==================== design 1
--- src/rtl/mem_access.sv ---
// Memory-stage data access unit: issues aligned loads/stores over a
// req/ready/rvalid handshake and stalls the pipeline while one is outstanding.
module mem_access (
  input  logic        clk,
  input  logic        rst,
  input  logic        ex_valid,
  input  logic        ex_mem_read,
  input  logic        ex_mem_write,
  input  logic [1:0]  ex_mem_size,
  input  logic        ex_mem_ext_un,
  input  logic [63:0] ex_alu_result,
  input  logic [63:0] ex_rs2_data,
  input  logic        flush,
  output logic        dmem_req,
  output logic        dmem_we,
  output logic [63:0] dmem_addr,
  output logic [63:0] dmem_wdata,
  output logic [7:0]  dmem_wstrb,
  input  logic        dmem_ready,
  input  logic        dmem_rvalid,
  input  logic [63:0] dmem_rdata,
  output logic [63:0] me_alu_result,
  output logic [63:0] me_mem_data,
  output logic        me_mem_to_reg,
  output logic        me_mem_ext_un,
  output logic [7:0]  me_mem_byte_enable,
  output logic        me_exception_flag,
  output logic [4:0]  me_exception_cause,
  output logic        stall_req
);
  typedef enum logic [1:0] {IDLE, REQ, WAIT, DONE} state_t;

  state_t      state, state_nxt;
  logic [7:0]  be_base, be;
  logic [63:0] wdata_sh;
  logic        misaligned, is_mem, start, flush_pend;

  always_comb begin
    be_base    = 8'h01;
    misaligned = 1'b0;
    case (ex_mem_size)
      2'd0: begin be_base = 8'h01; misaligned = 1'b0; end
      2'd1: begin be_base = 8'h03; misaligned = ex_alu_result[0]; end
      2'd2: begin be_base = 8'h0F; misaligned = |ex_alu_result[1:0]; end
      default: begin be_base = 8'hFF; misaligned = |ex_alu_result[2:0]; end
    endcase
  end

  assign be       = be_base << ex_alu_result[2:0];
  assign wdata_sh = ex_rs2_data << {ex_alu_result[2:0], 3'b000};
  assign is_mem   = ex_mem_read | ex_mem_write;
  assign start    = ex_valid & is_mem & ~misaligned & ~flush;

  assign me_alu_result      = ex_alu_result;
  assign me_mem_ext_un      = ex_mem_ext_un;
  assign me_mem_byte_enable = be;
  assign me_mem_to_reg      = ex_mem_read & ~misaligned;
  assign me_exception_flag  = ex_valid & is_mem & misaligned;
  assign me_exception_cause = !me_exception_flag ? 5'd0 :
                              ex_mem_read        ? 5'd4 : 5'd6;

  assign stall_req = ((state == IDLE) & start) | (state == REQ) | (state == WAIT);

  always_comb begin
    state_nxt = state;
    case (state)
      IDLE: if (start) state_nxt = REQ;
      REQ: begin
        if (dmem_ready)  state_nxt = WAIT;
        else if (flush)  state_nxt = IDLE;
      end
      WAIT: if (dmem_rvalid) state_nxt = (flush_pend | flush) ? IDLE : DONE;
      default: state_nxt = IDLE;
    endcase
  end

  always_ff @(posedge clk) begin
    if (rst) begin
      state       <= IDLE;
      dmem_req    <= 1'b0;
      dmem_we     <= 1'b0;
      dmem_addr   <= '0;
      dmem_wdata  <= '0;
      dmem_wstrb  <= '0;
      me_mem_data <= '0;
      flush_pend  <= 1'b0;
    end else begin
      state <= state_nxt;
      case (state)
        IDLE: if (start) begin
          dmem_req   <= 1'b1;
          dmem_we    <= ex_mem_write;
          dmem_addr  <= {ex_alu_result[63:3], 3'b000};
          dmem_wdata <= wdata_sh;
          dmem_wstrb <= be;
        end
        REQ: begin
          if (dmem_ready | flush) dmem_req <= 1'b0;
          // A flush coincident with acceptance still owes us a response to drain.
          if (dmem_ready & flush) flush_pend <= 1'b1;
        end
        WAIT: begin
          if (flush) flush_pend <= 1'b1;
          if (dmem_rvalid) begin
            if (!(flush_pend | flush) && !dmem_we) me_mem_data <= dmem_rdata;
            flush_pend <= 1'b0;
          end
        end
        default: flush_pend <= 1'b0;
      endcase
    end
  end
endmodule

--- config.mk ---
export PLATFORM = sky130hd
export DESIGN_NAME = mem_access
export DESIGN_NICKNAME = d
export VERILOG_FILES = /design/src/rtl/mem_access.sv
export SDC_FILE = /design/constraint.sdc
export NUM_CORES = 1
export LEC_CHECK = 0
export CORE_AREA = 2 2 189 191
export DETAILED_ROUTE_END_ITERATION = 8
export DIE_AREA = 0 0 191 193
export GPL_TIMING_DRIVEN = 0
export HOLD_SLACK_MARGIN = 0.15
export SLEW_MARGIN = 10
export SYNTH_ARGS = -nofsm -noshare
export SYNTH_HDL_FRONTEND = slang
export SYNTH_SLANG_ARGS = --single-unit
--- constraint.sdc ---
create_clock -name clk -period 9.63 [get_ports clk]
set_input_delay 2.889 -clock clk [delete_from_list [all_inputs] [get_ports clk]]
set_output_delay 2.889 -clock clk [all_outputs]
set_load 0.1 [all_outputs]
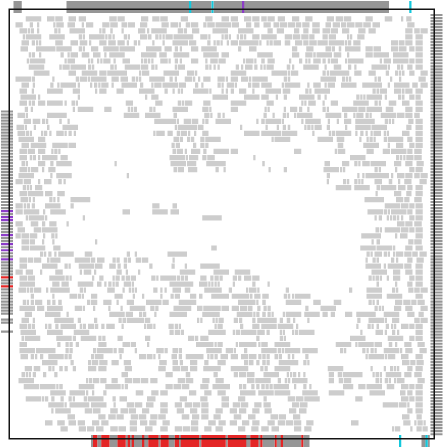
(design_1/pins.png)
Pins as bars across the die edge, other pins in gray.
legend:
  `me_exception_cause`:
    color: cyan
    pins: 5
    direction: output
    edge: 3 top, 2 bottom
  `dmem_wstrb`:
    color: purple
    pins: 8
    direction: output
    edge: 7 left, 1 top
  `ex_rs2_data`:
    color: red
    pins: 64
    direction: input
    edge: 62 bottom, 2 left
all pins by edge: 163 top, 140 right, 112 bottom, 71 left
die width: 191 um
DIE HEIGHT: 193 um
PortBufs: 474

==> out/results.ini <==
[hold_path]
whs_path_depth = 2
worst_hold_path_type = flip-flop to flip-flop

[setup_path]
critPathLaunch = ex_alu_result[2]
kind_of_critical_path = input pin to primary output
worst_r2r_path_depth = 9

[clock_network]
htreeDepth = 1
worstSkewPairLatency_ns = 0.53
clock_transition_at_the_register_clock_pins_on_the_worst_setup_and_hold_paths_after_cts_ns = 0.06
tritoncts = done
post_cts_setup_buffer_count = 0

[finish]
layout.clock_buffers = 34
final_common_cell = clkdlybuf4s50_1
syn_to_final_growth_pct = 66.49
lay_top_cells = clkdlybuf4s50_1, nand2_1, a21oi_1, dfxtp_1, clkbuf_1
largestClassByArea = buffers
top_regs = dmem_wdata (64), me_mem_data (64), dmem_addr (61)

[timing]
min_period_ns = 9.470
finalHoldViolations = 0
report.final.slew_viol_count = 0

[logic_synthesis]
yosysWarningCount = 0
synth_top_cell_by_area = dfxtp_1
synth.cell_area_um2 = 9253

[route]
met3WireLength_um = 3840
first_iter_violations = 678

[global_routing]
met3_usage = 0.04742
gr-total-overflow = 0
number_of_antenna_violations_at_the_first_check_in_global_routing = 2
grt_max_degree = 13

[outcome]
status = completed

[pwr]
p_seq_w = 0.000870

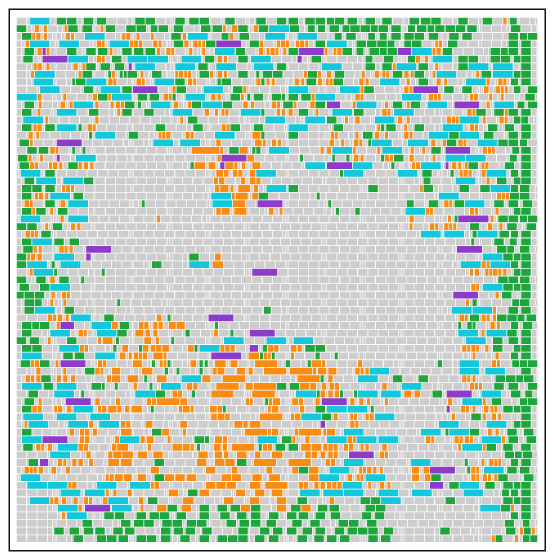
(design_1/cell_classes.png)
Fill, decap, tap and diode cells in gray.
legend:
  clock drivers and dummy loads:
    color: purple
    cells: 42
    share_of_their_area: 5.4%
  all other logic:
    color: orange
    cells: 784
    share_of_their_area: 29%
  flip-flops:
    color: cyan
    cells: 202
    share_of_their_area: 27%
  other buffers and delay cells:
    color: green
    cells: 637
    share_of_their_area: 38%
total non-filler cell area in the finished layout: 15400 um^2
sequential share of cell area: 0.2625
total number of placement rows: 69


==================== design 2
==> design_2/metal_stack.png <==
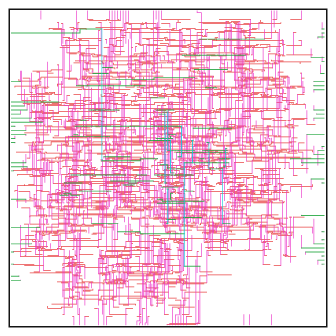
[src/rtl/program_loader_ctrl_if.sv]
// Byte-stream input and program-memory/core-control outputs of the boot loader.
// master: the loader itself; slave: the surrounding UART/memory/core environment.
interface program_loader_ctrl_if;
  logic        rx_valid;
  logic [7:0]  rx_data;
  logic        mem_sel;
  logic [31:0] mem_addr;
  logic        mem_we;
  logic [31:0] mem_wdata;
  logic        cpu_reset_n;
  logic        load_done;
  logic        load_error;
  logic [15:0] words_loaded;

  modport master (
    input  rx_valid, rx_data,
    output mem_sel, mem_addr, mem_we, mem_wdata,
    output cpu_reset_n, load_done, load_error, words_loaded
  );

  modport slave (
    output rx_valid, rx_data,
    input  mem_sel, mem_addr, mem_we, mem_wdata,
    input  cpu_reset_n, load_done, load_error, words_loaded
  );
endinterface

[src/rtl/program_loader_ctrl.sv]
// Boot loader: parses SYNC/LEN/data frames from a UART byte stream, writes words to program
// memory from address 0, then releases the core. LOADER_CHECKSUM_EN adds a trailing XOR check.
module program_loader_ctrl #(
  parameter int         MEM_WORDS = 1024,
  parameter logic [7:0] SYNC_BYTE = 8'hA5
) (
  input logic                   clk,
  input logic                   reset_n,
  program_loader_ctrl_if.master io_bus
);

`ifdef LOADER_CHECKSUM_EN
  typedef enum logic [2:0] {
    ST_SYNC, ST_LEN_LO, ST_LEN_HI, ST_DATA, ST_CHECK, ST_RUN, ST_ERROR
  } state_t;
  localparam state_t ST_END = ST_CHECK;
  localparam state_t ST_LAST = ST_CHECK;
`else
  typedef enum logic [2:0] {
    ST_SYNC, ST_LEN_LO, ST_LEN_HI, ST_DATA, ST_DRAIN, ST_RUN, ST_ERROR
  } state_t;
  localparam state_t ST_END = ST_RUN;
  localparam state_t ST_LAST = ST_DRAIN;
`endif

  localparam logic [31:0] MEM_WORDS_U = 32'(MEM_WORDS);

  state_t      r_state, w_state_nxt;
  logic [15:0] r_len, w_len_nxt, w_len_full;
  logic [1:0]  r_byte_idx, w_byte_idx_nxt;
  logic [15:0] r_word_idx, w_word_idx_nxt;
  logic [23:0] r_asm, w_asm_nxt;
  logic        r_mem_sel, w_mem_sel_nxt;
  logic [31:0] r_mem_addr, w_mem_addr_nxt;
  logic        r_mem_we, w_mem_we_nxt;
  logic [31:0] r_mem_wdata, w_mem_wdata_nxt;
  logic        r_cpu_reset_n, w_cpu_reset_n_nxt;
  logic        r_load_done, w_load_done_nxt;
  logic        r_load_error, w_load_error_nxt;
  logic [15:0] r_words_loaded, w_words_nxt;
`ifdef LOADER_CHECKSUM_EN
  logic [7:0]  r_csum, w_csum_nxt;
`endif

  // State, datapath and output registers
  always_ff @(posedge clk) begin
    if (!reset_n) begin
      r_state        <= ST_SYNC;
      r_len          <= 16'd0;
      r_byte_idx     <= 2'd0;
      r_word_idx     <= 16'd0;
      r_asm          <= 24'd0;
      r_mem_sel      <= 1'b1;
      r_mem_addr     <= 32'd0;
      r_mem_we       <= 1'b0;
      r_mem_wdata    <= 32'd0;
      r_cpu_reset_n  <= 1'b0;
      r_load_done    <= 1'b0;
      r_load_error   <= 1'b0;
      r_words_loaded <= 16'd0;
`ifdef LOADER_CHECKSUM_EN
      r_csum         <= 8'd0;
`endif
    end else begin
      r_state        <= w_state_nxt;
      r_len          <= w_len_nxt;
      r_byte_idx     <= w_byte_idx_nxt;
      r_word_idx     <= w_word_idx_nxt;
      r_asm          <= w_asm_nxt;
      r_mem_sel      <= w_mem_sel_nxt;
      r_mem_addr     <= w_mem_addr_nxt;
      r_mem_we       <= w_mem_we_nxt;
      r_mem_wdata    <= w_mem_wdata_nxt;
      r_cpu_reset_n  <= w_cpu_reset_n_nxt;
      r_load_done    <= w_load_done_nxt;
      r_load_error   <= w_load_error_nxt;
      r_words_loaded <= w_words_nxt;
`ifdef LOADER_CHECKSUM_EN
      r_csum         <= w_csum_nxt;
`endif
    end
  end

  // Next-state and next-output logic; outputs follow the next state so they stay registered
  always_comb begin
    w_state_nxt     = r_state;
    w_len_nxt       = r_len;
    w_byte_idx_nxt  = r_byte_idx;
    w_word_idx_nxt  = r_word_idx;
    w_asm_nxt       = r_asm;
    w_mem_we_nxt    = 1'b0;
    w_mem_addr_nxt  = r_mem_addr;
    w_mem_wdata_nxt = r_mem_wdata;
    w_words_nxt     = r_words_loaded;
    w_len_full      = {io_bus.rx_data, r_len[7:0]};
`ifdef LOADER_CHECKSUM_EN
    w_csum_nxt      = r_csum;
`endif
    case (r_state)
      ST_SYNC: begin
        if (io_bus.rx_valid && (io_bus.rx_data == SYNC_BYTE)) begin
          w_state_nxt = ST_LEN_LO;
        end else begin
          w_state_nxt = ST_SYNC;
        end
      end
      ST_LEN_LO: begin
        if (io_bus.rx_valid) begin
          w_len_nxt   = {8'd0, io_bus.rx_data};
          w_state_nxt = ST_LEN_HI;
        end else begin
          w_state_nxt = ST_LEN_LO;
        end
      end
      ST_LEN_HI: begin
        if (io_bus.rx_valid) begin
          w_len_nxt = w_len_full;
          if ({16'd0, w_len_full} > MEM_WORDS_U) begin
            w_state_nxt = ST_ERROR;
          end else if (w_len_full != 16'd0) begin
            w_state_nxt = ST_DATA;
          end else begin
            w_state_nxt = ST_END;
          end
        end else begin
          w_state_nxt = ST_LEN_HI;
        end
      end
      ST_DATA: begin
        if (io_bus.rx_valid) begin
          // Little-endian assembly: earlier bytes shift toward the low end
          w_asm_nxt      = {io_bus.rx_data, r_asm[23:8]};
          w_byte_idx_nxt = r_byte_idx + 2'd1;
`ifdef LOADER_CHECKSUM_EN
          w_csum_nxt     = r_csum ^ io_bus.rx_data;
`endif
          if (r_byte_idx == 2'd3) begin
            w_mem_we_nxt    = 1'b1;
            w_mem_wdata_nxt = {io_bus.rx_data, r_asm};
            w_mem_addr_nxt  = {14'd0, r_word_idx, 2'b00};
            w_words_nxt     = r_words_loaded + 16'd1;
            w_word_idx_nxt  = r_word_idx + 16'd1;
            if ((r_word_idx + 16'd1) == r_len) begin
              w_state_nxt = ST_LAST;
            end else begin
              w_state_nxt = ST_DATA;
            end
          end else begin
            w_state_nxt = ST_DATA;
          end
        end else begin
          w_state_nxt = ST_DATA;
        end
      end
`ifdef LOADER_CHECKSUM_EN
      ST_CHECK: begin
        if (io_bus.rx_valid) begin
          if (io_bus.rx_data == r_csum) begin
            w_state_nxt = ST_RUN;
          end else begin
            w_state_nxt = ST_ERROR;
          end
        end else begin
          w_state_nxt = ST_CHECK;
        end
      end
`else
      ST_DRAIN: begin
        w_state_nxt = ST_RUN;
      end
`endif
      ST_RUN:   w_state_nxt = ST_RUN;
      ST_ERROR: w_state_nxt = ST_ERROR;
      default:  w_state_nxt = ST_SYNC;
    endcase
    w_mem_sel_nxt     = (w_state_nxt != ST_RUN);
    w_cpu_reset_n_nxt = (w_state_nxt == ST_RUN);
    w_load_done_nxt   = (w_state_nxt == ST_RUN);
    w_load_error_nxt  = (w_state_nxt == ST_ERROR);
  end

  assign io_bus.mem_sel      = r_mem_sel;
  assign io_bus.mem_addr     = r_mem_addr;
  assign io_bus.mem_we       = r_mem_we;
  assign io_bus.mem_wdata    = r_mem_wdata;
  assign io_bus.cpu_reset_n  = r_cpu_reset_n;
  assign io_bus.load_done    = r_load_done;
  assign io_bus.load_error   = r_load_error;
  assign io_bus.words_loaded = r_words_loaded;

endmodule

[src/flat_wrapper.sv]
// flat-port wrapper written by rule: the top's interface ports become plain ports
module program_loader_ctrl_flat 
#(
  parameter int         MEM_WORDS = 1024,
  parameter logic [7:0] SYNC_BYTE = 8'hA5
)
  (clk, reset_n, io_bus_rx_valid, io_bus_rx_data, io_bus_mem_sel, io_bus_mem_addr, io_bus_mem_we, io_bus_mem_wdata, io_bus_cpu_reset_n, io_bus_load_done, io_bus_load_error, io_bus_words_loaded);
  program_loader_ctrl_if io_bus_i ();
  input logic clk;
  input logic reset_n;
  input wire logic [$bits(io_bus_i.rx_valid)-1:0] io_bus_rx_valid;
  input wire logic [$bits(io_bus_i.rx_data)-1:0] io_bus_rx_data;
  output wire logic [$bits(io_bus_i.mem_sel)-1:0] io_bus_mem_sel;
  output wire logic [$bits(io_bus_i.mem_addr)-1:0] io_bus_mem_addr;
  output wire logic [$bits(io_bus_i.mem_we)-1:0] io_bus_mem_we;
  output wire logic [$bits(io_bus_i.mem_wdata)-1:0] io_bus_mem_wdata;
  output wire logic [$bits(io_bus_i.cpu_reset_n)-1:0] io_bus_cpu_reset_n;
  output wire logic [$bits(io_bus_i.load_done)-1:0] io_bus_load_done;
  output wire logic [$bits(io_bus_i.load_error)-1:0] io_bus_load_error;
  output wire logic [$bits(io_bus_i.words_loaded)-1:0] io_bus_words_loaded;
  assign io_bus_i.rx_valid = io_bus_rx_valid;
  assign io_bus_i.rx_data = io_bus_rx_data;
  assign io_bus_mem_sel = io_bus_i.mem_sel;
  assign io_bus_mem_addr = io_bus_i.mem_addr;
  assign io_bus_mem_we = io_bus_i.mem_we;
  assign io_bus_mem_wdata = io_bus_i.mem_wdata;
  assign io_bus_cpu_reset_n = io_bus_i.cpu_reset_n;
  assign io_bus_load_done = io_bus_i.load_done;
  assign io_bus_load_error = io_bus_i.load_error;
  assign io_bus_words_loaded = io_bus_i.words_loaded;
  program_loader_ctrl #(.MEM_WORDS(MEM_WORDS), .SYNC_BYTE(SYNC_BYTE)) u_core (.clk(clk), .reset_n(reset_n), .io_bus(io_bus_i));
endmodule
[config.mk]
export PLATFORM = sky130hd
export DESIGN_NAME = program_loader_ctrl_flat
export DESIGN_NICKNAME = d
export VERILOG_FILES = /design/src/rtl/program_loader_ctrl_if.sv /design/src/rtl/program_loader_ctrl.sv /design/src/flat_wrapper.sv
export SDC_FILE = /design/constraint.sdc
export NUM_CORES = 1
export LEC_CHECK = 0
export CAP_MARGIN = 10
export CORE_UTILIZATION = 53
export DETAILED_ROUTE_END_ITERATION = 8
export GPL_ROUTABILITY_DRIVEN = 0
export PLACE_DENSITY = 0.8
export SKIP_LAST_GASP = 1
export SYNTH_ARGS = -nofsm -noshare
export SYNTH_HDL_FRONTEND = slang
export SYNTH_SLANG_ARGS = --single-unit
[constraint.sdc]
create_clock -name clk -period 2.75 [get_ports clk]
set_input_delay 0.275 -clock clk [delete_from_list [all_inputs] [get_ports clk]]
set_output_delay 0.275 -clock clk [all_outputs]
set_load 0.01 [all_outputs]
==> out/results.ini <==
[outcome]
status = completed

[die]
die_y_um = 106.0
row_count = 37

[logic_synthesis]
postSynthRegisterBits = 129
synth_stat.cells = 678
post_synth.cell_area_avg_um2 = 8.450
top_cell = nand2_1
yosysWarningCount = 0
synth.top_cells.by_area = dfxtp_1, nand2_1, a21boi_0
yosys_most_used_dff = dfxtp_1
topCombFamilyByArea = simple AND/OR/NAND/NOR gates

[pwr]
p_seq_frac = 0.450
power_top_consumer = the clock network
switch_share = 0.2221

[finish]
comb_area_frac = 0.4039
final_core_utilization = 0.6831
lay_top_cells = nand2_1, dfxtp_1, a21boi_0, clkdlybuf4s50_1, xnor2_1

[hold_path]
worst_hold_path_type = input pin to flip-flop

[placement]
dpl.cell_count = 863

[timing]
postLayoutSetupSlackWorst_ns = 0.4324
hold-worst-slack_ns = 0.2740
tightestPinTransition_ns = 0.6675
grt_setup_unrepaired = no
finalHoldViolations = 0

[route]
met2RoutedLength_um = 6248
top_layer_used = met4
first_iter_violations = 283

[clock_network]
tritoncts = done

[global_routing]
gr-total-overflow = 0
track_usage = 0.2493
number_of_antenna_violations_at_the_first_check_in_global_routing = 0
grtUsageMet1 = 0.3306
grt_most_used_layer = met2

[setup_path]
worst_path_dominant_cell_family = AND-OR/OR-AND gates
largest_stage_delay_on_the_critical_path_ns = 0.45

Notes on design_2/metal_stack.png above:
legend:
  met1:
    color: red
    wire_length: 5970 um
  met4:
    color: cyan
    wire_length: 188 um
  met2:
    color: magenta
    wire_length: 6250 um
  met3:
    color: green
    wire_length: 714 um


==================== design 3
File: config.mk
export PLATFORM = sky130hd
export DESIGN_NAME = exc_ctrl
export DESIGN_NICKNAME = d
export VERILOG_FILES = /design/src/rtl/exc_ctrl.sv
export SDC_FILE = /design/constraint.sdc
export NUM_CORES = 1
export LEC_CHECK = 0
export CAP_MARGIN = 10
export CORE_ASPECT_RATIO = 0.7
export CORE_MARGIN = 2
export CORE_UTILIZATION = 48
export CTS_BUF_LIST = sky130_fd_sc_hd__clkbuf_8 sky130_fd_sc_hd__clkbuf_16
export CTS_CLUSTER_SIZE = 40
export DETAILED_ROUTE_END_ITERATION = 8
export GPL_TIMING_DRIVEN = 0
export PLACE_DENSITY = 0.85
export SYNTH_ARGS = -nofsm -noshare
export SYNTH_HDL_FRONTEND = slang
export SYNTH_SLANG_ARGS = --single-unit
export TNS_END_PERCENT = 5
File: constraint.sdc
create_clock -name clk -period 8.5 [get_ports clk]
set_input_delay 2.125 -clock clk [delete_from_list [all_inputs] [get_ports clk]]
set_output_delay 2.125 -clock clk [all_outputs]
set_load 0.01 [all_outputs]
File: src/rtl/exc_ctrl.sv
// Exception/interrupt sequencer: prioritises requests, builds the cause word, saves EPC,
// and sequences flush -> redirect -> handler -> eret. Define EXC_INT_SYNC_EN to add a 2-flop int_req synchroniser.
module exc_ctrl #(
    parameter logic [31:0] HANDLER_PC   = 32'h0000_4180,
    parameter int          FLUSH_CYCLES = 2
) (
    input  logic        clk,
    input  logic        reset,
    input  logic        exc_valid,
    input  logic [4:0]  exc_code,
    input  logic [31:0] pc,
    input  logic        bd,
    input  logic [5:0]  int_req,
    input  logic [5:0]  int_mask,
    input  logic        int_en,
    input  logic        eret,
    output logic [31:0] reason,
    output logic        reason_we,
    output logic [31:0] epc,
    output logic        flush,
    output logic        redirect,
    output logic [31:0] redirect_pc,
    output logic        in_handler
);

    typedef enum logic [2:0] {
        S_IDLE,
        S_FLUSH,
        S_REDIR,
        S_HANDLER,
        S_RETURN
    } state_t;

    localparam logic [3:0] FLUSH_LOAD = 4'(FLUSH_CYCLES - 1);

    state_t      state, state_n;
    logic [3:0]  cnt, cnt_n;
    logic [4:0]  cause_code, cause_code_n;
    logic        cause_bd, cause_bd_n;
    logic [31:0] epc_n, redirect_pc_n;
    logic        reason_we_n;
    logic [5:0]  ip;
    logic        take_int;

`ifdef EXC_INT_SYNC_EN
    logic [5:0] int_meta;

    always_ff @(posedge clk or posedge reset) begin
        if (reset) begin
            int_meta <= '0;
            ip       <= '0;
        end else begin
            int_meta <= int_req;
            ip       <= int_meta;
        end
    end
`else
    always_ff @(posedge clk or posedge reset) begin
        if (reset) ip <= '0;
        else       ip <= int_req;
    end
`endif

    assign take_int = int_en & |(ip & int_mask);

    // Pending lines are shown live; the other fields hold the last recorded exception.
    assign reason = {cause_bd, 15'b0, ip, 3'b0, cause_code, 2'b0};

    always_comb begin
        // NOTE: every signal written here gets a default first so no latch is inferred.
        state_n       = state;
        cnt_n         = cnt;
        cause_code_n  = cause_code;
        cause_bd_n    = cause_bd;
        epc_n         = epc;
        redirect_pc_n = redirect_pc;
        reason_we_n   = 1'b0;
        case (state)
            S_IDLE: begin
                if (exc_valid || take_int) begin
                    cause_code_n = exc_valid ? exc_code : 5'd0;
                    cause_bd_n   = bd;
                    epc_n        = bd ? pc - 32'd4 : pc;
                    reason_we_n  = 1'b1;
                    cnt_n        = FLUSH_LOAD;
                    state_n      = S_FLUSH;
                end
            end
            S_FLUSH: begin
                if (cnt == 4'd0) begin
                    redirect_pc_n = HANDLER_PC;
                    state_n       = S_REDIR;
                end else begin
                    cnt_n = cnt - 4'd1;
                end
            end
            S_REDIR: state_n = S_HANDLER;
            S_HANDLER: begin
                // A nested exception keeps the original return address.
                if (exc_valid) begin
                    cause_code_n = exc_code;
                    cause_bd_n   = bd;
                    reason_we_n  = 1'b1;
                    cnt_n        = FLUSH_LOAD;
                    state_n      = S_FLUSH;
                end else if (eret) begin
                    redirect_pc_n = epc;
                    state_n       = S_RETURN;
                end
            end
            S_RETURN: state_n = S_IDLE;
            default:  state_n = S_IDLE;
        endcase
    end

    // NOTE: sequential state uses non-blocking assignments so every register samples pre-edge values.
    always_ff @(posedge clk or posedge reset) begin
        if (reset) begin
            state       <= S_IDLE;
            cnt         <= '0;
            cause_code  <= '0;
            cause_bd    <= 1'b0;
            epc         <= '0;
            redirect_pc <= '0;
            reason_we   <= 1'b0;
            flush       <= 1'b0;
            redirect    <= 1'b0;
            in_handler  <= 1'b0;
        end else begin
            state       <= state_n;
            cnt         <= cnt_n;
            cause_code  <= cause_code_n;
            cause_bd    <= cause_bd_n;
            epc         <= epc_n;
            redirect_pc <= redirect_pc_n;
            reason_we   <= reason_we_n;
            flush       <= (state_n == S_FLUSH);
            redirect    <= (state_n == S_REDIR) || (state_n == S_RETURN);
            in_handler  <= (state_n == S_HANDLER);
        end
    end

endmodule
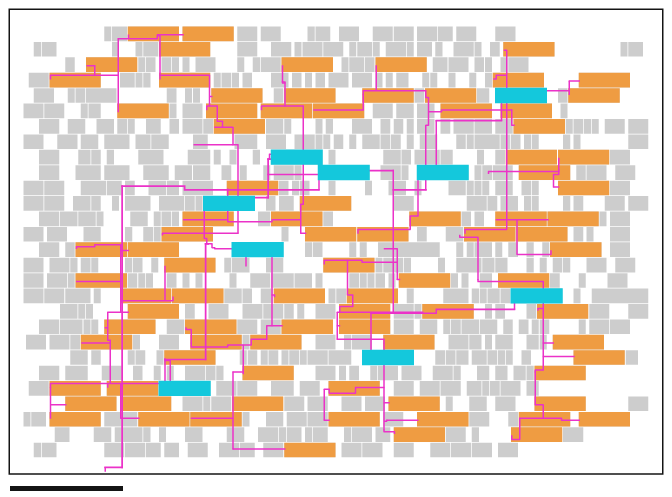
(design_3/clock_map.png)
Scale bar: 20 um.
legend:
  clock wires:
    color: magenta
    length: 1040 um
  flip-flops:
    color: orange
    count: 87
  cells driving clock nets:
    color: cyan
    count: 9
flops lie: spread over the die

==> out/results.ini <==
[global_routing]
track_usage = 0.2521
met3_usage = 0.04280

[setup_path]
worst_r2r_path_depth = 9
critPathLaunch = pc[18]

[finish]
fillers = 631
top_regs = epc (32), redirect_pc (32), ip (6)
final.signal_buffer_count = 178
comb_area_frac = 0.2904
seq_area_frac = 0.3617

[pwr]
cellPowerDensity_nw_per_um2 = 315.7
clkPwrFrac = 0.212

[outcome]
status = completed

[logic_synthesis]
synth.top_cells.by_area = dfrtp_1, nand2_1, o21ai_1
number_of_standard_cells_after_synthesis = 434

[clock_network]
clock_tree.root_cell = clkbuf_16
htreeDepth = 3

[die]
floorplan.core_util = 0.4927

[hold_path]
worstHoldStart = redirect_pc[6]$_DFFE_PP0P_

[timing]
layout_worst_path_cycle_share = 0.4987

[route]
vias = 3714

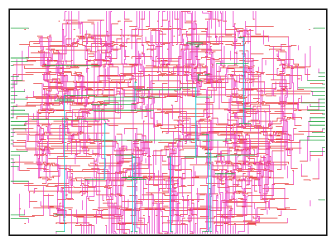
(design_3/metal_stack.png)
legend:
  met2:
    color: magenta
    wire_length: 5400 um
  met1:
    color: red
    wire_length: 5040 um
  met3:
    color: green
    wire_length: 541 um
  met4:
    color: cyan
    wire_length: 280 um


==================== design 4
$ cat config.mk
export PLATFORM = sky130hd
export DESIGN_NAME = uart_tx_scheduler
export DESIGN_NICKNAME = d
export VERILOG_FILES = /design/src/rtl/uart_tx_scheduler.sv
export SDC_FILE = /design/constraint.sdc
export NUM_CORES = 1
export LEC_CHECK = 0
export CAP_MARGIN = 20
export CORE_MARGIN = 2
export CORE_UTILIZATION = 50
export DETAILED_ROUTE_END_ITERATION = 7
export HOLD_SLACK_MARGIN = 0.05
export PLACE_DENSITY = 0.84
export SETUP_SLACK_MARGIN = 0.02
export SLEW_MARGIN = 25
export SYNTH_ARGS = -nofsm -noshare
export SYNTH_HDL_FRONTEND = slang
export SYNTH_SLANG_ARGS = --single-unit
$ cat constraint.sdc
create_clock -name clock -period 5.08 [get_ports clock]
set_clock_uncertainty 0.05 [all_clocks]
set_input_delay 0.762 -clock clock [delete_from_list [all_inputs] [get_ports clock]]
set_output_delay 0.762 -clock clock [all_outputs]
set_load 0.05 [all_outputs]
$ cat src/rtl/uart_tx_scheduler.sv
// Packet-level round-robin scheduler that shares one UART transmitter between
// NUM_REQ byte-stream requesters using the data_rdy / tx_busy handshake.

module uart_tx_sched_lane (
  input  logic       sel,
  input  logic       valid,
  input  logic [7:0] data,
  input  logic       last,
  input  logic       take,
  output logic       ready,
  output logic       vld_m,
  output logic [7:0] data_m,
  output logic       last_m
);
  // Masked lane outputs are OR-reduced in the top, so unselected lanes drive 0.
  assign ready  = sel & take;
  assign vld_m  = sel & valid;
  assign data_m = sel ? data : 8'h00;
  assign last_m = sel & last;
endmodule

module uart_tx_scheduler #(
  parameter int NUM_REQ       = 3,
  parameter int START_TIMEOUT = 16,
  parameter int GAP_TIMEOUT   = 100_000
) (
  input  logic                    clock,
  input  logic                    reset,
  input  logic [NUM_REQ-1:0]      req_valid,
  input  logic [NUM_REQ-1:0][7:0] req_data,
  input  logic [NUM_REQ-1:0]      req_last,
  output logic [NUM_REQ-1:0]      req_ready,
  output logic [NUM_REQ-1:0]      grant,
  output logic [7:0]              uart_data,
  output logic                    uart_data_rdy,
  input  logic                    tx_busy,
  output logic                    gap_abort
);
  localparam int IW = (NUM_REQ > 1) ? $clog2(NUM_REQ) : 1;
  localparam int TW = $clog2(START_TIMEOUT + 1);
  localparam int GW = $clog2(GAP_TIMEOUT + 1);

  typedef enum logic [2:0] {IDLE, ISSUE, WAIT_BUSY, WAIT_DONE, HOLD} state_t;

  state_t                    state, state_nxt;
  logic [IW-1:0]             gnt_idx, gnt_idx_nxt, rr_ptr, rr_ptr_nxt, ptr_inc, pick_idx;
  logic [NUM_REQ-1:0]        grant_nxt, pick_oh, sel;
  logic                      pick_vld;
  logic [7:0]                uart_data_nxt;
  logic                      last_q, last_nxt;
  logic [TW-1:0]             to_cnt, to_cnt_nxt;
  logic [GW-1:0]             gap_cnt, gap_cnt_nxt;
  logic                      abort_nxt;
  logic                      take;
  logic [NUM_REQ-1:0]        vld_m, last_m;
  logic [NUM_REQ-1:0][7:0]   data_m;
  logic                      sel_vld, sel_last;
  logic [7:0]                sel_data;

  // First valid requester at or after rr_ptr, wrapping.
  always_comb begin
    int j;
    j        = 0;
    pick_vld = 1'b0;
    pick_idx = '0;
    for (int k = 0; k < NUM_REQ; k++) begin
      j = (int'(rr_ptr) + k) % NUM_REQ;
      if (!pick_vld && req_valid[j[IW-1:0]]) begin
        pick_vld = 1'b1;
        pick_idx = j[IW-1:0];
      end
    end
    pick_oh           = '0;
    pick_oh[pick_idx] = pick_vld;
  end

  // While free the lanes follow the arbiter pick; once granted they follow grant.
  assign sel     = (state == IDLE) ? pick_oh : grant;
  assign take    = (state == WAIT_BUSY) && tx_busy;
  assign ptr_inc = (gnt_idx == IW'(NUM_REQ - 1)) ? '0 : gnt_idx + IW'(1);

  for (genvar i = 0; i < NUM_REQ; i++) begin : g_lane
    uart_tx_sched_lane u_lane (
      .sel    (sel[i]),
      .valid  (req_valid[i]),
      .data   (req_data[i]),
      .last   (req_last[i]),
      .take   (take),
      .ready  (req_ready[i]),
      .vld_m  (vld_m[i]),
      .data_m (data_m[i]),
      .last_m (last_m[i])
    );
  end

  always_comb begin
    sel_vld  = |vld_m;
    sel_last = |last_m;
    sel_data = '0;
    for (int i = 0; i < NUM_REQ; i++) sel_data = sel_data | data_m[i];
  end

  always_comb begin
    state_nxt     = state;
    grant_nxt     = grant;
    gnt_idx_nxt   = gnt_idx;
    rr_ptr_nxt    = rr_ptr;
    uart_data_nxt = uart_data;
    last_nxt      = last_q;
    to_cnt_nxt    = to_cnt;
    gap_cnt_nxt   = gap_cnt;
    abort_nxt     = 1'b0;
    case (state)
      IDLE: begin
        if (pick_vld && !tx_busy) begin
          grant_nxt     = pick_oh;
          gnt_idx_nxt   = pick_idx;
          uart_data_nxt = sel_data;
          state_nxt     = ISSUE;
        end
      end
      ISSUE: begin
        to_cnt_nxt = '0;
        state_nxt  = WAIT_BUSY;
      end
      WAIT_BUSY: begin
        if (tx_busy) begin
          last_nxt  = sel_last;
          state_nxt = WAIT_DONE;
        end else if (to_cnt == TW'(START_TIMEOUT - 1)) begin
          state_nxt = ISSUE;
        end else begin
          to_cnt_nxt = to_cnt + TW'(1);
        end
      end
      WAIT_DONE: begin
        if (!tx_busy) begin
          if (last_q) begin
            grant_nxt  = '0;
            rr_ptr_nxt = ptr_inc;
            state_nxt  = IDLE;
          end else begin
            gap_cnt_nxt = '0;
            state_nxt   = HOLD;
          end
        end
      end
      HOLD: begin
        if (sel_vld) begin
          uart_data_nxt = sel_data;
          state_nxt     = ISSUE;
        end else if (gap_cnt == GW'(GAP_TIMEOUT - 1)) begin
          abort_nxt  = 1'b1;
          grant_nxt  = '0;
          rr_ptr_nxt = ptr_inc;
          state_nxt  = IDLE;
        end else begin
          gap_cnt_nxt = gap_cnt + GW'(1);
        end
      end
      default: state_nxt = IDLE;
    endcase
  end

  // uart_data_rdy is registered off the next state so it is high exactly in ISSUE.
  always_ff @(posedge clock or negedge reset) begin
    if (!reset) begin
      state         <= IDLE;
      grant         <= '0;
      gnt_idx       <= '0;
      rr_ptr        <= '0;
      uart_data     <= '0;
      uart_data_rdy <= 1'b0;
      last_q        <= 1'b0;
      to_cnt        <= '0;
      gap_cnt       <= '0;
      gap_abort     <= 1'b0;
    end else begin
      state         <= state_nxt;
      grant         <= grant_nxt;
      gnt_idx       <= gnt_idx_nxt;
      rr_ptr        <= rr_ptr_nxt;
      uart_data     <= uart_data_nxt;
      uart_data_rdy <= (state_nxt == ISSUE);
      last_q        <= last_nxt;
      to_cnt        <= to_cnt_nxt;
      gap_cnt       <= gap_cnt_nxt;
      gap_abort     <= abort_nxt;
    end
  end
endmodule

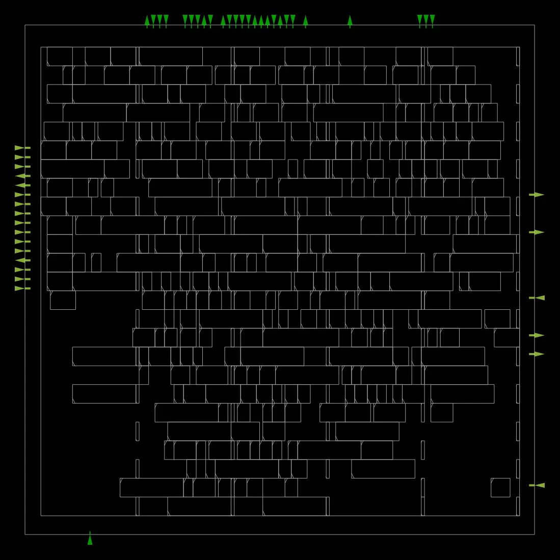
(design_4/final_placement.png)
placeable core area: 4723 um^2
fill cell count: 387

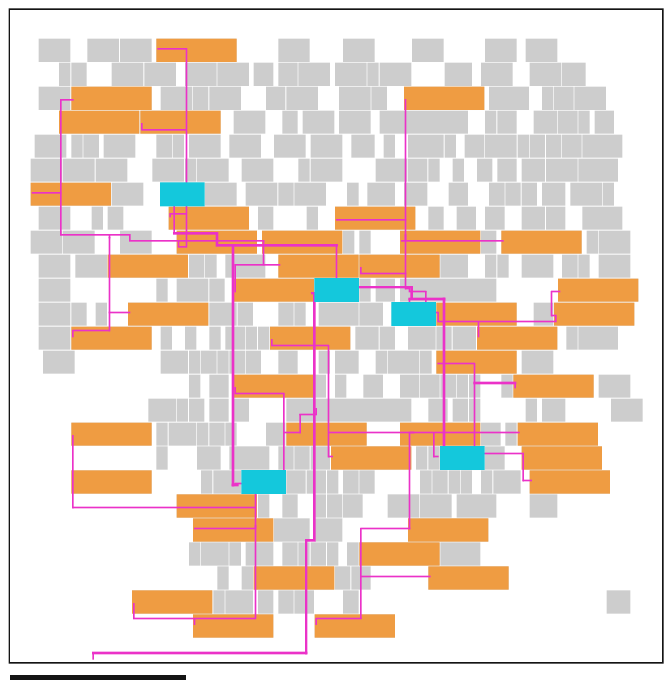
(design_4/clock_map.png)
Scale bar: 20 um.
legend:
  clock wires:
    color: magenta
    length: 552 um
  cells driving clock nets:
    color: cyan
    count: 5
  flip-flops:
    color: orange
    count: 43
flops lie: spread over the die
Clock Power Share: 0.177
clock network power consumption: 0.000316 W
Clk Latency, worst-skew pair: 0.30 ns

==> out/results.ini <==
[outcome]
status = completed

[route]
drcViolationCount = 0
detailedRoute.firstPassIterationCount = 6

[pwr]
comb_power_w = 0.000929
comb_power_share = 0.520
switchingPower_w = 0.0007799
power.ir.vdd_worst_v = 0.0003642

[finish]
largest_register_ffs = 17
layout_cell_share_with_drive_strength_beyond_1 = 0.06410
largestClassByArea = multi-input combinational cells
n_all_inverters = 12
layout.clock_buffers = 6
syn_to_final_growth_pct = 26.51

[setup_path]
critical_path_end = req_ready[1]
critical_path.max_fanout = 10
crit_cells = 8
worst_r2r_path_depth = 10
cp_data_arrival_time_ns = 3.68
timing.critical_path.slowest_stage_cell = clkdlybuf4s50_1

[timing]
timing.fmax_ghz = 0.2227
grt_setup_unrepaired = no
report.final.slew_viol_count = 0
setup-tns-final_ns = 0
layout_worst_path_cycle_share = 0.8841

[logic_synthesis]
post_synth.cell_area_avg_um2 = 9.191
yosys.cell_types.count = 48
async_reset_ff_frac = 1.000

[global_routing]
first_global_vias = 1998
gr-total-overflow = 0
grt_most_used_layer = met2
grtUsageMet1 = 0.2723

[die]
io_pins = 49
die_y_um = 73.93
chip_area_um2 = 5465

[placement]
placed_area_um2 = 2958


==================== design 5
==> design_5/metal_stack.png <==
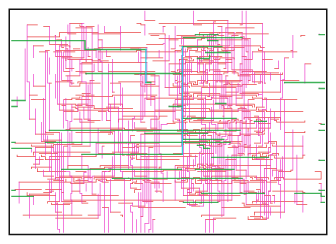
==> design_5/clock_map.png <==
Scale bar: 20 um.
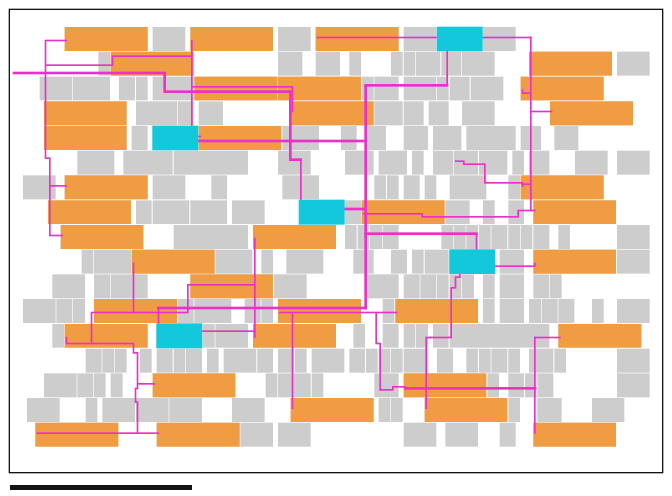
==> design_5/final_placement.png <==
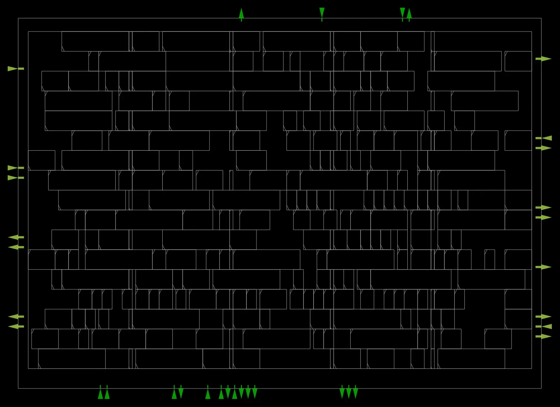
$ cat config.mk
export PLATFORM = sky130hd
export DESIGN_NAME = lzrw1_stream_parser
export DESIGN_NICKNAME = d
export VERILOG_FILES = /design/src/rtl/lzrw1_pkg.sv /design/src/rtl/lzrw1_stream_parser.sv
export SDC_FILE = /design/constraint.sdc
export NUM_CORES = 1
export LEC_CHECK = 0
export CORE_ASPECT_RATIO = 0.7
export CORE_UTILIZATION = 56
export DETAILED_ROUTE_END_ITERATION = 8
export PLACE_DENSITY_LB_ADDON = 0.1
export RECOVER_POWER = 25
export SETUP_SLACK_MARGIN = 0.5
export SYNTH_ARGS = -nofsm -noshare
export SYNTH_HDL_FRONTEND = slang
export SYNTH_SLANG_ARGS = --single-unit
$ cat constraint.sdc
create_clock -name clock -period 4.4 [get_ports clock]
set_input_delay 0.88 -clock clock [delete_from_list [all_inputs] [get_ports clock]]
set_output_delay 0.88 -clock clock [all_outputs]
set_load 0.01 [all_outputs]
$ cat src/rtl/lzrw1_pkg.sv
// Shared types and constants for the LZRW1 compressed-stream parser.
package lzrw1_pkg;

    localparam int LZRW1_GROUP_SIZE  = 8;
    localparam int LZRW1_COUNT_WIDTH = 16;

    localparam logic LZRW1_LITERAL = 1'b0;
    localparam logic LZRW1_COPY    = 1'b1;

    typedef enum logic [2:0] {
        GET_CW  = 3'd0,
        GET_B0  = 3'd1,
        GET_B1  = 3'd2,
        PRESENT = 3'd3,
        GAP     = 3'd4,
        DRAIN   = 3'd5,
        ERROR   = 3'd6
    } parser_state_t;

    typedef struct packed {
        logic [15:0] data;
        logic        is_copy;
    } item_t;

    // Counter increment that sticks at all-ones instead of wrapping.
    function automatic logic [LZRW1_COUNT_WIDTH-1:0] sat_inc(
        input logic [LZRW1_COUNT_WIDTH-1:0] value
    );
        return (&value) ? value : (value + {{(LZRW1_COUNT_WIDTH-1){1'b0}}, 1'b1});
    endfunction

endpackage

$ cat src/rtl/lzrw1_stream_parser.sv
// Splits an LZRW1 byte stream into literal/copy items for decompressor_top.
// Optional item statistics are enabled with LZRW1_PARSER_STATS_EN.
module lzrw1_stream_parser
    import lzrw1_pkg::*;
(
    input  logic        clock,
    input  logic        reset,
    input  logic [7:0]  in_byte,
    input  logic        in_valid,
    input  logic        in_last,
    output logic        in_ready,
    output logic [15:0] dec_data_in,
    output logic        dec_control_word,
    output logic        dec_data_valid,
    input  logic        decompressor_busy,
    output logic        block_done,
    output logic        format_error
`ifdef LZRW1_PARSER_STATS_EN
    ,
    output logic [LZRW1_COUNT_WIDTH-1:0] literal_count,
    output logic [LZRW1_COUNT_WIDTH-1:0] copy_count
`endif
);

    parser_state_t r_state;
    parser_state_t w_next_state;
    item_t         r_item;
    item_t         w_next_item;
    logic [7:0]    r_ctrl;
    logic [7:0]    w_next_ctrl;
    logic [2:0]    r_bit_idx;
    logic [2:0]    w_next_bit_idx;
    logic          r_last_seen;
    logic          w_next_last;
    logic          r_in_ready;
    logic          r_data_valid;
    logic          r_block_done;
    logic          r_format_error;
    logic          w_xfer;
    logic          w_flag;
    logic          w_accept;
    logic          w_drain_done;

    assign w_xfer = in_valid & r_in_ready;
    // Flags are consumed MSB first: bit 7 belongs to item 0.
    assign w_flag = r_ctrl[3'd7 - r_bit_idx];

    // Next-state, item capture and handshake decode.
    always_comb begin
        w_next_state   = r_state;
        w_next_item    = r_item;
        w_next_ctrl    = r_ctrl;
        w_next_bit_idx = r_bit_idx;
        w_next_last    = r_last_seen;
        w_accept       = 1'b0;
        w_drain_done   = 1'b0;
        case (r_state)
            GET_CW: begin
                if (w_xfer) begin
                    w_next_ctrl    = in_byte;
                    w_next_bit_idx = 3'd0;
                    w_next_last    = 1'b0;
                    w_next_state   = in_last ? DRAIN : GET_B0;
                end else begin
                    w_next_state = GET_CW;
                end
            end
            GET_B0: begin
                if (w_xfer) begin
                    w_next_item.is_copy = w_flag;
                    if (w_flag == LZRW1_COPY) begin
                        w_next_item.data = {in_byte, 8'h00};
                        w_next_state     = in_last ? ERROR : GET_B1;
                    end else begin
                        w_next_item.data = {8'h00, in_byte};
                        w_next_last      = in_last;
                        w_next_state     = PRESENT;
                    end
                end else begin
                    w_next_state = GET_B0;
                end
            end
            GET_B1: begin
                if (w_xfer) begin
                    w_next_item.data[7:0] = in_byte;
                    w_next_last           = in_last;
                    w_next_state          = PRESENT;
                end else begin
                    w_next_state = GET_B1;
                end
            end
            PRESENT: begin
                if (!decompressor_busy) begin
                    w_accept     = 1'b1;
                    w_next_state = GAP;
                end else begin
                    w_next_state = PRESENT;
                end
            end
            // One idle cycle lets the decompressor's registered busy rise first.
            GAP: begin
                if (r_last_seen) begin
                    w_next_state = DRAIN;
                end else if (r_bit_idx == 3'(LZRW1_GROUP_SIZE - 1)) begin
                    w_next_bit_idx = 3'd0;
                    w_next_state   = GET_CW;
                end else begin
                    w_next_bit_idx = r_bit_idx + 3'd1;
                    w_next_state   = GET_B0;
                end
            end
            DRAIN: begin
                if (!decompressor_busy) begin
                    w_drain_done = 1'b1;
                    w_next_state = GET_CW;
                end else begin
                    w_next_state = DRAIN;
                end
            end
            ERROR: begin
                if (w_xfer && in_last) begin
                    w_next_state = GET_CW;
                end else begin
                    w_next_state = ERROR;
                end
            end
            default: begin
                w_next_state = GET_CW;
            end
        endcase
    end

    // State, item register and registered outputs.
    always_ff @(posedge clock or negedge reset) begin
        if (!reset) begin
            r_state        <= GET_CW;
            r_item         <= '0;
            r_ctrl         <= 8'h00;
            r_bit_idx      <= 3'd0;
            r_last_seen    <= 1'b0;
            r_in_ready     <= 1'b0;
            r_data_valid   <= 1'b0;
            r_block_done   <= 1'b0;
            r_format_error <= 1'b0;
        end else begin
            r_state        <= w_next_state;
            r_item         <= w_next_item;
            r_ctrl         <= w_next_ctrl;
            r_bit_idx      <= w_next_bit_idx;
            r_last_seen    <= w_next_last;
            r_in_ready     <= (w_next_state == GET_CW) || (w_next_state == GET_B0) ||
                              (w_next_state == GET_B1) || (w_next_state == ERROR);
            r_data_valid   <= (w_next_state == PRESENT);
            r_block_done   <= w_drain_done;
            r_format_error <= r_format_error | (w_next_state == ERROR);
        end
    end

    assign in_ready         = r_in_ready;
    assign dec_data_in      = r_item.data;
    assign dec_control_word = r_item.is_copy;
    assign dec_data_valid   = r_data_valid;
    assign block_done       = r_block_done;
    assign format_error     = r_format_error;

`ifdef LZRW1_PARSER_STATS_EN
    logic [LZRW1_COUNT_WIDTH-1:0] r_literal_count;
    logic [LZRW1_COUNT_WIDTH-1:0] r_copy_count;

    // Per-block item statistics, restarted whenever a block completes.
    always_ff @(posedge clock or negedge reset) begin
        if (!reset) begin
            r_literal_count <= '0;
            r_copy_count    <= '0;
        end else if (w_drain_done) begin
            r_literal_count <= '0;
            r_copy_count    <= '0;
        end else if (w_accept) begin
            if (r_item.is_copy == LZRW1_COPY) begin
                r_copy_count <= sat_inc(r_copy_count);
            end else begin
                r_literal_count <= sat_inc(r_literal_count);
            end
        end else begin
            r_literal_count <= r_literal_count;
            r_copy_count    <= r_copy_count;
        end
    end

    assign literal_count = r_literal_count;
    assign copy_count    = r_copy_count;
`endif

endmodule

==> out/results.ini <==
[finish]
syn_to_final_growth_pct = 22.80
layout.clock.cell_area_share = 0.04762
layout_cell_share_with_drive_strength_beyond_1 = 0.09871
final_common_cell = nand2_1

[timing]
final-setup-viol-count = 0
report.final.slew_viol_count = 37
setup-tns-final_ns = 0

[clock_network]
tritoncts = done
clkSinkCount = 36
clock_path_buffers = 2

[outcome]
status = finished with violations
violations_in_the_final_reports = max-capacitance violations, max-slew violations

[setup_path]
timing.critical_path.slowest_stage_cell = clkbuf_1
kind_of_critical_path = input pin to asynchronous set/reset pin
critPathLaunch = reset

[placement]
placed_area_um2 = 2231

[pwr]
p_seq_frac = 0.382
switch_share = 0.3962
clock_net_power_w = 0.000294

[logic_synthesis]
yosysWarningCount = 0
synth.top_cells.by_area = dfrtp_1, nand2_1, o21ai_0
synth_top_cell_by_area = dfrtp_1
top_cell = nand2_1

[global_routing]
grt_first_pass_wirelength_um = 7500

[job]
cap_viol_max_count = 1

[hold_path]
whs_path_depth = 1

Notes on design_5/metal_stack.png above:
legend:
  met3:
    color: green
    wire_length: 388 um
  met2:
    color: magenta
    wire_length: 2070 um
  met1:
    color: red
    wire_length: 1930 um
  met4:
    color: cyan
    wire_length: 32.0 um

Notes on design_5/clock_map.png above:
legend:
  flip-flops:
    color: orange
    count: 36
  cells driving clock nets:
    color: cyan
    count: 5
  clock wires:
    color: magenta
    length: 476 um
flops lie: spread over the die

Notes on design_5/final_placement.png above:
placeable core area: 3191 um^2
sequential share of cell area: 0.3852


==================== design 6
===== src/rtl/bus_arbiter_mux_pkg.sv =====
// Shared types and constants for the round-robin bus arbiter and its picker.
// Legacy source indices keep the old 5-bit select code assignments.
package bus_arb_pkg;

  typedef enum logic {
    IDLE,
    OWNED
  } state_t;

  localparam int unsigned DEF_WIDTH    = 32;
  localparam int unsigned DEF_NUM_SRC  = 24;
  localparam int unsigned DEF_MAX_HOLD = 8;

  localparam int unsigned R0     = 0;
  localparam int unsigned R1     = 1;
  localparam int unsigned R2     = 2;
  localparam int unsigned R3     = 3;
  localparam int unsigned R4     = 4;
  localparam int unsigned R5     = 5;
  localparam int unsigned R6     = 6;
  localparam int unsigned R7     = 7;
  localparam int unsigned R8     = 8;
  localparam int unsigned R9     = 9;
  localparam int unsigned R10    = 10;
  localparam int unsigned R11    = 11;
  localparam int unsigned R12    = 12;
  localparam int unsigned R13    = 13;
  localparam int unsigned R14    = 14;
  localparam int unsigned R15    = 15;
  localparam int unsigned HI     = 16;
  localparam int unsigned LO     = 17;
  localparam int unsigned ZHI    = 18;
  localparam int unsigned ZLO    = 19;
  localparam int unsigned PC     = 20;
  localparam int unsigned MDR    = 21;
  localparam int unsigned INPORT = 22;
  localparam int unsigned C      = 23;

endpackage


===== src/rtl/bus_arbiter_mux_rr_pick.sv =====
// Combinational round-robin picker: first set req bit at or above ptr, wrapping.
// Searches {req, req & mask(>=ptr)} for its lowest set bit and folds the index back.
module rr_pick #(
  parameter int unsigned NUM_SRC = 24,
  parameter int unsigned SEL_W   = $clog2(NUM_SRC)
) (
  input  logic [NUM_SRC-1:0] req,
  input  logic [SEL_W-1:0]   ptr,
  output logic               pick_valid,
  output logic [SEL_W-1:0]   pick_idx
);

  localparam int unsigned IDX_W = $clog2(2 * NUM_SRC);

  logic [NUM_SRC-1:0]   upper_mask;
  logic [2*NUM_SRC-1:0] search;
  logic [IDX_W-1:0]     found;

  always_comb begin
    upper_mask = '0;
    for (int unsigned i = 0; i < NUM_SRC; i++) begin
      upper_mask[i] = (i >= 32'(ptr));
    end
    search = {req, req & upper_mask};
  end

  // Scan downward so the lowest set bit is the last one written.
  always_comb begin
    found = '0;
    for (int unsigned i = 2 * NUM_SRC; i > 0; i--) begin
      if (search[i-1]) begin
        found = IDX_W'(i - 1);
      end
    end
  end

  always_comb begin
    pick_valid = |req;
    if (found >= IDX_W'(NUM_SRC)) begin
      pick_idx = SEL_W'(found - IDX_W'(NUM_SRC));
    end else begin
      pick_idx = SEL_W'(found);
    end
  end

endmodule


===== src/rtl/bus_arbiter_mux.sv =====
// Round-robin arbitrated bus driver with registered grant and bus keeper.
// Optional contention counter output enabled by defining BUS_ARB_STATS_EN.
module bus_arbiter_mux
  import bus_arb_pkg::*;
#(
  parameter int unsigned WIDTH    = DEF_WIDTH,
  parameter int unsigned NUM_SRC  = DEF_NUM_SRC,
  parameter int unsigned SEL_W    = $clog2(NUM_SRC),
  parameter int unsigned MAX_HOLD = DEF_MAX_HOLD
) (
  input  logic                     clk,
  input  logic                     clr,
  input  logic [NUM_SRC-1:0]       req,
  input  logic                     lock,
  input  logic [NUM_SRC*WIDTH-1:0] src_data,
  output logic [NUM_SRC-1:0]       grant,
  output logic                     grant_valid,
  output logic [SEL_W-1:0]         grant_idx,
  output logic [WIDTH-1:0]         bus_out,
  output logic                     contention
`ifdef BUS_ARB_STATS_EN
  ,
  output logic [15:0]              contention_cnt
`endif
);

  localparam int unsigned HOLD_W = (MAX_HOLD > 1) ? $clog2(MAX_HOLD) : 1;
  localparam logic [HOLD_W-1:0] HOLD_LAST = HOLD_W'(MAX_HOLD - 1);
  localparam logic [SEL_W-1:0]  LAST_SRC  = SEL_W'(NUM_SRC - 1);

  state_t             state;
  logic [SEL_W-1:0]   ptr;
  logic [HOLD_W-1:0]  hold_cnt;

  logic               pick_valid;
  logic [SEL_W-1:0]   pick_idx;
  logic [WIDTH-1:0]   src_arr [NUM_SRC];
  logic               owner_req;
  logic               rotate_due;
  logic               multi_req;
  logic               issue;
  logic               drop;

  for (genvar g = 0; g < NUM_SRC; g++) begin : g_unpack
    assign src_arr[g] = src_data[g*WIDTH +: WIDTH];
  end

  rr_pick #(
    .NUM_SRC (NUM_SRC),
    .SEL_W   (SEL_W)
  ) u_pick (
    .req        (req),
    .ptr        (ptr),
    .pick_valid (pick_valid),
    .pick_idx   (pick_idx)
  );

  assign owner_req  = req[grant_idx];
  assign rotate_due = !lock && (hold_cnt == HOLD_LAST);
  assign multi_req  = |(req & (req - NUM_SRC'(1)));

  // ptr sits at owner+1, so a rotation pick equal to the owner means nobody else asked.
  always_comb begin
    issue = 1'b0;
    drop  = 1'b0;
    case (state)
      IDLE: begin
        issue = pick_valid;
      end
      OWNED: begin
        if (!owner_req) begin
          issue = pick_valid;
          drop  = !pick_valid;
        end else if (rotate_due && (pick_idx != grant_idx)) begin
          issue = 1'b1;
        end
      end
      default: begin
        issue = 1'b0;
        drop  = 1'b0;
      end
    endcase
  end

  always_ff @(posedge clk) begin
    if (clr) begin
      state       <= IDLE;
      ptr         <= '0;
      hold_cnt    <= '0;
      grant       <= '0;
      grant_valid <= 1'b0;
      grant_idx   <= '0;
      bus_out     <= '0;
      contention  <= 1'b0;
    end else begin
      contention <= multi_req;
      if (issue) begin
        state       <= OWNED;
        grant       <= NUM_SRC'(1) << pick_idx;
        grant_valid <= 1'b1;
        grant_idx   <= pick_idx;
        bus_out     <= src_arr[pick_idx];
        hold_cnt    <= '0;
        ptr         <= (pick_idx == LAST_SRC) ? '0 : pick_idx + SEL_W'(1);
      end else if (drop) begin
        state       <= IDLE;
        grant       <= '0;
        grant_valid <= 1'b0;
      end else if (state == OWNED) begin
        bus_out <= src_arr[grant_idx];
        if (rotate_due) begin
          hold_cnt <= '0;
        end else if (hold_cnt != HOLD_LAST) begin
          hold_cnt <= hold_cnt + HOLD_W'(1);
        end
      end
    end
  end

`ifdef BUS_ARB_STATS_EN
  always_ff @(posedge clk) begin
    if (clr) begin
      contention_cnt <= '0;
    end else if (multi_req && (contention_cnt != '1)) begin
      contention_cnt <= contention_cnt + 16'd1;
    end
  end
`endif

endmodule


===== config.mk =====
export PLATFORM = sky130hd
export DESIGN_NAME = bus_arbiter_mux
export DESIGN_NICKNAME = d
export VERILOG_FILES = /design/src/rtl/bus_arbiter_mux_pkg.sv /design/src/rtl/bus_arbiter_mux_rr_pick.sv /design/src/rtl/bus_arbiter_mux.sv
export SDC_FILE = /design/constraint.sdc
export NUM_CORES = 1
export LEC_CHECK = 0
export CAP_MARGIN = 40
export CORE_AREA = 2 2 332 334
export DETAILED_ROUTE_END_ITERATION = 8
export DIE_AREA = 0 0 334 336
export GPL_TIMING_DRIVEN = 1
export HOLD_SLACK_MARGIN = 0.15
export PLACE_DENSITY_LB_ADDON = 0.1
export SETUP_SLACK_MARGIN = 0.4
export SYNTH_ARGS = -nofsm -noshare
export SYNTH_HDL_FRONTEND = slang
export SYNTH_SLANG_ARGS = --single-unit

===== constraint.sdc =====
create_clock -name clk -period 9.55 [get_ports clk]
set_input_delay 1.91 -clock clk [delete_from_list [all_inputs] [get_ports clk]]
set_output_delay 1.91 -clock clk [all_outputs]
set_load 0.05 [all_outputs]

==> out/results.ini <==
[setup_path]
reg2reg_to = bus_out[4]$_SDFFE_PP0P_
timing.critical_path.slowest_stage_cell = clkdlybuf4s50_1

[route]
met2RoutedLength_um = 64880

[hold_path]
worstHoldStart = bus_out[13]$_SDFFE_PP0P_

[logic_synthesis]
yosys_area_um2 = 16790

[pwr]
comb_power_w = 0.00811
switchingPower_w = 0.005287
cellLeakagePower_nw = 9.048

[finish]
nMultiInputCombCells = 1718
antenna_cells = 45
design.final.nets = 3519

[placement]
placed_area_um2 = 26750

[job]
cap_viol_max_count = 0

[outcome]
status = completed

[timing]
layout_worst_path_cycle_share = 0.7462

[global_routing]
grt_util_met2 = 0.3828

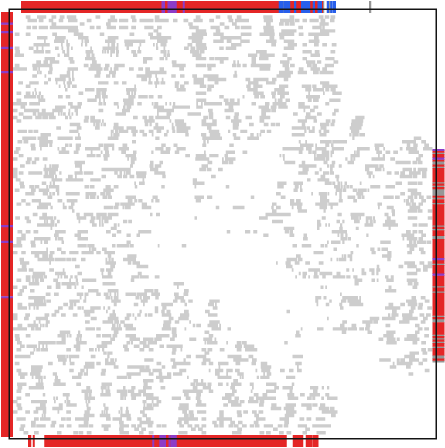
(design_6/pins.png)
Pins as bars across the die edge, other pins in gray.
legend:
  `src_data`:
    color: red
    pins: 768
    direction: input
    edge: 238 left, 226 top, 214 bottom, 90 right
  `grant`:
    color: blue
    pins: 24
    direction: output
    edge: top
  `bus_out`:
    color: purple
    pins: 32
    direction: output
    edge: 11 bottom, 10 top, 7 left, 4 right
all pins by edge: 265 top, 245 left, 225 bottom, 123 right

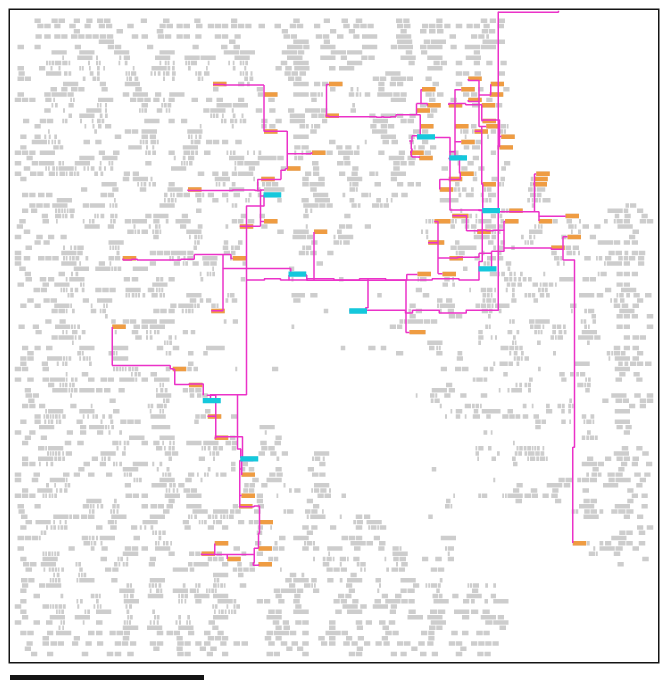
(design_6/clock_map.png)
Scale bar: 100 um.
legend:
  clock wires:
    color: magenta
    length: 2170 um
  cells driving clock nets:
    color: cyan
    count: 9
  flip-flops:
    color: orange
    count: 71
routed clock nets: 10


==================== design 7
==> design_7/pins.png <==
Pins as bars across the die edge, other pins in gray.
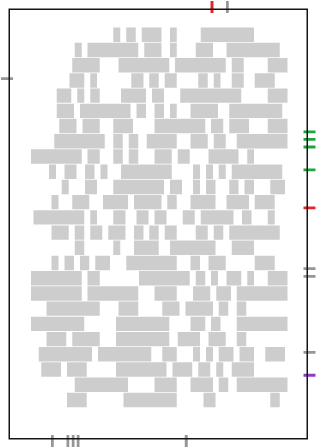
===== src/rtl/keypad_pkg.sv =====
// Shared types and constants for the 4x4 matrix keypad scanner.
// Valid/ready note: this block has no handshake; key_valid is a level qualifier for key_code.
package keypad_pkg;

    localparam int NUM_ROWS = 4;
    localparam int NUM_COLS = 4;

    typedef enum logic [1:0] {
        S_DRIVE   = 2'd0,
        S_HOLD    = 2'd1,
        S_RELEASE = 2'd2
    } scan_state_t;

    // KEYMAP[row][col]; within each row the rightmost nibble is column 0.
    localparam logic [3:0][3:0][3:0] KEYMAP = {
        {4'hD, 4'hF, 4'h0, 4'hE},
        {4'hC, 4'h9, 4'h8, 4'h7},
        {4'hB, 4'h6, 4'h5, 4'h4},
        {4'hA, 4'h3, 4'h2, 4'h1}
    };

    // Lowest-index active-low row; only meaningful when at least one bit is low.
    function automatic logic [1:0] lowest_low_row(input logic [3:0] rows);
        logic [1:0] r;
        r = 2'd0;
        for (int i = NUM_ROWS - 1; i >= 0; i--) begin
            if (!rows[i]) r = 2'(i);
        end
        return r;
    endfunction

endpackage


===== src/rtl/keypad_scanner_sync_2ff.sv =====
// Two-flop synchronizer with asynchronous active-low reset to a configurable idle value.
module sync_2ff #(
    parameter int               WIDTH     = 4,
    parameter logic [WIDTH-1:0] RESET_VAL = '1
) (
    input  logic             clk,
    input  logic             rst_n,
    input  logic [WIDTH-1:0] d_i,
    output logic [WIDTH-1:0] q_o
);

    logic [WIDTH-1:0] meta_q;
    logic [WIDTH-1:0] sync_q;

    always_ff @(posedge clk or negedge rst_n) begin
        if (!rst_n) begin
            meta_q <= RESET_VAL;
            sync_q <= RESET_VAL;
        end else begin
            meta_q <= d_i;
            sync_q <= meta_q;
        end
    end

    assign q_o = sync_q;

endmodule


===== src/rtl/keypad_scanner.sv =====
// 4x4 keypad column scanner: drives one column low at a time, locks onto the first pressed key
// and reports it until its row goes idle for RELEASE_CYCLES.
module keypad_scanner
    import keypad_pkg::*;
#(
    parameter int SETTLE_CYCLES  = 1000,
    parameter int RELEASE_CYCLES = 1000
) (
    input  logic        clk,
    input  logic        rst_n,
    input  logic [3:0]  row_n,
    output logic [3:0]  col_n,
    output logic        key_valid,
    output logic [3:0]  key_code,
    output scan_state_t dbg_state_o
);

    localparam int CNT_MAX = (SETTLE_CYCLES > RELEASE_CYCLES) ? SETTLE_CYCLES : RELEASE_CYCLES;
    localparam int CNT_W   = (CNT_MAX > 1) ? $clog2(CNT_MAX) : 1;
    localparam logic [CNT_W-1:0] SETTLE_LAST  = CNT_W'(SETTLE_CYCLES - 1);
    localparam logic [CNT_W-1:0] RELEASE_LAST = CNT_W'(RELEASE_CYCLES - 1);

    logic [3:0] row_s;

    scan_state_t      state_q,     state_d;
    logic [1:0]       col_idx_q,   col_idx_d;
    logic [3:0]       col_n_q,     col_n_d;
    logic [CNT_W-1:0] cnt_q,       cnt_d;
    logic [1:0]       lock_row_q,  lock_row_d;
    logic             key_valid_q, key_valid_d;
    logic [3:0]       key_code_q,  key_code_d;

    sync_2ff #(
        .WIDTH     (4),
        .RESET_VAL (4'hF)
    ) u_row_sync (
        .clk   (clk),
        .rst_n (rst_n),
        .d_i   (row_n),
        .q_o   (row_s)
    );

    always_ff @(posedge clk or negedge rst_n) begin
        if (!rst_n) begin
            state_q     <= S_DRIVE;
            col_idx_q   <= 2'd0;
            col_n_q     <= 4'b1110;
            cnt_q       <= '0;
            lock_row_q  <= 2'd0;
            key_valid_q <= 1'b0;
            key_code_q  <= 4'h0;
        end else begin
            state_q     <= state_d;
            col_idx_q   <= col_idx_d;
            col_n_q     <= col_n_d;
            cnt_q       <= cnt_d;
            lock_row_q  <= lock_row_d;
            key_valid_q <= key_valid_d;
            key_code_q  <= key_code_d;
        end
    end

    always_comb begin
        state_d     = state_q;
        col_idx_d   = col_idx_q;
        cnt_d       = cnt_q;
        lock_row_d  = lock_row_q;
        key_valid_d = key_valid_q;
        key_code_d  = key_code_q;
        unique case (state_q)
            S_DRIVE: begin
                if (cnt_q == SETTLE_LAST) begin
                    cnt_d = '0;
                    if (row_s == 4'hF) begin
                        col_idx_d = col_idx_q + 2'd1;
                    end else begin
                        lock_row_d  = lowest_low_row(row_s);
                        key_code_d  = KEYMAP[lowest_low_row(row_s)][col_idx_q];
                        key_valid_d = 1'b1;
                        state_d     = S_HOLD;
                    end
                end else begin
                    cnt_d = cnt_q + 1'b1;
                end
            end
            S_HOLD: begin
                if (row_s[lock_row_q]) begin
                    key_valid_d = 1'b0;
                    cnt_d       = '0;
                    state_d     = S_RELEASE;
                end
            end
            S_RELEASE: begin
                // A bounce back to pressed takes priority over the release timeout.
                if (!row_s[lock_row_q]) begin
                    key_valid_d = 1'b1;
                    state_d     = S_HOLD;
                end else if (cnt_q == RELEASE_LAST) begin
                    cnt_d     = '0;
                    col_idx_d = col_idx_q + 2'd1;
                    state_d   = S_DRIVE;
                end else begin
                    cnt_d = cnt_q + 1'b1;
                end
            end
            default: begin
                state_d = S_DRIVE;
                cnt_d   = '0;
            end
        endcase
        col_n_d = ~(4'b0001 << col_idx_d);
    end

    always_comb begin
        col_n       = col_n_q;
        key_valid   = key_valid_q;
        key_code    = key_code_q;
        dbg_state_o = state_q;
    end

endmodule


===== config.mk =====
export PLATFORM = sky130hd
export DESIGN_NAME = keypad_scanner
export DESIGN_NICKNAME = d
export VERILOG_FILES = /design/src/rtl/keypad_pkg.sv /design/src/rtl/keypad_scanner_sync_2ff.sv /design/src/rtl/keypad_scanner.sv
export SDC_FILE = /design/constraint.sdc
export NUM_CORES = 1
export LEC_CHECK = 0
export CAP_MARGIN = 20
export CELL_PAD_IN_SITES_DETAIL_PLACEMENT = 1
export CELL_PAD_IN_SITES_GLOBAL_PLACEMENT = 1
export CORE_ASPECT_RATIO = 1.5
export CORE_MARGIN = 3
export CORE_UTILIZATION = 49
export CTS_BUF_LIST = sky130_fd_sc_hd__clkbuf_4 sky130_fd_sc_hd__clkbuf_8
export DETAILED_ROUTE_END_ITERATION = 10
export GPL_TIMING_DRIVEN = 0
export PLACE_DENSITY = 0.88
export SLEW_MARGIN = 40
export SYNTH_ARGS = -nofsm -noshare
export SYNTH_HDL_FRONTEND = slang
export SYNTH_SLANG_ARGS = --single-unit
export TNS_END_PERCENT = 5

===== constraint.sdc =====
create_clock -name clk -period 5.5 [get_ports clk]
set_input_delay 1.1 -clock clk [delete_from_list [all_inputs] [get_ports clk]]
set_output_delay 1.1 -clock clk [all_outputs]
set_load 0.02 [all_outputs]

==> out/results.ini <==
[logic_synthesis]
yosys_area_um2 = 1624
synth.cells.most_frequent = dfrtp_1, o21ai_0, dfstp_2, nand2_1, nor2_1
synth_top_cell_by_area = dfrtp_1
synth.cell_area_um2 = 1624
synth.cellmix.simpleShare = 0.1949
yosys.cell_types.count = 45
postSynthRegisterBits = 33
synth-edff-count = 0

[outcome]
status = completed

[finish]
antenna_cells = 0
largestClassByArea = registers
final_common_cell = dfrtp_1
n_sequential_cell = 33
finalInstanceArea_um2 = 1944

[clock_network]
tritoncts = done
tritoncts.num_buffers = 5
worstSkewPairLatency_ns = 0.29

[placement]
dp_worst_setup_slack_ns = 3.274

[die]
tap-cell-count = 40

[global_routing]
grt_max_degree = 34
grt_first_pass_wirelength_um = 6292
track_usage = 0.2115

[route]
drtAntennaViolNets = 0
drcViolationCount = 0
wl_per_cell_um = 17.07
top_layer_used = met4

[setup_path]
largest_stage_delay_on_the_critical_path_ns = 0.66
timing.critical_path.slowest_stage_cell = clkdlybuf4s50_1
crit_cells = 1
path_buffers = 1

[pwr]
p_seq_frac = 0.505
power_top_consumer = sequential cells
clkPwrFrac = 0.460

[timing]
grt_setup_unrepaired = no

## Picture notes: design_7/pins.png
legend:
  `col_n`:
    color: green
    pins: 4
    direction: output
    edge: right
  `dbg_state_o`:
    color: red
    pins: 2
    direction: output
    edge: 1 right, 1 top
  `rst_n`:
    color: purple
    pins: 1
    direction: input
    edge: right
all pins by edge: 9 right, 5 bottom, 2 top, 1 left
DIE HEIGHT: 76.51 um
die width: 53.01 um
PortBufs: 16


==================== design 8
==> design_8/final_placement.png <==
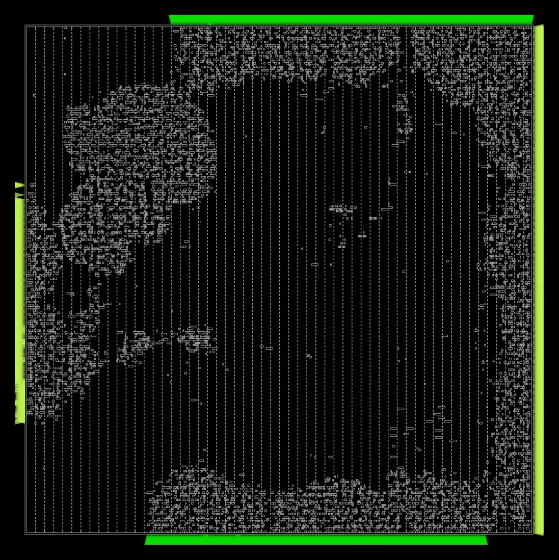
### config.mk
export PLATFORM = sky130hd
export DESIGN_NAME = fc_layer_mac
export DESIGN_NICKNAME = d
export VERILOG_FILES = /design/src/rtl/fc_layer_mac.sv
export SDC_FILE = /design/constraint.sdc
export NUM_CORES = 2
export LEC_CHECK = 0
export ABC_AREA = 1
export CAP_MARGIN = 20
export CORE_AREA = 2 2 774 776
export CTS_BUF_LIST = sky130_fd_sc_hd__clkbuf_2 sky130_fd_sc_hd__clkbuf_4 sky130_fd_sc_hd__clkbuf_8
export DETAILED_ROUTE_END_ITERATION = 7
export DIE_AREA = 0 0 776 778
export GPL_TIMING_DRIVEN = 0
export PLACE_DENSITY_LB_ADDON = 0.2
export SYNTH_ARGS = -nofsm -noshare
export SYNTH_HDL_FRONTEND = slang
export SYNTH_SLANG_ARGS = --single-unit
export TNS_END_PERCENT = 10
### constraint.sdc
create_clock -name clk -period 39.9 [get_ports clk]
set_input_delay 3.99 -clock clk [delete_from_list [all_inputs] [get_ports clk]]
set_output_delay 3.99 -clock clk [all_outputs]
set_load 0.005 [all_outputs]
### src/rtl/fc_layer_mac.sv
// Sequential fully-connected layer: one fixed-point MAC per cycle per output neuron, weights/biases streamed from a 1-cycle-latency memory.
// Optional build macro FC_RELU_EN clamps negative saturated results to zero before they are written.
module fc_layer_mac #(
  parameter int SIZE   = 16,
  parameter int FRAC   = 8,
  parameter int IN_SZ  = 120,
  parameter int OUT_SZ = 84,
  parameter int ACC_W  = 40,
  localparam int AW    = $clog2(OUT_SZ * (IN_SZ + 1))
) (
  input  logic                        clk,
  input  logic                        reset,
  input  logic                        start,
  input  logic [0:IN_SZ-1][SIZE-1:0]  in_values,
  output logic [AW-1:0]               weight_addr,
  input  logic [SIZE-1:0]             weight_data,
  output logic                        busy,
  output logic                        done,
  output logic                        out_load_en,
  output logic [SIZE-1:0]             out_load_address,
  output logic [SIZE-1:0]             out_load_value
);

  localparam int IW = $clog2(IN_SZ + 1);
  localparam logic signed [ACC_W-1:0] SAT_MAX = ACC_W'((2 ** (SIZE - 1)) - 1);
  localparam logic signed [ACC_W-1:0] SAT_MIN = -ACC_W'(2 ** (SIZE - 1));

  typedef enum logic [2:0] {
    ST_IDLE  = 3'd0,
    ST_MAC   = 3'd1,
    ST_DRAIN = 3'd2,
    ST_WRITE = 3'd3,
    ST_DONE  = 3'd4
  } state_t;

  state_t                    state_r, state_next_s;
  logic [IW-1:0]             i_r, rd_idx_r;
  logic                      rd_valid_r;
  logic [SIZE-1:0]           o_r;
  logic signed [ACC_W-1:0]   acc_r, acc_next_s;
  logic signed [SIZE-1:0]    in_sel_s;
  logic signed [2*SIZE-1:0]  prod_s;
  logic [AW-1:0]             weight_addr_r;
  logic                      busy_r, done_r, load_en_r;
  logic [SIZE-1:0]           load_addr_r, load_value_r;

  // Shift, saturate and (optionally) rectify an accumulator into a data word.
  function automatic logic [SIZE-1:0] to_out(input logic signed [ACC_W-1:0] a);
    logic signed [ACC_W-1:0] r;
    logic [SIZE-1:0]         res;
    r = a >>> FRAC;
    if (r > SAT_MAX) begin
      res = SAT_MAX[SIZE-1:0];
    end else if (r < SAT_MIN) begin
      res = SAT_MIN[SIZE-1:0];
    end else begin
      res = r[SIZE-1:0];
    end
`ifdef FC_RELU_EN
    if (res[SIZE-1]) begin
      res = {SIZE{1'b0}};
    end else begin
      res = res;
    end
`endif
    return res;
  endfunction

  // State register.
  always_ff @(posedge clk) begin
    if (reset) state_r <= ST_IDLE;
    else       state_r <= state_next_s;
  end

  // Next-state logic.
  always_comb begin
    state_next_s = state_r;
    case (state_r)
      ST_IDLE:  if (start) state_next_s = ST_MAC; else state_next_s = ST_IDLE;
      ST_MAC:   if (i_r == IW'(IN_SZ)) state_next_s = ST_DRAIN; else state_next_s = ST_MAC;
      ST_DRAIN: state_next_s = ST_WRITE;
      ST_WRITE: if (o_r == SIZE'(OUT_SZ - 1)) state_next_s = ST_DONE; else state_next_s = ST_MAC;
      ST_DONE:  state_next_s = ST_IDLE;
      default:  state_next_s = ST_IDLE;
    endcase
  end

  // Memory data arriving this cycle belongs to the address issued last cycle.
  always_comb begin
    in_sel_s = {SIZE{1'b0}};
    for (int k = 0; k < IN_SZ; k++) begin
      in_sel_s = (rd_idx_r == IW'(k)) ? in_values[k] : in_sel_s;
    end
    prod_s = in_sel_s * $signed(weight_data);
    if (!rd_valid_r) begin
      acc_next_s = acc_r;
    end else if (rd_idx_r == IW'(IN_SZ)) begin
      acc_next_s = acc_r + ({{(ACC_W - SIZE){weight_data[SIZE-1]}}, weight_data} <<< FRAC);
    end else begin
      acc_next_s = acc_r + {{(ACC_W - 2*SIZE){prod_s[2*SIZE-1]}}, prod_s};
    end
  end

  // Index counters, read pipeline tracking and accumulator.
  always_ff @(posedge clk) begin
    if (reset) begin
      i_r        <= {IW{1'b0}};
      o_r        <= {SIZE{1'b0}};
      acc_r      <= {ACC_W{1'b0}};
      rd_valid_r <= 1'b0;
      rd_idx_r   <= {IW{1'b0}};
    end else begin
      rd_valid_r <= (state_r == ST_MAC);
      rd_idx_r   <= i_r;
      case (state_r)
        ST_IDLE: begin
          i_r   <= {IW{1'b0}};
          o_r   <= {SIZE{1'b0}};
          acc_r <= {ACC_W{1'b0}};
        end
        ST_MAC: begin
          i_r   <= i_r + IW'(1);
          acc_r <= acc_next_s;
        end
        ST_DRAIN: acc_r <= acc_next_s;
        ST_WRITE: begin
          i_r   <= {IW{1'b0}};
          acc_r <= {ACC_W{1'b0}};
          o_r   <= (o_r == SIZE'(OUT_SZ - 1)) ? o_r : o_r + SIZE'(1);
        end
        ST_DONE: acc_r <= acc_r;
        default: acc_r <= {ACC_W{1'b0}};
      endcase
    end
  end

  // Registered outputs, decoded from the state being entered.
  always_ff @(posedge clk) begin
    if (reset) begin
      busy_r        <= 1'b0;
      done_r        <= 1'b0;
      load_en_r     <= 1'b0;
      load_addr_r   <= {SIZE{1'b0}};
      load_value_r  <= {SIZE{1'b0}};
      weight_addr_r <= {AW{1'b0}};
    end else begin
      busy_r    <= (state_next_s == ST_MAC) || (state_next_s == ST_DRAIN) ||
                   (state_next_s == ST_WRITE);
      done_r    <= (state_next_s == ST_DONE);
      load_en_r <= (state_next_s == ST_WRITE);
      if (state_next_s == ST_WRITE) begin
        load_addr_r  <= o_r;
        load_value_r <= to_out(acc_next_s);
      end
      // Neurons are contiguous in memory, so the address just keeps counting across neurons.
      if (state_next_s == ST_MAC) begin
        weight_addr_r <= (state_r == ST_IDLE) ? {AW{1'b0}} : weight_addr_r + AW'(1);
      end
    end
  end

  assign weight_addr      = weight_addr_r;
  assign busy             = busy_r;
  assign done             = done_r;
  assign out_load_en      = load_en_r;
  assign out_load_address = load_addr_r;
  assign out_load_value   = load_value_r;

endmodule

==> out/results.ini <==
[logic_synthesis]
synth_sequential_area_ratio = 0.07190
mux_share_of_post_synthesis_cell_area = 0
syn-num-nets = 8566
synth-edff-count = 0
synth.top_cells.by_area = nand2_1, fa_1, inv_1

[route]
vias = 49833
met2RoutedLength_um = 245000
drcViolationCount = 0

[setup_path]
cp_data_arrival_time_ns = 31.77
worst_path_dominant_cell_family = simple AND/OR/NAND/NOR gates
setup.worst_path.start_class = input pin
reg2reg_to = out_load_value[5]$_SDFFE_PP0P_

[clock_network]
post_cts_setup_buffer_count = 0
clock_path_buffers = 2
tritoncts = done
clock_transition_at_the_register_clock_pins_on_the_worst_setup_and_hold_paths_after_cts_ns = 0.09
cts.hold.buffers_added = 0

[finish]
final.signal_buffer_count = 2286
fillers = 70274
final-seq-area_um2 = 2462
area.combinational_um2 = 27310

[outcome]
status = completed

[timing]
finClkSkew_ns = 0.02048
tightestPinTransition_ns = 1.288
timing.fmax_ghz = 0.03197

[pwr]
total_power_w = 0.005511
p_seq_frac = 0.027

[job]
cap_viol_max_count = 0

About design_8/final_placement.png:
sequential share of cell area: 0.03680
# Taps: 7865
sequential cell count: 123


==================== design 9
==> design_9/clock_map.png <==
Scale bar: 50 um.
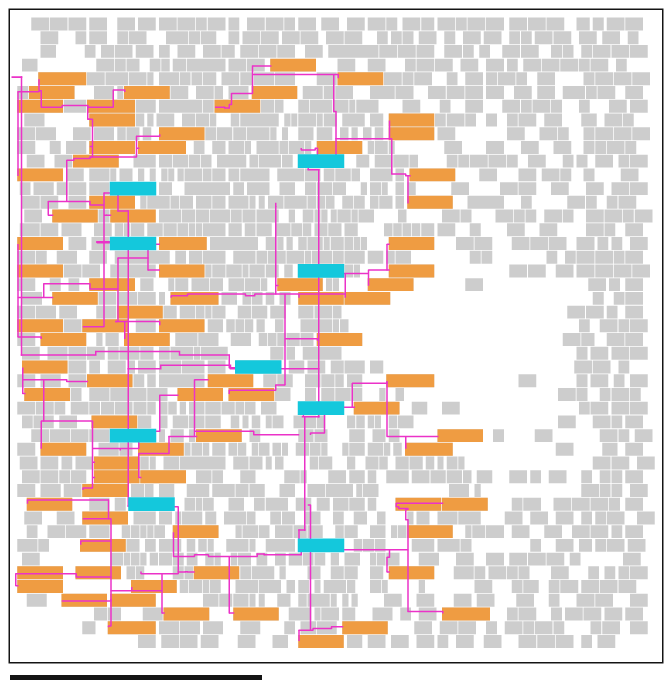
==> design_9/metal_stack.png <==
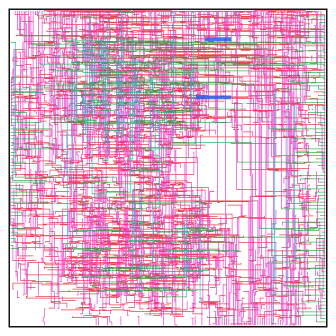
==> design_9/final_placement.png <==
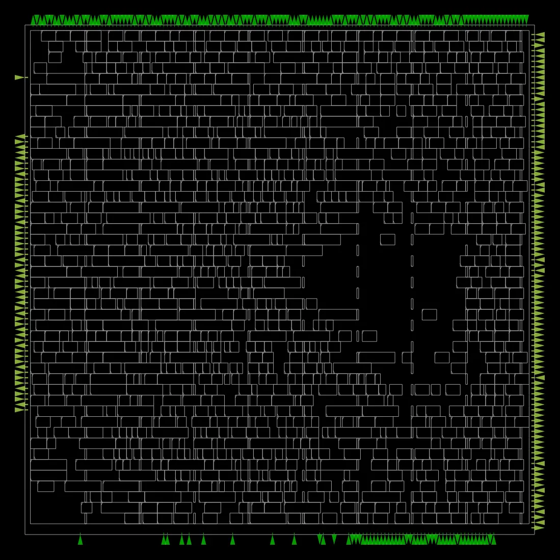
File: config.mk
export PLATFORM = sky130hd
export DESIGN_NAME = core_host_driver
export DESIGN_NICKNAME = d
export VERILOG_FILES = /design/src/rtl/core_host_driver.sv
export SDC_FILE = /design/constraint.sdc
export NUM_CORES = 1
export LEC_CHECK = 0
export CAP_MARGIN = 10
export CORE_UTILIZATION = 42
export DETAILED_ROUTE_END_ITERATION = 10
export GPL_ROUTABILITY_DRIVEN = 1
export HOLD_SLACK_MARGIN = 0.05
export PLACE_DENSITY = 0.83
export SETUP_SLACK_MARGIN = 0.3
export SYNTH_ARGS = -nofsm -noshare
export SYNTH_HDL_FRONTEND = slang
export SYNTH_SLANG_ARGS = --single-unit
File: constraint.sdc
create_clock -name clk -period 4.4 [get_ports clk]
set_clock_uncertainty 0.2 [all_clocks]
set_input_delay 1.32 -clock clk [delete_from_list [all_inputs] [get_ports clk]]
set_output_delay 1.32 -clock clk [all_outputs]
set_load 0.005 [all_outputs]
File: src/rtl/core_host_driver.sv
// Host-side driver for a streaming core. It takes one job descriptor, issues
// the command word, streams nIn source words into the core, and collects nOut
// result words to the sink. Both data sides run concurrently during the
// transfer phase, and each stops on its own once its target is reached.
module core_host_driver #(
    parameter int CMD_W  = 16,
    parameter int DATA_W = 64,
    parameter int CNT_W  = 16
) (
    input  logic              clk,
    input  logic              rst_n,
    // job descriptor
    input  logic              job_valid,
    output logic              job_ready,
    input  logic [CMD_W-1:0]  job_cmd,
    input  logic [CNT_W-1:0]  job_nIn,
    input  logic [CNT_W-1:0]  job_nOut,
    // upstream source
    input  logic [DATA_W-1:0] src_data,
    input  logic              src_valid,
    output logic              src_ready,
    // downstream sink
    output logic [DATA_W-1:0] snk_data,
    output logic              snk_valid,
    input  logic              snk_ready,
    // core command channel
    output logic [CMD_W-1:0]  cmd,
    output logic              cmd_hasAny,
    input  logic              cmd_consume,
    // core input channel
    output logic [DATA_W-1:0] in,
    output logic              in_isReady,
    input  logic              in_canReceive,
    // core output channel
    input  logic [DATA_W-1:0] out,
    input  logic              out_isReady,
    output logic              out_canReceive,
    // status
    output logic              busy,
    output logic              done
);

    typedef enum logic [1:0] {
        S_IDLE,
        S_CMD,
        S_XFER,
        S_DONE
    } state_t;

    state_t            state_reg, state_next;
    logic [CMD_W-1:0]  cmd_reg, cmd_next;
    logic [CNT_W-1:0]  n_in_reg, n_in_next;
    logic [CNT_W-1:0]  n_out_reg, n_out_next;
    logic [CNT_W-1:0]  in_cnt_reg, in_cnt_next;
    logic [CNT_W-1:0]  out_cnt_reg, out_cnt_next;

    logic in_more;
    logic out_more;
    logic in_xfer;
    logic in_fire;
    logic out_fire;

    // Each side stays open only while it still owes words, so the counters
    // can never pass their targets and cannot wrap even at the maximum count.
    assign in_xfer  = (state_reg == S_XFER);
    assign in_more  = (in_cnt_reg < n_in_reg);
    assign out_more = (out_cnt_reg < n_out_reg);

    // Input side: source straight through to the core, no added latency.
    assign in             = in_xfer ? src_data : '0;
    assign in_isReady     = in_xfer & src_valid & in_more;
    assign src_ready      = in_xfer & in_canReceive & in_more;

    // Output side: core straight through to the sink; excess core output
    // stays unconsumed because out_canReceive drops once nOut is reached.
    assign snk_data       = in_xfer ? out : '0;
    assign snk_valid      = in_xfer & out_isReady & out_more;
    assign out_canReceive = in_xfer & snk_ready & out_more;

    assign in_fire  = in_isReady & in_canReceive;
    assign out_fire = out_isReady & out_canReceive;

    // Command is presented only while waiting for the core to take it.
    assign cmd_hasAny = (state_reg == S_CMD);
    assign cmd        = (state_reg == S_CMD) ? cmd_reg : '0;

    // job_ready is qualified with rst_n so it drops the moment reset asserts.
    assign job_ready = rst_n & (state_reg == S_IDLE);
    assign busy      = (state_reg != S_IDLE);
    assign done      = (state_reg == S_DONE);

    // State, latched descriptor and word counters.
    always_ff @(posedge clk or negedge rst_n) begin
        if (!rst_n) begin
            state_reg   <= S_IDLE;
            cmd_reg     <= '0;
            n_in_reg    <= '0;
            n_out_reg   <= '0;
            in_cnt_reg  <= '0;
            out_cnt_reg <= '0;
        end else begin
            state_reg   <= state_next;
            cmd_reg     <= cmd_next;
            n_in_reg    <= n_in_next;
            n_out_reg   <= n_out_next;
            in_cnt_reg  <= in_cnt_next;
            out_cnt_reg <= out_cnt_next;
        end
    end

    // Job sequencing: accept, issue command, stream both sides, pulse done.
    always_comb begin
        state_next   = state_reg;
        cmd_next     = cmd_reg;
        n_in_next    = n_in_reg;
        n_out_next   = n_out_reg;
        in_cnt_next  = in_cnt_reg;
        out_cnt_next = out_cnt_reg;
        case (state_reg)
            S_IDLE: begin
                if (job_valid) begin
                    cmd_next   = job_cmd;
                    n_in_next  = job_nIn;
                    n_out_next = job_nOut;
                    state_next = S_CMD;
                end
            end
            S_CMD: begin
                if (cmd_consume) begin
                    in_cnt_next  = '0;
                    out_cnt_next = '0;
                    if ((n_in_reg == '0) && (n_out_reg == '0)) begin
                        state_next = S_DONE;
                    end else begin
                        state_next = S_XFER;
                    end
                end
            end
            S_XFER: begin
                if (in_fire) begin
                    in_cnt_next = in_cnt_reg + CNT_W'(1);
                end
                if (out_fire) begin
                    out_cnt_next = out_cnt_reg + CNT_W'(1);
                end
                // Finishing edge may carry the last word of both sides at once.
                if ((in_cnt_next == n_in_reg) && (out_cnt_next == n_out_reg)) begin
                    state_next = S_DONE;
                end
            end
            S_DONE: begin
                state_next = S_IDLE;
            end
            default: begin
                state_next = S_IDLE;
            end
        endcase
    end

endmodule

==> out/results.ini <==
[outcome]
status = completed

[finish]
layout.clock_buffers = 9
n_all_inverters = 41
final_core_utilization = 0.7092

[route]
drcViolationCount = 0
drtAntennaViolNets = 0
met2RoutedLength_um = 14470

[logic_synthesis]
async_reset_ff_frac = 1.000
yosysWarningCount = 0
synth.top_cells.by_area = dfrtp_1, and2_1, mux2_2
netlist.area_leader.share = 0.3017
synth_top_cell_by_area = dfrtp_1

[pwr]
power_top_consumer = combinational logic

[job]
cap_viol_max_count = 0

[clock_network]
tritoncts = done

[timing]
tightestPinTransition_ns = 0.8205

[hold_path]
worst_hold_path_type = flip-flop to flip-flop

[setup_path]
largest_stage_delay_on_the_critical_path_ns = 0.52
crit_cells = 11

Notes on design_9/clock_map.png above:
legend:
  clock wires:
    color: magenta
    length: 1230 um
  flip-flops:
    color: orange
    count: 82
  cells driving clock nets:
    color: cyan
    count: 9
routed clock nets: 10
clock network power consumption: 0.000794 W
Clk Latency, worst-skew pair: 0.35 ns
Clock Power Share: 0.140

Notes on design_9/metal_stack.png above:
legend:
  met5:
    color: blue
    wire_length: 22.1 um
  met2:
    color: magenta
    wire_length: 14500 um
  met4:
    color: cyan
    wire_length: 1520 um
  met1:
    color: red
    wire_length: 11400 um
  met3:
    color: green
    wire_length: 4110 um
global-route usage over all layers: 0.3623
WL/cell: 23.08 um
Total Routed Length: 31550 um

Notes on design_9/final_placement.png above:
sequential share of cell area: 0.1838
sequential cell count: 82


==================== design 10
### src/rtl/rd_req_sched_pkg.sv
// Shared encodings and AXI constants for the read-request scheduler.
package rd_req_sched_pkg;

  localparam int unsigned ADDR_W = 32;
  localparam int unsigned LINE_W = 128;
  localparam int unsigned ID_W   = 4;

  localparam logic [1:0] S_IDLE = 2'd0;
  localparam logic [1:0] S_ADDR = 2'd1;
  localparam logic [1:0] S_DATA = 2'd2;
  localparam logic [1:0] S_RESP = 2'd3;

  localparam logic [7:0] AXI_LEN4   = 8'd3;
  localparam logic [2:0] AXI_SIZE32 = 3'b010;
  localparam logic [1:0] AXI_INCR   = 2'b01;

  localparam logic [ADDR_W-1:0] LINE_MASK = 32'hFFFF_FFF0;

  // Align a byte address down to its 16-byte line.
  function automatic logic [ADDR_W-1:0] line_addr(input logic [ADDR_W-1:0] a);
    return a & LINE_MASK;
  endfunction

endpackage

### src/rtl/rd_req_sched_arb.sv
// Round-robin one-hot arbiter: first request at/after ptr, circularly.
module rr_arb_onehot #(
  parameter int unsigned NREQ = 2,
  parameter int unsigned IW   = 1
) (
  input  logic [NREQ-1:0] req,
  input  logic [IW-1:0]   ptr,
  output logic [NREQ-1:0] grant,
  output logic [IW-1:0]   idx,
  output logic            any
);

  // Scan from ptr upward, wrapping, and keep the first hit.
  always_comb begin
    logic [IW-1:0] j;
    j     = '0;
    grant = '0;
    idx   = '0;
    any   = 1'b0;
    for (int unsigned k = 0; k < NREQ; k++) begin
      j = IW'((32'(ptr) + k) % NREQ);
      if (!any && req[j]) begin
        grant[j] = 1'b1;
        idx      = j;
        any      = 1'b1;
      end
    end
  end

endmodule

### src/rtl/rd_req_sched.sv
// Shares one AXI read path between NREQ requesters, one 4-beat burst at a time.
module rd_req_sched
  import rd_req_sched_pkg::*;
#(
  parameter int unsigned NREQ    = 2,
  parameter logic [3:0]  ID_BASE = 4'd0,
  parameter int unsigned TIMEOUT = 256
) (
  input  logic                 clk,
  input  logic                 rst_n,
  input  logic [NREQ-1:0]      req_valid,
  input  logic [NREQ*32-1:0]   req_addr,
  output logic [NREQ-1:0]      req_ready,
  output logic [NREQ-1:0]      rsp_valid,
  output logic [LINE_W-1:0]    rsp_data,
  output logic                 rsp_err,
  input  logic [NREQ-1:0]      rsp_full,
  output logic                 arvalid,
  input  logic                 arready,
  output logic [ADDR_W-1:0]    araddr,
  output logic [ID_W-1:0]      arid,
  output logic [7:0]           arlen,
  output logic [2:0]           arsize,
  output logic [1:0]           arburst,
  output logic                 next_rrq,
  output logic [ID_W-1:0]      next_rid,
  output logic                 rqfull_1,
  input  logic [LINE_W-1:0]    rdat_m_data,
  input  logic                 finish_mrd
);

  localparam int unsigned IW = (NREQ > 1) ? $clog2(NREQ) : 1;
  localparam int unsigned TW = (TIMEOUT > 1) ? $clog2(TIMEOUT) : 1;

  logic [1:0]        state_q, state_d;
  logic [IW-1:0]     owner_q;
  logic [IW-1:0]     rr_ptr_q;
  logic [TW-1:0]     timer_q;
  logic [LINE_W-1:0] line_q;
  logic              err_q;

  logic [NREQ-1:0]   grant_c;
  logic [IW-1:0]     gidx_c;
  logic              gany_c;
  logic [ADDR_W-1:0] sel_addr_c;
  logic              owner_full_c;
  logic              take_c;
  logic              done_ok_c;
  logic              done_to_c;
  logic              send_c;

  rr_arb_onehot #(.NREQ(NREQ), .IW(IW)) u_arb (
    .req   (req_valid),
    .ptr   (rr_ptr_q),
    .grant (grant_c),
    .idx   (gidx_c),
    .any   (gany_c)
  );

  assign sel_addr_c   = req_addr[32*gidx_c +: 32];
  assign owner_full_c = rsp_full[owner_q];

  // State register.
  always_ff @(posedge clk or negedge rst_n) begin
    if (!rst_n) state_q <= S_IDLE;
    else        state_q <= state_d;
  end

  // Next state and per-cycle strobes.
  always_comb begin
    state_d   = state_q;
    take_c    = 1'b0;
    done_ok_c = 1'b0;
    done_to_c = 1'b0;
    send_c    = 1'b0;
    case (state_q)
      S_IDLE: begin
        if (gany_c) begin
          take_c  = 1'b1;
          state_d = S_ADDR;
        end
      end
      S_ADDR: begin
        if (arready) state_d = S_DATA;
      end
      S_DATA: begin
        // A finish landing on the last timer cycle still returns data.
        if (finish_mrd) begin
          done_ok_c = 1'b1;
          state_d   = S_RESP;
        end else if (timer_q == TW'(TIMEOUT - 1)) begin
          done_to_c = 1'b1;
          state_d   = S_RESP;
        end
      end
      S_RESP: begin
        if (!owner_full_c) begin
          send_c  = 1'b1;
          state_d = S_IDLE;
        end
      end
      default: state_d = S_IDLE;
    endcase
  end

  // Request latch, AR channel, timer and line buffer.
  always_ff @(posedge clk or negedge rst_n) begin
    if (!rst_n) begin
      owner_q  <= '0;
      rr_ptr_q <= '0;
      timer_q  <= '0;
      line_q   <= '0;
      err_q    <= 1'b0;
      arvalid  <= 1'b0;
      araddr   <= '0;
      arid     <= '0;
      next_rrq <= 1'b0;
      next_rid <= '0;
    end else begin
      next_rrq <= take_c;
      if (take_c) begin
        owner_q  <= gidx_c;
        rr_ptr_q <= (gidx_c == IW'(NREQ - 1)) ? '0 : IW'(gidx_c + 1'b1);
        araddr   <= line_addr(sel_addr_c);
        arid     <= ID_BASE + 4'(gidx_c);
        next_rid <= ID_BASE + 4'(gidx_c);
        arvalid  <= 1'b1;
      end else if (state_q == S_ADDR && arready) begin
        arvalid  <= 1'b0;
      end
      if (state_q == S_ADDR)      timer_q <= '0;
      else if (state_q == S_DATA) timer_q <= TW'(timer_q + 1'b1);
      if (done_ok_c) begin
        line_q <= rdat_m_data;
        err_q  <= 1'b0;
      end else if (done_to_c) begin
        line_q <= '0;
        err_q  <= 1'b1;
      end
    end
  end

  assign req_ready = take_c ? grant_c : '0;
  assign rsp_valid = send_c ? (NREQ'(1) << owner_q) : '0;
  assign rsp_data  = line_q;
  assign rsp_err   = err_q;
  assign rqfull_1  = (state_q != S_IDLE) && owner_full_c;
  assign arlen     = AXI_LEN4;
  assign arsize    = AXI_SIZE32;
  assign arburst   = AXI_INCR;

endmodule
### config.mk
export PLATFORM = sky130hd
export DESIGN_NAME = rd_req_sched
export DESIGN_NICKNAME = d
export VERILOG_FILES = /design/src/rtl/rd_req_sched_pkg.sv /design/src/rtl/rd_req_sched_arb.sv /design/src/rtl/rd_req_sched.sv
export SDC_FILE = /design/constraint.sdc
export NUM_CORES = 1
export LEC_CHECK = 0
export CORE_AREA = 5 5 147 149
export CTS_CLUSTER_SIZE = 24
export DETAILED_ROUTE_END_ITERATION = 8
export DIE_AREA = 0 0 152 154
export PLACE_DENSITY_LB_ADDON = 0.08
export REMOVE_ABC_BUFFERS = 1
export SYNTH_ARGS = -nofsm -noshare
export SYNTH_HDL_FRONTEND = slang
export SYNTH_SLANG_ARGS = --single-unit
### constraint.sdc
create_clock -name clk -period 1.76 [get_ports clk]
set_clock_uncertainty 0.05 [all_clocks]
set_input_delay 0.176 -clock clk [delete_from_list [all_inputs] [get_ports clk]]
set_output_delay 0.176 -clock clk [all_outputs]
set_load 0.01 [all_outputs]
==> out/results.ini <==
[setup_path]
largest_stage_delay_on_the_critical_path_ns = 0.40
reg2reg_from = timer_q[0]$_DFFE_PN0P_
cp_cell_sequence = ha_1 > nand3_1 > nor2_2 > o21ai_4 > bufbuf_16 > a22o_1
setup.worst_path.start_class = flip-flop
crit_cells = 6
cp_data_required_time_ns = 2.06
reg2reg_to = rsp_data[22]$_DFFE_PN0P_
path_buffers = 1
worst_r2r_path_depth = 6

[clock_network]
post_cts_setup_buffer_count = 1
worstSkewPairLatency_ns = 0.41

[logic_synthesis]
synth.cells.most_frequent = dfrtp_1, a22o_1, inv_1
mux_share_of_post_synthesis_cell_area = 0.006207
topCombFamilyByArea = AND-OR/OR-AND gates
yosys_most_used_dff = dfrtp_1
synth_sequential_area_ratio = 0.6432
synth_stat.cells = 491

[global_routing]
grt_first_pass_wirelength_um = 36360
first_global_vias = 6126

[finish]
layout.clock.cell_area_share = 0.05588
lay_top_cells = clkdlybuf4s50_1, dfrtp_1, a22o_1, inv_1, a222oi_1
layout_cell_share_with_drive_strength_beyond_1 = 0.09007
final_common_cell = clkdlybuf4s50_1
final-seq-area_um2 = 4279
layoutNonFillerInstCount = 1136

[placement]
placed_area_um2 = 10480

[timing]
layout_worst_path_cycle_share = 0.9669
finalHoldViolations = 0

[route]
drcViolationCount = 0
met2RoutedLength_um = 11590

[die]
chip_area_um2 = 23410

[pwr]
clock_net_power_w = 0.00396
comb_power_w = 0.00919
cellPowerDensity_nw_per_um2 = 1781

[outcome]
status = completed

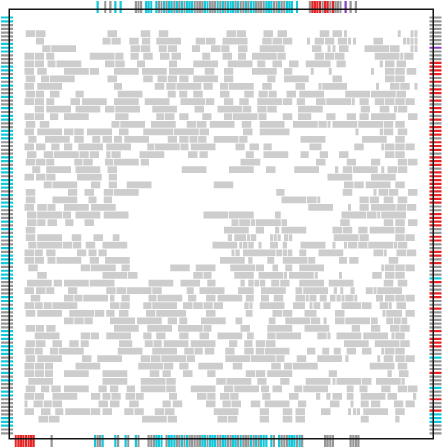
(design_10/pins.png)
Pins as bars across the die edge, other pins in gray.
legend:
  `req_addr`:
    color: red
    pins: 64
    direction: input
    edge: 49 right, 8 bottom, 7 top
  `rsp_data`:
    color: cyan
    pins: 128
    direction: output
    edge: 54 left, 34 bottom, 34 top, 6 right
  `arburst`:
    color: purple
    pins: 2
    direction: output
    edge: 1 right, 1 top
die width: 152 um
DIE HEIGHT: 154 um
PortBufs: 357

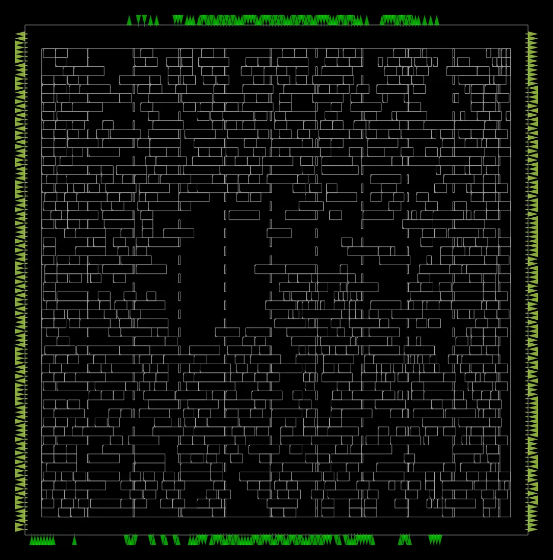
(design_10/final_placement.png)
placeable core area: 20040 um^2
final core utilization: 0.5587
sequential share of cell area: 0.3822
# Taps: 270


==================== design 11
==> design_11/pins.png <==
Pins as bars across the die edge, other pins in gray.
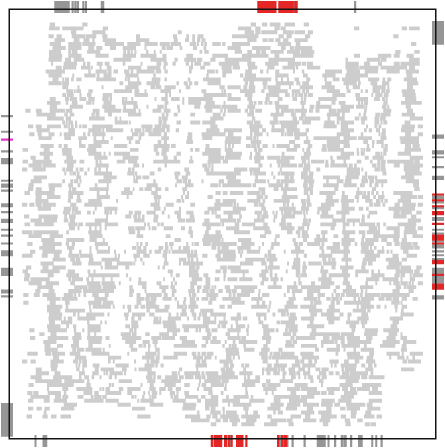
==> design_11/metal_stack.png <==
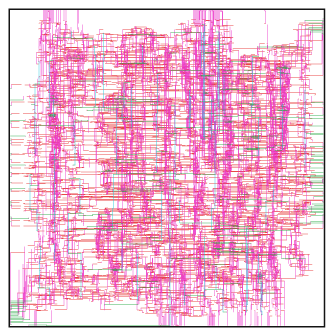
[src/rtl/div_iter.sv]
// rtl/div_iter.sv - iterative restoring radix-2 divider (quotient/remainder), optional early-out via DIV_ITER_EARLY_OUT_EN
module div_iter #(
    parameter int XLEN = 64
) (
    input  logic            clock,
    input  logic            reset,
    input  logic            in_valid,
    output logic            in_ready,
    input  logic [XLEN-1:0] in_a,
    input  logic [XLEN-1:0] in_b,
    input  logic            in_signed,
    input  logic            in_word,
    input  logic            in_rem,
    input  logic            flush,
    output logic            out_valid,
    input  logic            out_ready,
    output logic [XLEN-1:0] out_data
);

    // Word operations use the low 32 bits, so XLEN must exceed 32.
    localparam int CW = $clog2(XLEN);
    localparam logic [XLEN-1:0] MIN_X = {1'b1, {(XLEN-1){1'b0}}};
    localparam logic [XLEN-1:0] MIN_W = {{(XLEN-31){1'b1}}, {31{1'b0}}};

    typedef enum logic [2:0] {IDLE, PREP, ITER, FIX, DONE} state_t;

    state_t          state_q, state_d;
    logic [XLEN-1:0] a_q, b_q;
    logic            sgn_q, word_q, rem_sel_q;
    logic [XLEN-1:0] quo_q, rem_q, dvs_q;
    logic            neg_quo_q, neg_rem_q;
    logic [CW-1:0]   cnt_q;

    logic [XLEN-1:0] a_ext, b_ext, a_abs, b_abs;
    logic            a_neg, b_neg, b_zero;
    logic [XLEN:0]   rem_shift, diff;
    logic [XLEN-1:0] quo_fix, rem_fix, sel, result;

    function automatic logic [XLEN-1:0] word_ext(input logic [XLEN-1:0] v, input logic sx);
        return sx ? {{(XLEN-32){v[31]}}, v[31:0]} : {{(XLEN-32){1'b0}}, v[31:0]};
    endfunction

    assign in_ready  = (state_q == IDLE);
    assign out_valid = (state_q == DONE);

    // Operand conditioning for PREP, the restoring step for ITER and sign fix-up for FIX
    always_comb begin
        a_ext     = word_q ? word_ext(a_q, sgn_q) : a_q;
        b_ext     = word_q ? word_ext(b_q, sgn_q) : b_q;
        a_neg     = sgn_q & a_ext[XLEN-1];
        b_neg     = sgn_q & b_ext[XLEN-1];
        a_abs     = a_neg ? -a_ext : a_ext;
        b_abs     = b_neg ? -b_ext : b_ext;
        b_zero    = (b_ext == '0);
        rem_shift = {rem_q, quo_q[XLEN-1]};
        diff      = rem_shift - {1'b0, dvs_q};
        quo_fix   = neg_quo_q ? -quo_q : quo_q;
        rem_fix   = neg_rem_q ? -rem_q : rem_q;
        sel       = rem_sel_q ? rem_fix : quo_fix;
        result    = word_q ? word_ext(sel, 1'b1) : sel;
    end

`ifdef DIV_ITER_EARLY_OUT_EN
    logic ovf;
    // Signed most-negative / -1 at the operation width
    always_comb begin
        ovf = sgn_q && (b_ext == '1) && (a_ext == (word_q ? MIN_W : MIN_X));
    end
`endif

    // State register
    always_ff @(posedge clock or posedge reset) begin
        if (reset) state_q <= IDLE;
        else       state_q <= state_d;
    end

    // Next-state logic; flush wins over accept and completion
    always_comb begin
        state_d = state_q;
        case (state_q)
            IDLE: if (in_valid) state_d = PREP;
`ifdef DIV_ITER_EARLY_OUT_EN
            PREP: state_d = (b_zero || ovf) ? FIX : ITER;
`else
            PREP: state_d = ITER;
`endif
            ITER: if (cnt_q == '0) state_d = FIX;
            FIX:  state_d = DONE;
            DONE: if (out_ready) state_d = IDLE;
            default: state_d = IDLE;
        endcase
        if (flush) state_d = IDLE;
    end

    // Datapath: latch request, condition operands, iterate, register result
    always_ff @(posedge clock or posedge reset) begin
        if (reset) begin
            a_q       <= '0;
            b_q       <= '0;
            sgn_q     <= 1'b0;
            word_q    <= 1'b0;
            rem_sel_q <= 1'b0;
            quo_q     <= '0;
            rem_q     <= '0;
            dvs_q     <= '0;
            neg_quo_q <= 1'b0;
            neg_rem_q <= 1'b0;
            cnt_q     <= '0;
            out_data  <= '0;
        end else begin
            case (state_q)
                IDLE: begin
                    if (in_valid && !flush) begin
                        a_q       <= in_a;
                        b_q       <= in_b;
                        sgn_q     <= in_signed;
                        word_q    <= in_word;
                        rem_sel_q <= in_rem;
                    end
                end
                PREP: begin
                    quo_q     <= a_abs;
                    rem_q     <= '0;
                    dvs_q     <= b_abs;
                    // Divide-by-zero keeps an all-ones quotient regardless of signs
                    neg_quo_q <= (a_neg ^ b_neg) & ~b_zero;
                    neg_rem_q <= a_neg;
                    cnt_q     <= CW'(XLEN-1);
`ifdef DIV_ITER_EARLY_OUT_EN
                    // Preload what the iterations would have produced
                    if (b_zero) begin
                        quo_q <= '1;
                        rem_q <= a_abs;
                    end else if (ovf) begin
                        quo_q <= a_abs;
                        rem_q <= '0;
                    end
`endif
                end
                ITER: begin
                    if (!diff[XLEN]) begin
                        rem_q <= diff[XLEN-1:0];
                        quo_q <= {quo_q[XLEN-2:0], 1'b1};
                    end else begin
                        rem_q <= rem_shift[XLEN-1:0];
                        quo_q <= {quo_q[XLEN-2:0], 1'b0};
                    end
                    if (cnt_q != '0) cnt_q <= cnt_q - CW'(1);
                end
                FIX: begin
                    if (!flush) out_data <= result;
                end
                default: ;
            endcase
        end
    end

endmodule
[config.mk]
export PLATFORM = sky130hd
export DESIGN_NAME = div_iter
export DESIGN_NICKNAME = d
export VERILOG_FILES = /design/src/rtl/div_iter.sv
export SDC_FILE = /design/constraint.sdc
export NUM_CORES = 1
export LEC_CHECK = 0
export CAP_MARGIN = 20
export CORE_AREA = 8 8 287 289
export CTS_CLUSTER_DIAMETER = 30
export DETAILED_ROUTE_END_ITERATION = 10
export DIE_AREA = 0 0 295 297
export PLACE_DENSITY_LB_ADDON = 0.08
export RECOVER_POWER = 50
export REMOVE_ABC_BUFFERS = 1
export SLEW_MARGIN = 0
export SYNTH_ARGS = -nofsm -noshare
export SYNTH_HDL_FRONTEND = slang
export SYNTH_SLANG_ARGS = --single-unit
[constraint.sdc]
create_clock -name clock -period 16.8 [get_ports clock]
set_clock_uncertainty 0.15 [all_clocks]
set_input_delay 2.52 -clock clock [delete_from_list [all_inputs] [get_ports clock]]
set_output_delay 2.52 -clock clock [all_outputs]
set_load 0.02 [all_outputs]
==> out/results.ini <==
[outcome]
status = finished with violations
violations_in_the_final_reports = max-capacitance violations, max-slew violations

[timing]
setup-tns-final_ns = 0
min_period_ns = 7.046
layout_worst_path_cycle_share = 0.4194
report.final.slew_viol_count = 608

[setup_path]
reg2reg_from = state_q[2]$_DFFE_PP0P_
kind_of_critical_path = flip-flop to flip-flop
cp_cell_sequence = nor2_1 > nand2_1 > clkbuf_1 > clkbuf_1 > o21ai_0
largest_stage_delay_on_the_critical_path_ns = 2.35
path_buffers = 2
timing.critical_path.mode_cell = clkbuf_1

[clock_network]
clkSinkCount = 398
clock_transition_at_the_register_clock_pins_on_the_worst_setup_and_hold_paths_after_cts_ns = 0.05

[logic_synthesis]
ys_sh_aoi = 0.2080
yosys_area_um2 = 26190
ys_sh_xor = 0.09998
top_cell = dfrtp_1

[pwr]
switch_share = 0.4332
p_seq_w = 0.00187
cellPowerDensity_nw_per_um2 = 244.0
comb_power_share = 0.487

[finish]
final.signal_buffer_count = 232
n_sequential_cell = 398
layout.clock_buffers = 151
lay_top_cells = dfrtp_1, o21ai_0, nand2_1, clkdlybuf4s50_1, a21oi_1

[global_routing]
grt_first_pass_wirelength_um = 138400
grtUsageMet1 = 0.2781

[job]
cap_viol_max_count = 10

[hold_path]
whs_path_depth = 2

About design_11/pins.png:
legend:
  `out_data`:
    color: red
    pins: 64
    direction: output
    edge: 27 top, 21 bottom, 16 right
  `in_word`:
    color: magenta
    pins: 1
    direction: input
    edge: left
all pins by edge: 59 right, 50 bottom, 47 top, 46 left
die width: 295 um
PortBufs: 201
DIE HEIGHT: 297 um

About design_11/metal_stack.png:
legend:
  met1:
    color: red
    wire_length: 41.9 mm
  met3:
    color: green
    wire_length: 4000 um
  met2:
    color: magenta
    wire_length: 38.5 mm
  met4:
    color: cyan
    wire_length: 2520 um


==================== design 12
<file path="src/rtl/rmii_rx_capture.sv">
`default_nettype none
// ============================================================================
//  Module      : rmii_rx_capture
//  Description : RMII receive capture. Strips preamble/SFD, assembles bytes
//                LSB-first and stores a per-frame byte window into one of
//                2**BANKS_LOG2 banks, with per-frame status reporting.
//  Revision    : 1.0 - initial release
// ============================================================================
module rmii_rx_capture #(
    parameter int BYTES_LOG2 = 6,
    parameter int BANKS_LOG2 = 1,
    parameter int SKIP_W     = 11,
    localparam int c_BANK_W  = (BANKS_LOG2 > 0) ? BANKS_LOG2 : 1
) (
    input  logic                  clk,
    input  logic                  reset,
    input  logic                  rmii_crs,
    input  logic [1:0]            rmii_rx,
    input  logic [SKIP_W-1:0]     skip_bytes,
    input  logic                  single_shot,
    input  logic                  arm,
    input  logic [c_BANK_W-1:0]   rd_bank,
    input  logic [BYTES_LOG2-1:0] rd_addr,
    output logic [7:0]            rd_data,
    output logic                  frame_done,
    output logic [c_BANK_W-1:0]   frame_bank,
    output logic [15:0]           frame_len,
    output logic                  frame_odd,
    output logic                  frozen,
    output logic [7:0]            drop_cnt
);

    localparam int          c_ADDR_W  = BYTES_LOG2 + BANKS_LOG2;
    localparam int          c_DEPTH   = 2 ** c_ADDR_W;
    localparam logic [16:0] c_WIN     = 17'(2 ** BYTES_LOG2);

    localparam logic [2:0]  c_ST_IDLE = 3'd0;
    localparam logic [2:0]  c_ST_PRE  = 3'd1;
    localparam logic [2:0]  c_ST_DATA = 3'd2;
    localparam logic [2:0]  c_ST_END  = 3'd3;
    localparam logic [2:0]  c_ST_DROP = 3'd4;

    logic [2:0]            r_state;
    logic [1:0]            r_phase;
    logic [5:0]            r_byte;
    logic [15:0]           r_byte_cnt;
    logic [SKIP_W-1:0]     r_skip;
    logic                  r_capture;
    logic                  r_idle_ok;
    logic [c_BANK_W-1:0]   r_wbank;
    logic                  r_frame_done;
    logic [c_BANK_W-1:0]   r_frame_bank;
    logic [15:0]           r_frame_len;
    logic                  r_frame_odd;
    logic                  r_frozen;
    logic [7:0]            r_drop_cnt;
    logic [7:0]            r_rd_data;
    logic [7:0]            r_mem [0:c_DEPTH-1];

    logic [7:0]            w_byte;
    logic [16:0]           w_idx;
    logic                  w_in_win;
    logic                  w_we;
    logic [c_ADDR_W-1:0]   w_wr_addr;
    logic [c_ADDR_W-1:0]   w_rd_addr;
    logic [c_BANK_W-1:0]   w_next_bank;

    assign w_byte   = {rmii_rx, r_byte};
    assign w_idx    = {1'b0, r_byte_cnt} - 17'(r_skip);
    // A borrow out of the subtraction means the byte is still in the skip region
    assign w_in_win = !w_idx[16] && (w_idx < c_WIN);
    assign w_we     = (r_state == c_ST_DATA) && rmii_crs && (r_phase == 2'd3)
                      && r_capture && w_in_win;

    generate
        if (BANKS_LOG2 == 0) begin : g_one_bank
            assign w_wr_addr   = w_idx[BYTES_LOG2-1:0];
            assign w_rd_addr   = rd_addr;
            assign w_next_bank = '0;
        end else begin : g_multi_bank
            assign w_wr_addr   = {r_wbank, w_idx[BYTES_LOG2-1:0]};
            assign w_rd_addr   = {rd_bank, rd_addr};
            assign w_next_bank = r_wbank + 1'b1;
        end
    endgenerate

    always_ff @(posedge clk) begin
        if (w_we) begin
            r_mem[w_wr_addr] <= w_byte;
        end
    end

    always_ff @(posedge clk) begin
        if (reset) begin
            r_rd_data <= 8'd0;
        end else begin
            r_rd_data <= r_mem[w_rd_addr];
        end
    end

    always_ff @(posedge clk) begin
        if (reset) begin
            r_state      <= c_ST_IDLE;
            r_phase      <= 2'd0;
            r_byte       <= 6'd0;
            r_byte_cnt   <= 16'd0;
            r_skip       <= '0;
            r_capture    <= 1'b0;
            r_idle_ok    <= 1'b0;
            r_wbank      <= '0;
            r_frame_done <= 1'b0;
            r_frame_bank <= '0;
            r_frame_len  <= 16'd0;
            r_frame_odd  <= 1'b0;
            r_frozen     <= 1'b0;
            r_drop_cnt   <= 8'd0;
        end else begin
            r_frame_done <= 1'b0;
            // A frame cut by reset must not be re-synchronised on its payload
            if (!rmii_crs) begin
                r_idle_ok <= 1'b1;
            end
            if (!single_shot || arm) begin
                r_frozen <= 1'b0;
            end
            case (r_state)
                c_ST_IDLE: begin
                    if (rmii_crs && (rmii_rx == 2'b01) && r_idle_ok) begin
                        r_state <= c_ST_PRE;
                    end
                end
                c_ST_PRE: begin
                    if (!rmii_crs) begin
                        r_state <= c_ST_IDLE;
                    end else if (rmii_rx == 2'b11) begin
                        r_state    <= c_ST_DATA;
                        r_skip     <= skip_bytes;
                        r_byte_cnt <= 16'd0;
                        r_phase    <= 2'd0;
                        r_capture  <= !(r_frozen && single_shot);
                    end else if (rmii_rx != 2'b01) begin
                        r_state <= c_ST_DROP;
                    end
                end
                c_ST_DATA: begin
                    if (!rmii_crs) begin
                        r_state <= c_ST_END;
                    end else begin
                        r_phase <= r_phase + 2'd1;
                        if (r_phase == 2'd3) begin
                            if (r_byte_cnt != 16'hFFFF) begin
                                r_byte_cnt <= r_byte_cnt + 16'd1;
                            end
                        end else begin
                            r_byte[{r_phase, 1'b0} +: 2] <= rmii_rx;
                        end
                    end
                end
                c_ST_END: begin
                    r_state <= c_ST_IDLE;
                    if (r_capture) begin
                        r_frame_done <= 1'b1;
                        r_frame_len  <= r_byte_cnt;
                        r_frame_odd  <= (r_phase != 2'd0);
                        r_frame_bank <= r_wbank;
                        if (single_shot) begin
                            r_frozen <= 1'b1;
                        end else begin
                            r_wbank <= w_next_bank;
                        end
                    end else if (r_drop_cnt != 8'hFF) begin
                        r_drop_cnt <= r_drop_cnt + 8'd1;
                    end
                end
                c_ST_DROP: begin
                    if (!rmii_crs) begin
                        r_state <= c_ST_IDLE;
                    end
                end
                default: r_state <= c_ST_IDLE;
            endcase
        end
    end

    assign rd_data    = r_rd_data;
    assign frame_done = r_frame_done;
    assign frame_bank = r_frame_bank;
    assign frame_len  = r_frame_len;
    assign frame_odd  = r_frame_odd;
    assign frozen     = r_frozen;
    assign drop_cnt   = r_drop_cnt;

endmodule
`default_nettype wire
</file>
<file path="config.mk">
export PLATFORM = sky130hd
export DESIGN_NAME = rmii_rx_capture
export DESIGN_NICKNAME = d
export VERILOG_FILES = /design/src/rtl/rmii_rx_capture.sv
export SDC_FILE = /design/constraint.sdc
export NUM_CORES = 1
export LEC_CHECK = 0
export CORE_ASPECT_RATIO = 1.75
export CORE_MARGIN = 3
export CORE_UTILIZATION = 60
export CTS_CLUSTER_DIAMETER = 40
export DETAILED_ROUTE_END_ITERATION = 8
export PLACE_DENSITY = 0.78
export SLEW_MARGIN = 0
export SYNTH_ARGS = -nofsm -noshare
export SYNTH_HDL_FRONTEND = slang
export SYNTH_SLANG_ARGS = --single-unit
</file>
<file path="constraint.sdc">
create_clock -name clk -period 10 [get_ports clk]
set_input_delay 1.5 -clock clk [delete_from_list [all_inputs] [get_ports clk]]
set_output_delay 1.5 -clock clk [all_outputs]
set_load 0.02 [all_outputs]
</file>
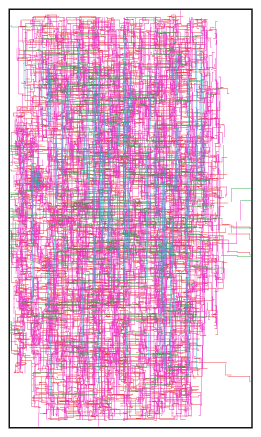
(design_12/metal_stack.png)
legend:
  met3:
    color: green
    wire_length: 9440 um
  met4:
    color: cyan
    wire_length: 7180 um
  met1:
    color: red
    wire_length: 35.6 mm
  met2:
    color: magenta
    wire_length: 57.2 mm
Total Routed Length: 109400 um
via total after detailed routing: 24585
global-route usage over all layers: 0.2885
WL/cell: 30.91 um

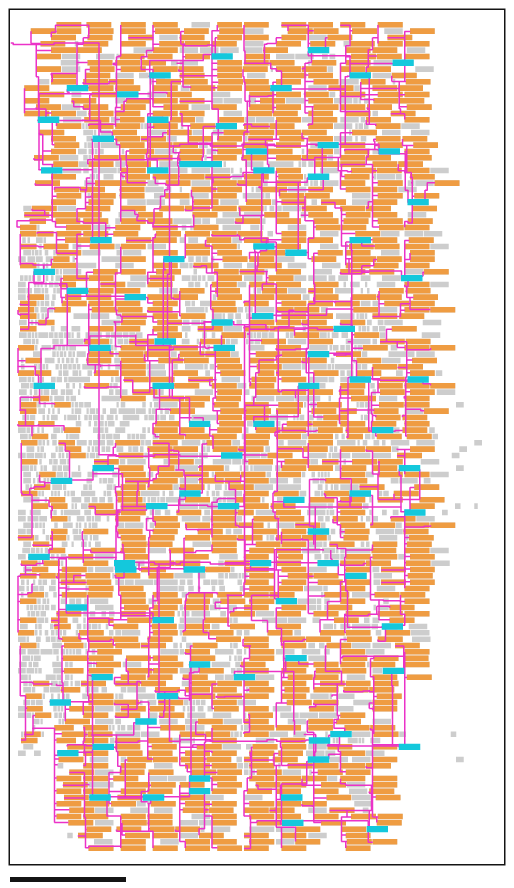
(design_12/clock_map.png)
Scale bar: 50 um.
legend:
  clock wires:
    color: magenta
    length: 11000 um
  cells driving clock nets:
    color: cyan
    count: 89
  flip-flops:
    color: orange
    count: 1101
flops lie: spread over the die

==> out/results.ini <==
[finish]
portion_of_the_layout_cell_area_used_by_non_clock_buffers = 0.03322
seq_area_frac = 0.6500
comb_area_frac = 0.2324
final_common_cell = edfxtp_1
lay_top_cells = edfxtp_1, mux4_2, nand2_1, buf_4, nor4_1

[global_routing]
grt_util_met2 = 0.4890

[logic_synthesis]
netlist.area_leader.share = 0.6892

[clock_network]
htreeDepth = 3
tritoncts = done
clock_tree.root_cell = clkbuf_16

[timing]
timing.fmax_ghz = 0.2214

[pwr]
total_power_w = 0.008892
p_seq_w = 0.00498
clock_net_power_w = 0.00355

[setup_path]
reg2reg_to = r_mem[31][6]$_DFFE_PP_

[outcome]
status = completed

[hold_path]
worstHoldStart = frame_len[2]$_SDFFE_PP0P_

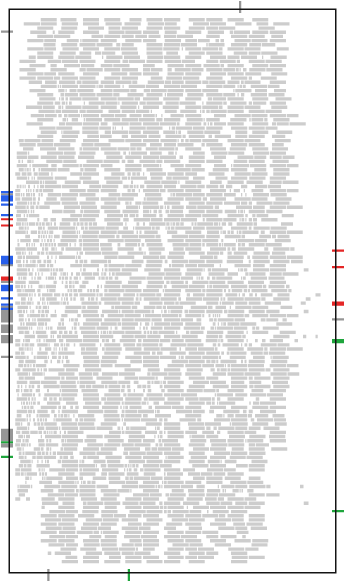
(design_12/pins.png)
Pins as bars across the die edge, other pins in gray.
legend:
  `rd_data`:
    color: red
    pins: 8
    direction: output
    edge: 4 left, 4 right
  `frame_len`:
    color: blue
    pins: 16
    direction: output
    edge: left
  `rd_addr`:
    color: green
    pins: 6
    direction: input
    edge: 3 right, 2 left, 1 bottom
all pins by edge: 50 left, 8 right, 2 bottom, 1 top
PortBufs: 60
die width: 212.1 um
DIE HEIGHT: 366.7 um



==> gallery <==
Cell placement.
shot_01.png
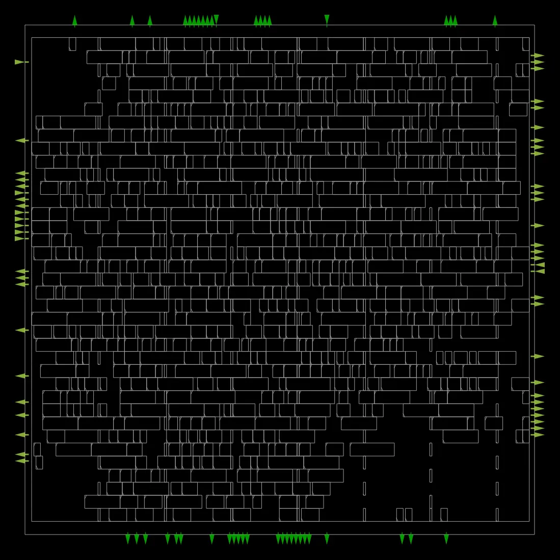
shot_02.png
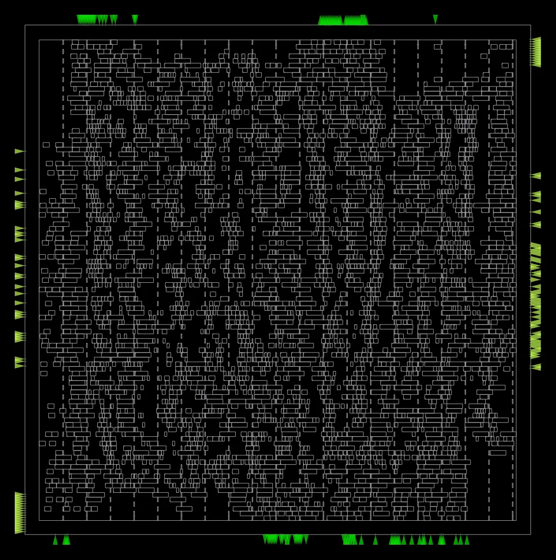
shot_03.png
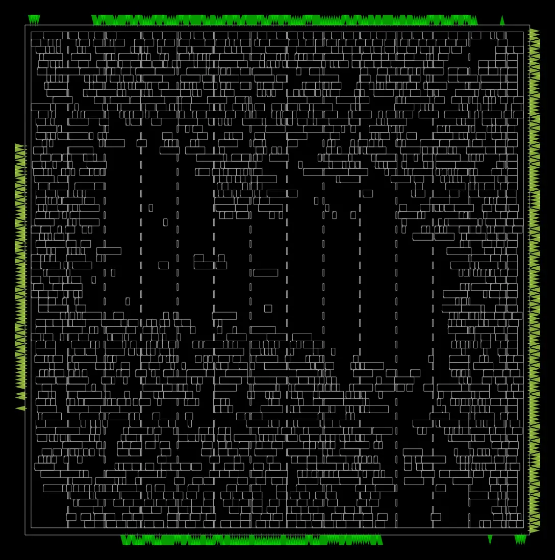
shot_04.png
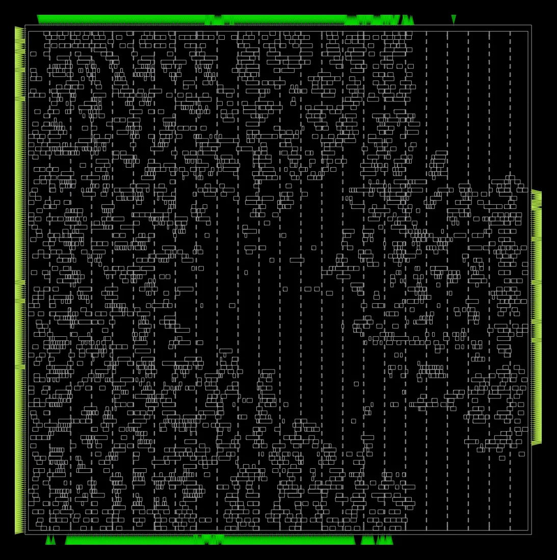
shot_05.png
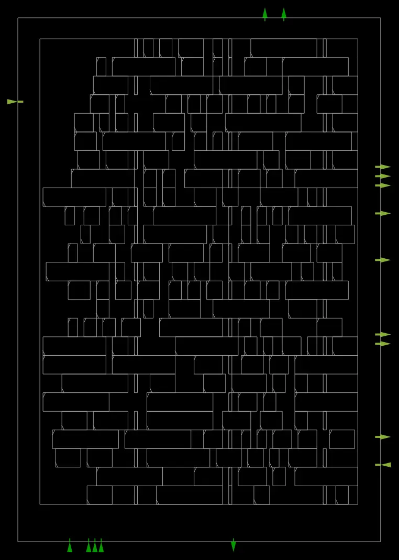
shot_06.png
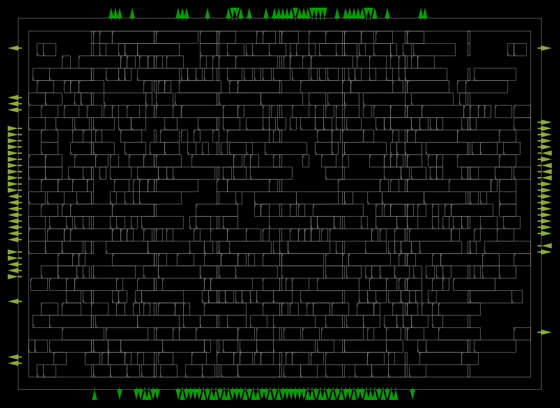
The one with the fewest sequential cells is shot_05.png.
The one with the lowest utilization is shot_04.png.
shot_04.png is design 6.
shot_03.png is design 1.
shot_02.png is design 11.
shot_01.png is design 2.
shot_05.png is design 7.
shot_06.png is design 3.


==> screenshots <==
Placed cells, one color a class.
Fill, decap, tap and diode cells in gray.
(a)
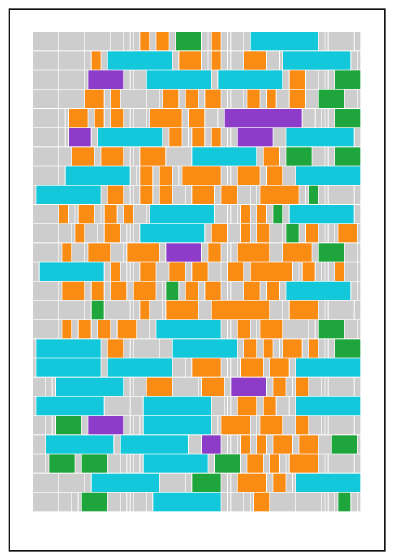
(b)
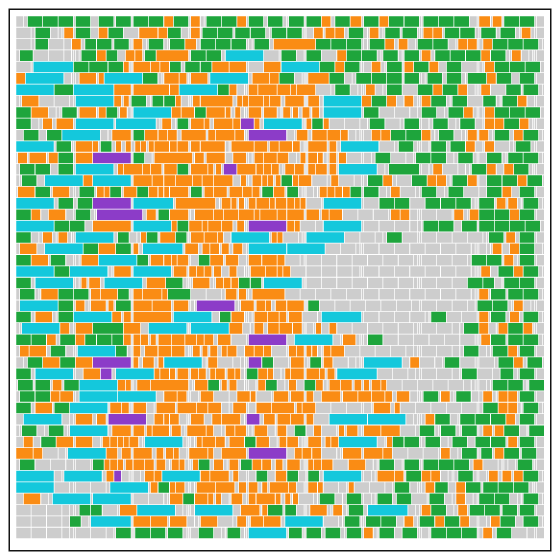
(c)
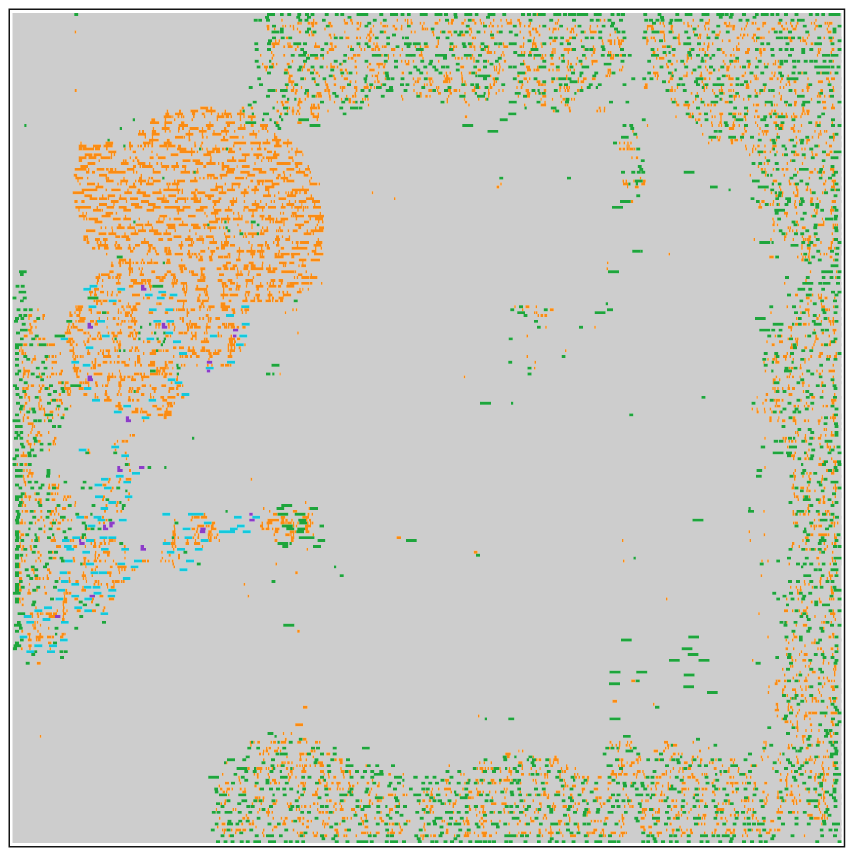
(d)
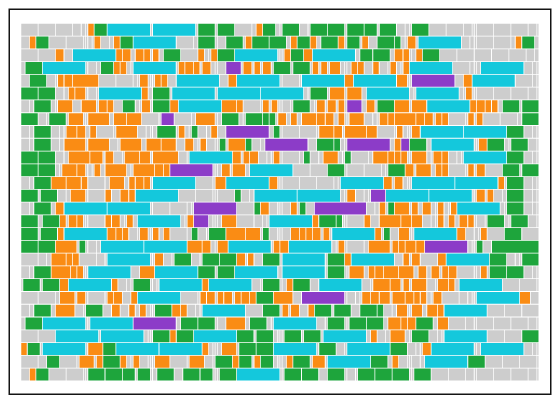
(e)
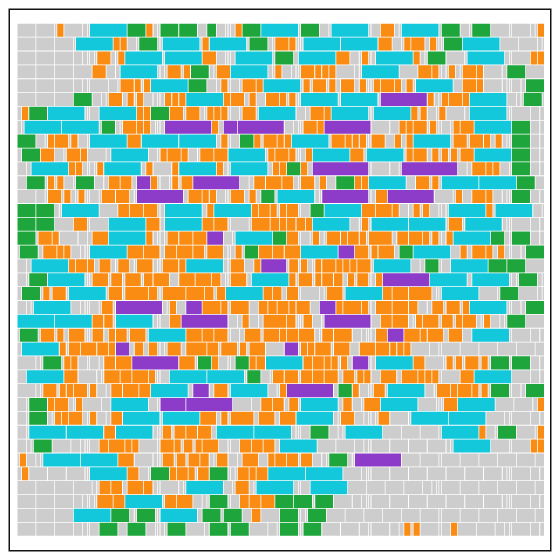
(f)
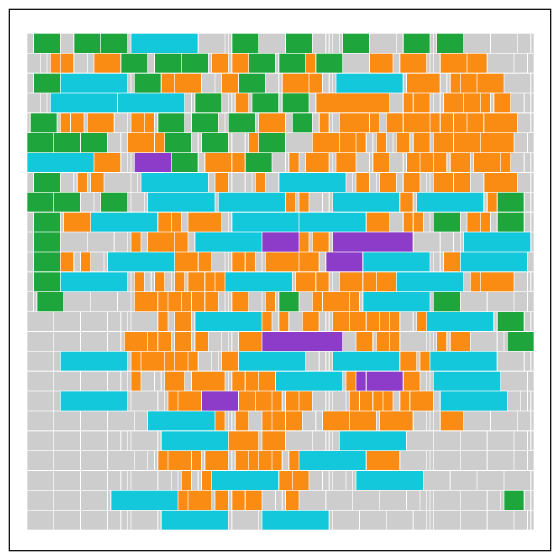
- (c) = design 8
- (e) = design 2
- (d) = design 3
- (f) = design 4
- (b) = design 9
- (a) = design 7
The one with the lowest utilization is (c).
The one with the fewest sequential cells is (a).

Key to (c):
legend:
  flip-flops:
    color: cyan
    cells: 123
    share_of_their_area: 4.3%
  other buffers and delay cells:
    color: green
    cells: 2286
    share_of_their_area: 40%
  clock drivers and dummy loads:
    color: purple
    cells: 31
    share_of_their_area: 0.63%
  all other logic:
    color: orange
    cells: 5891
    share_of_their_area: 55%

Power and IR drop assume default switching activity.
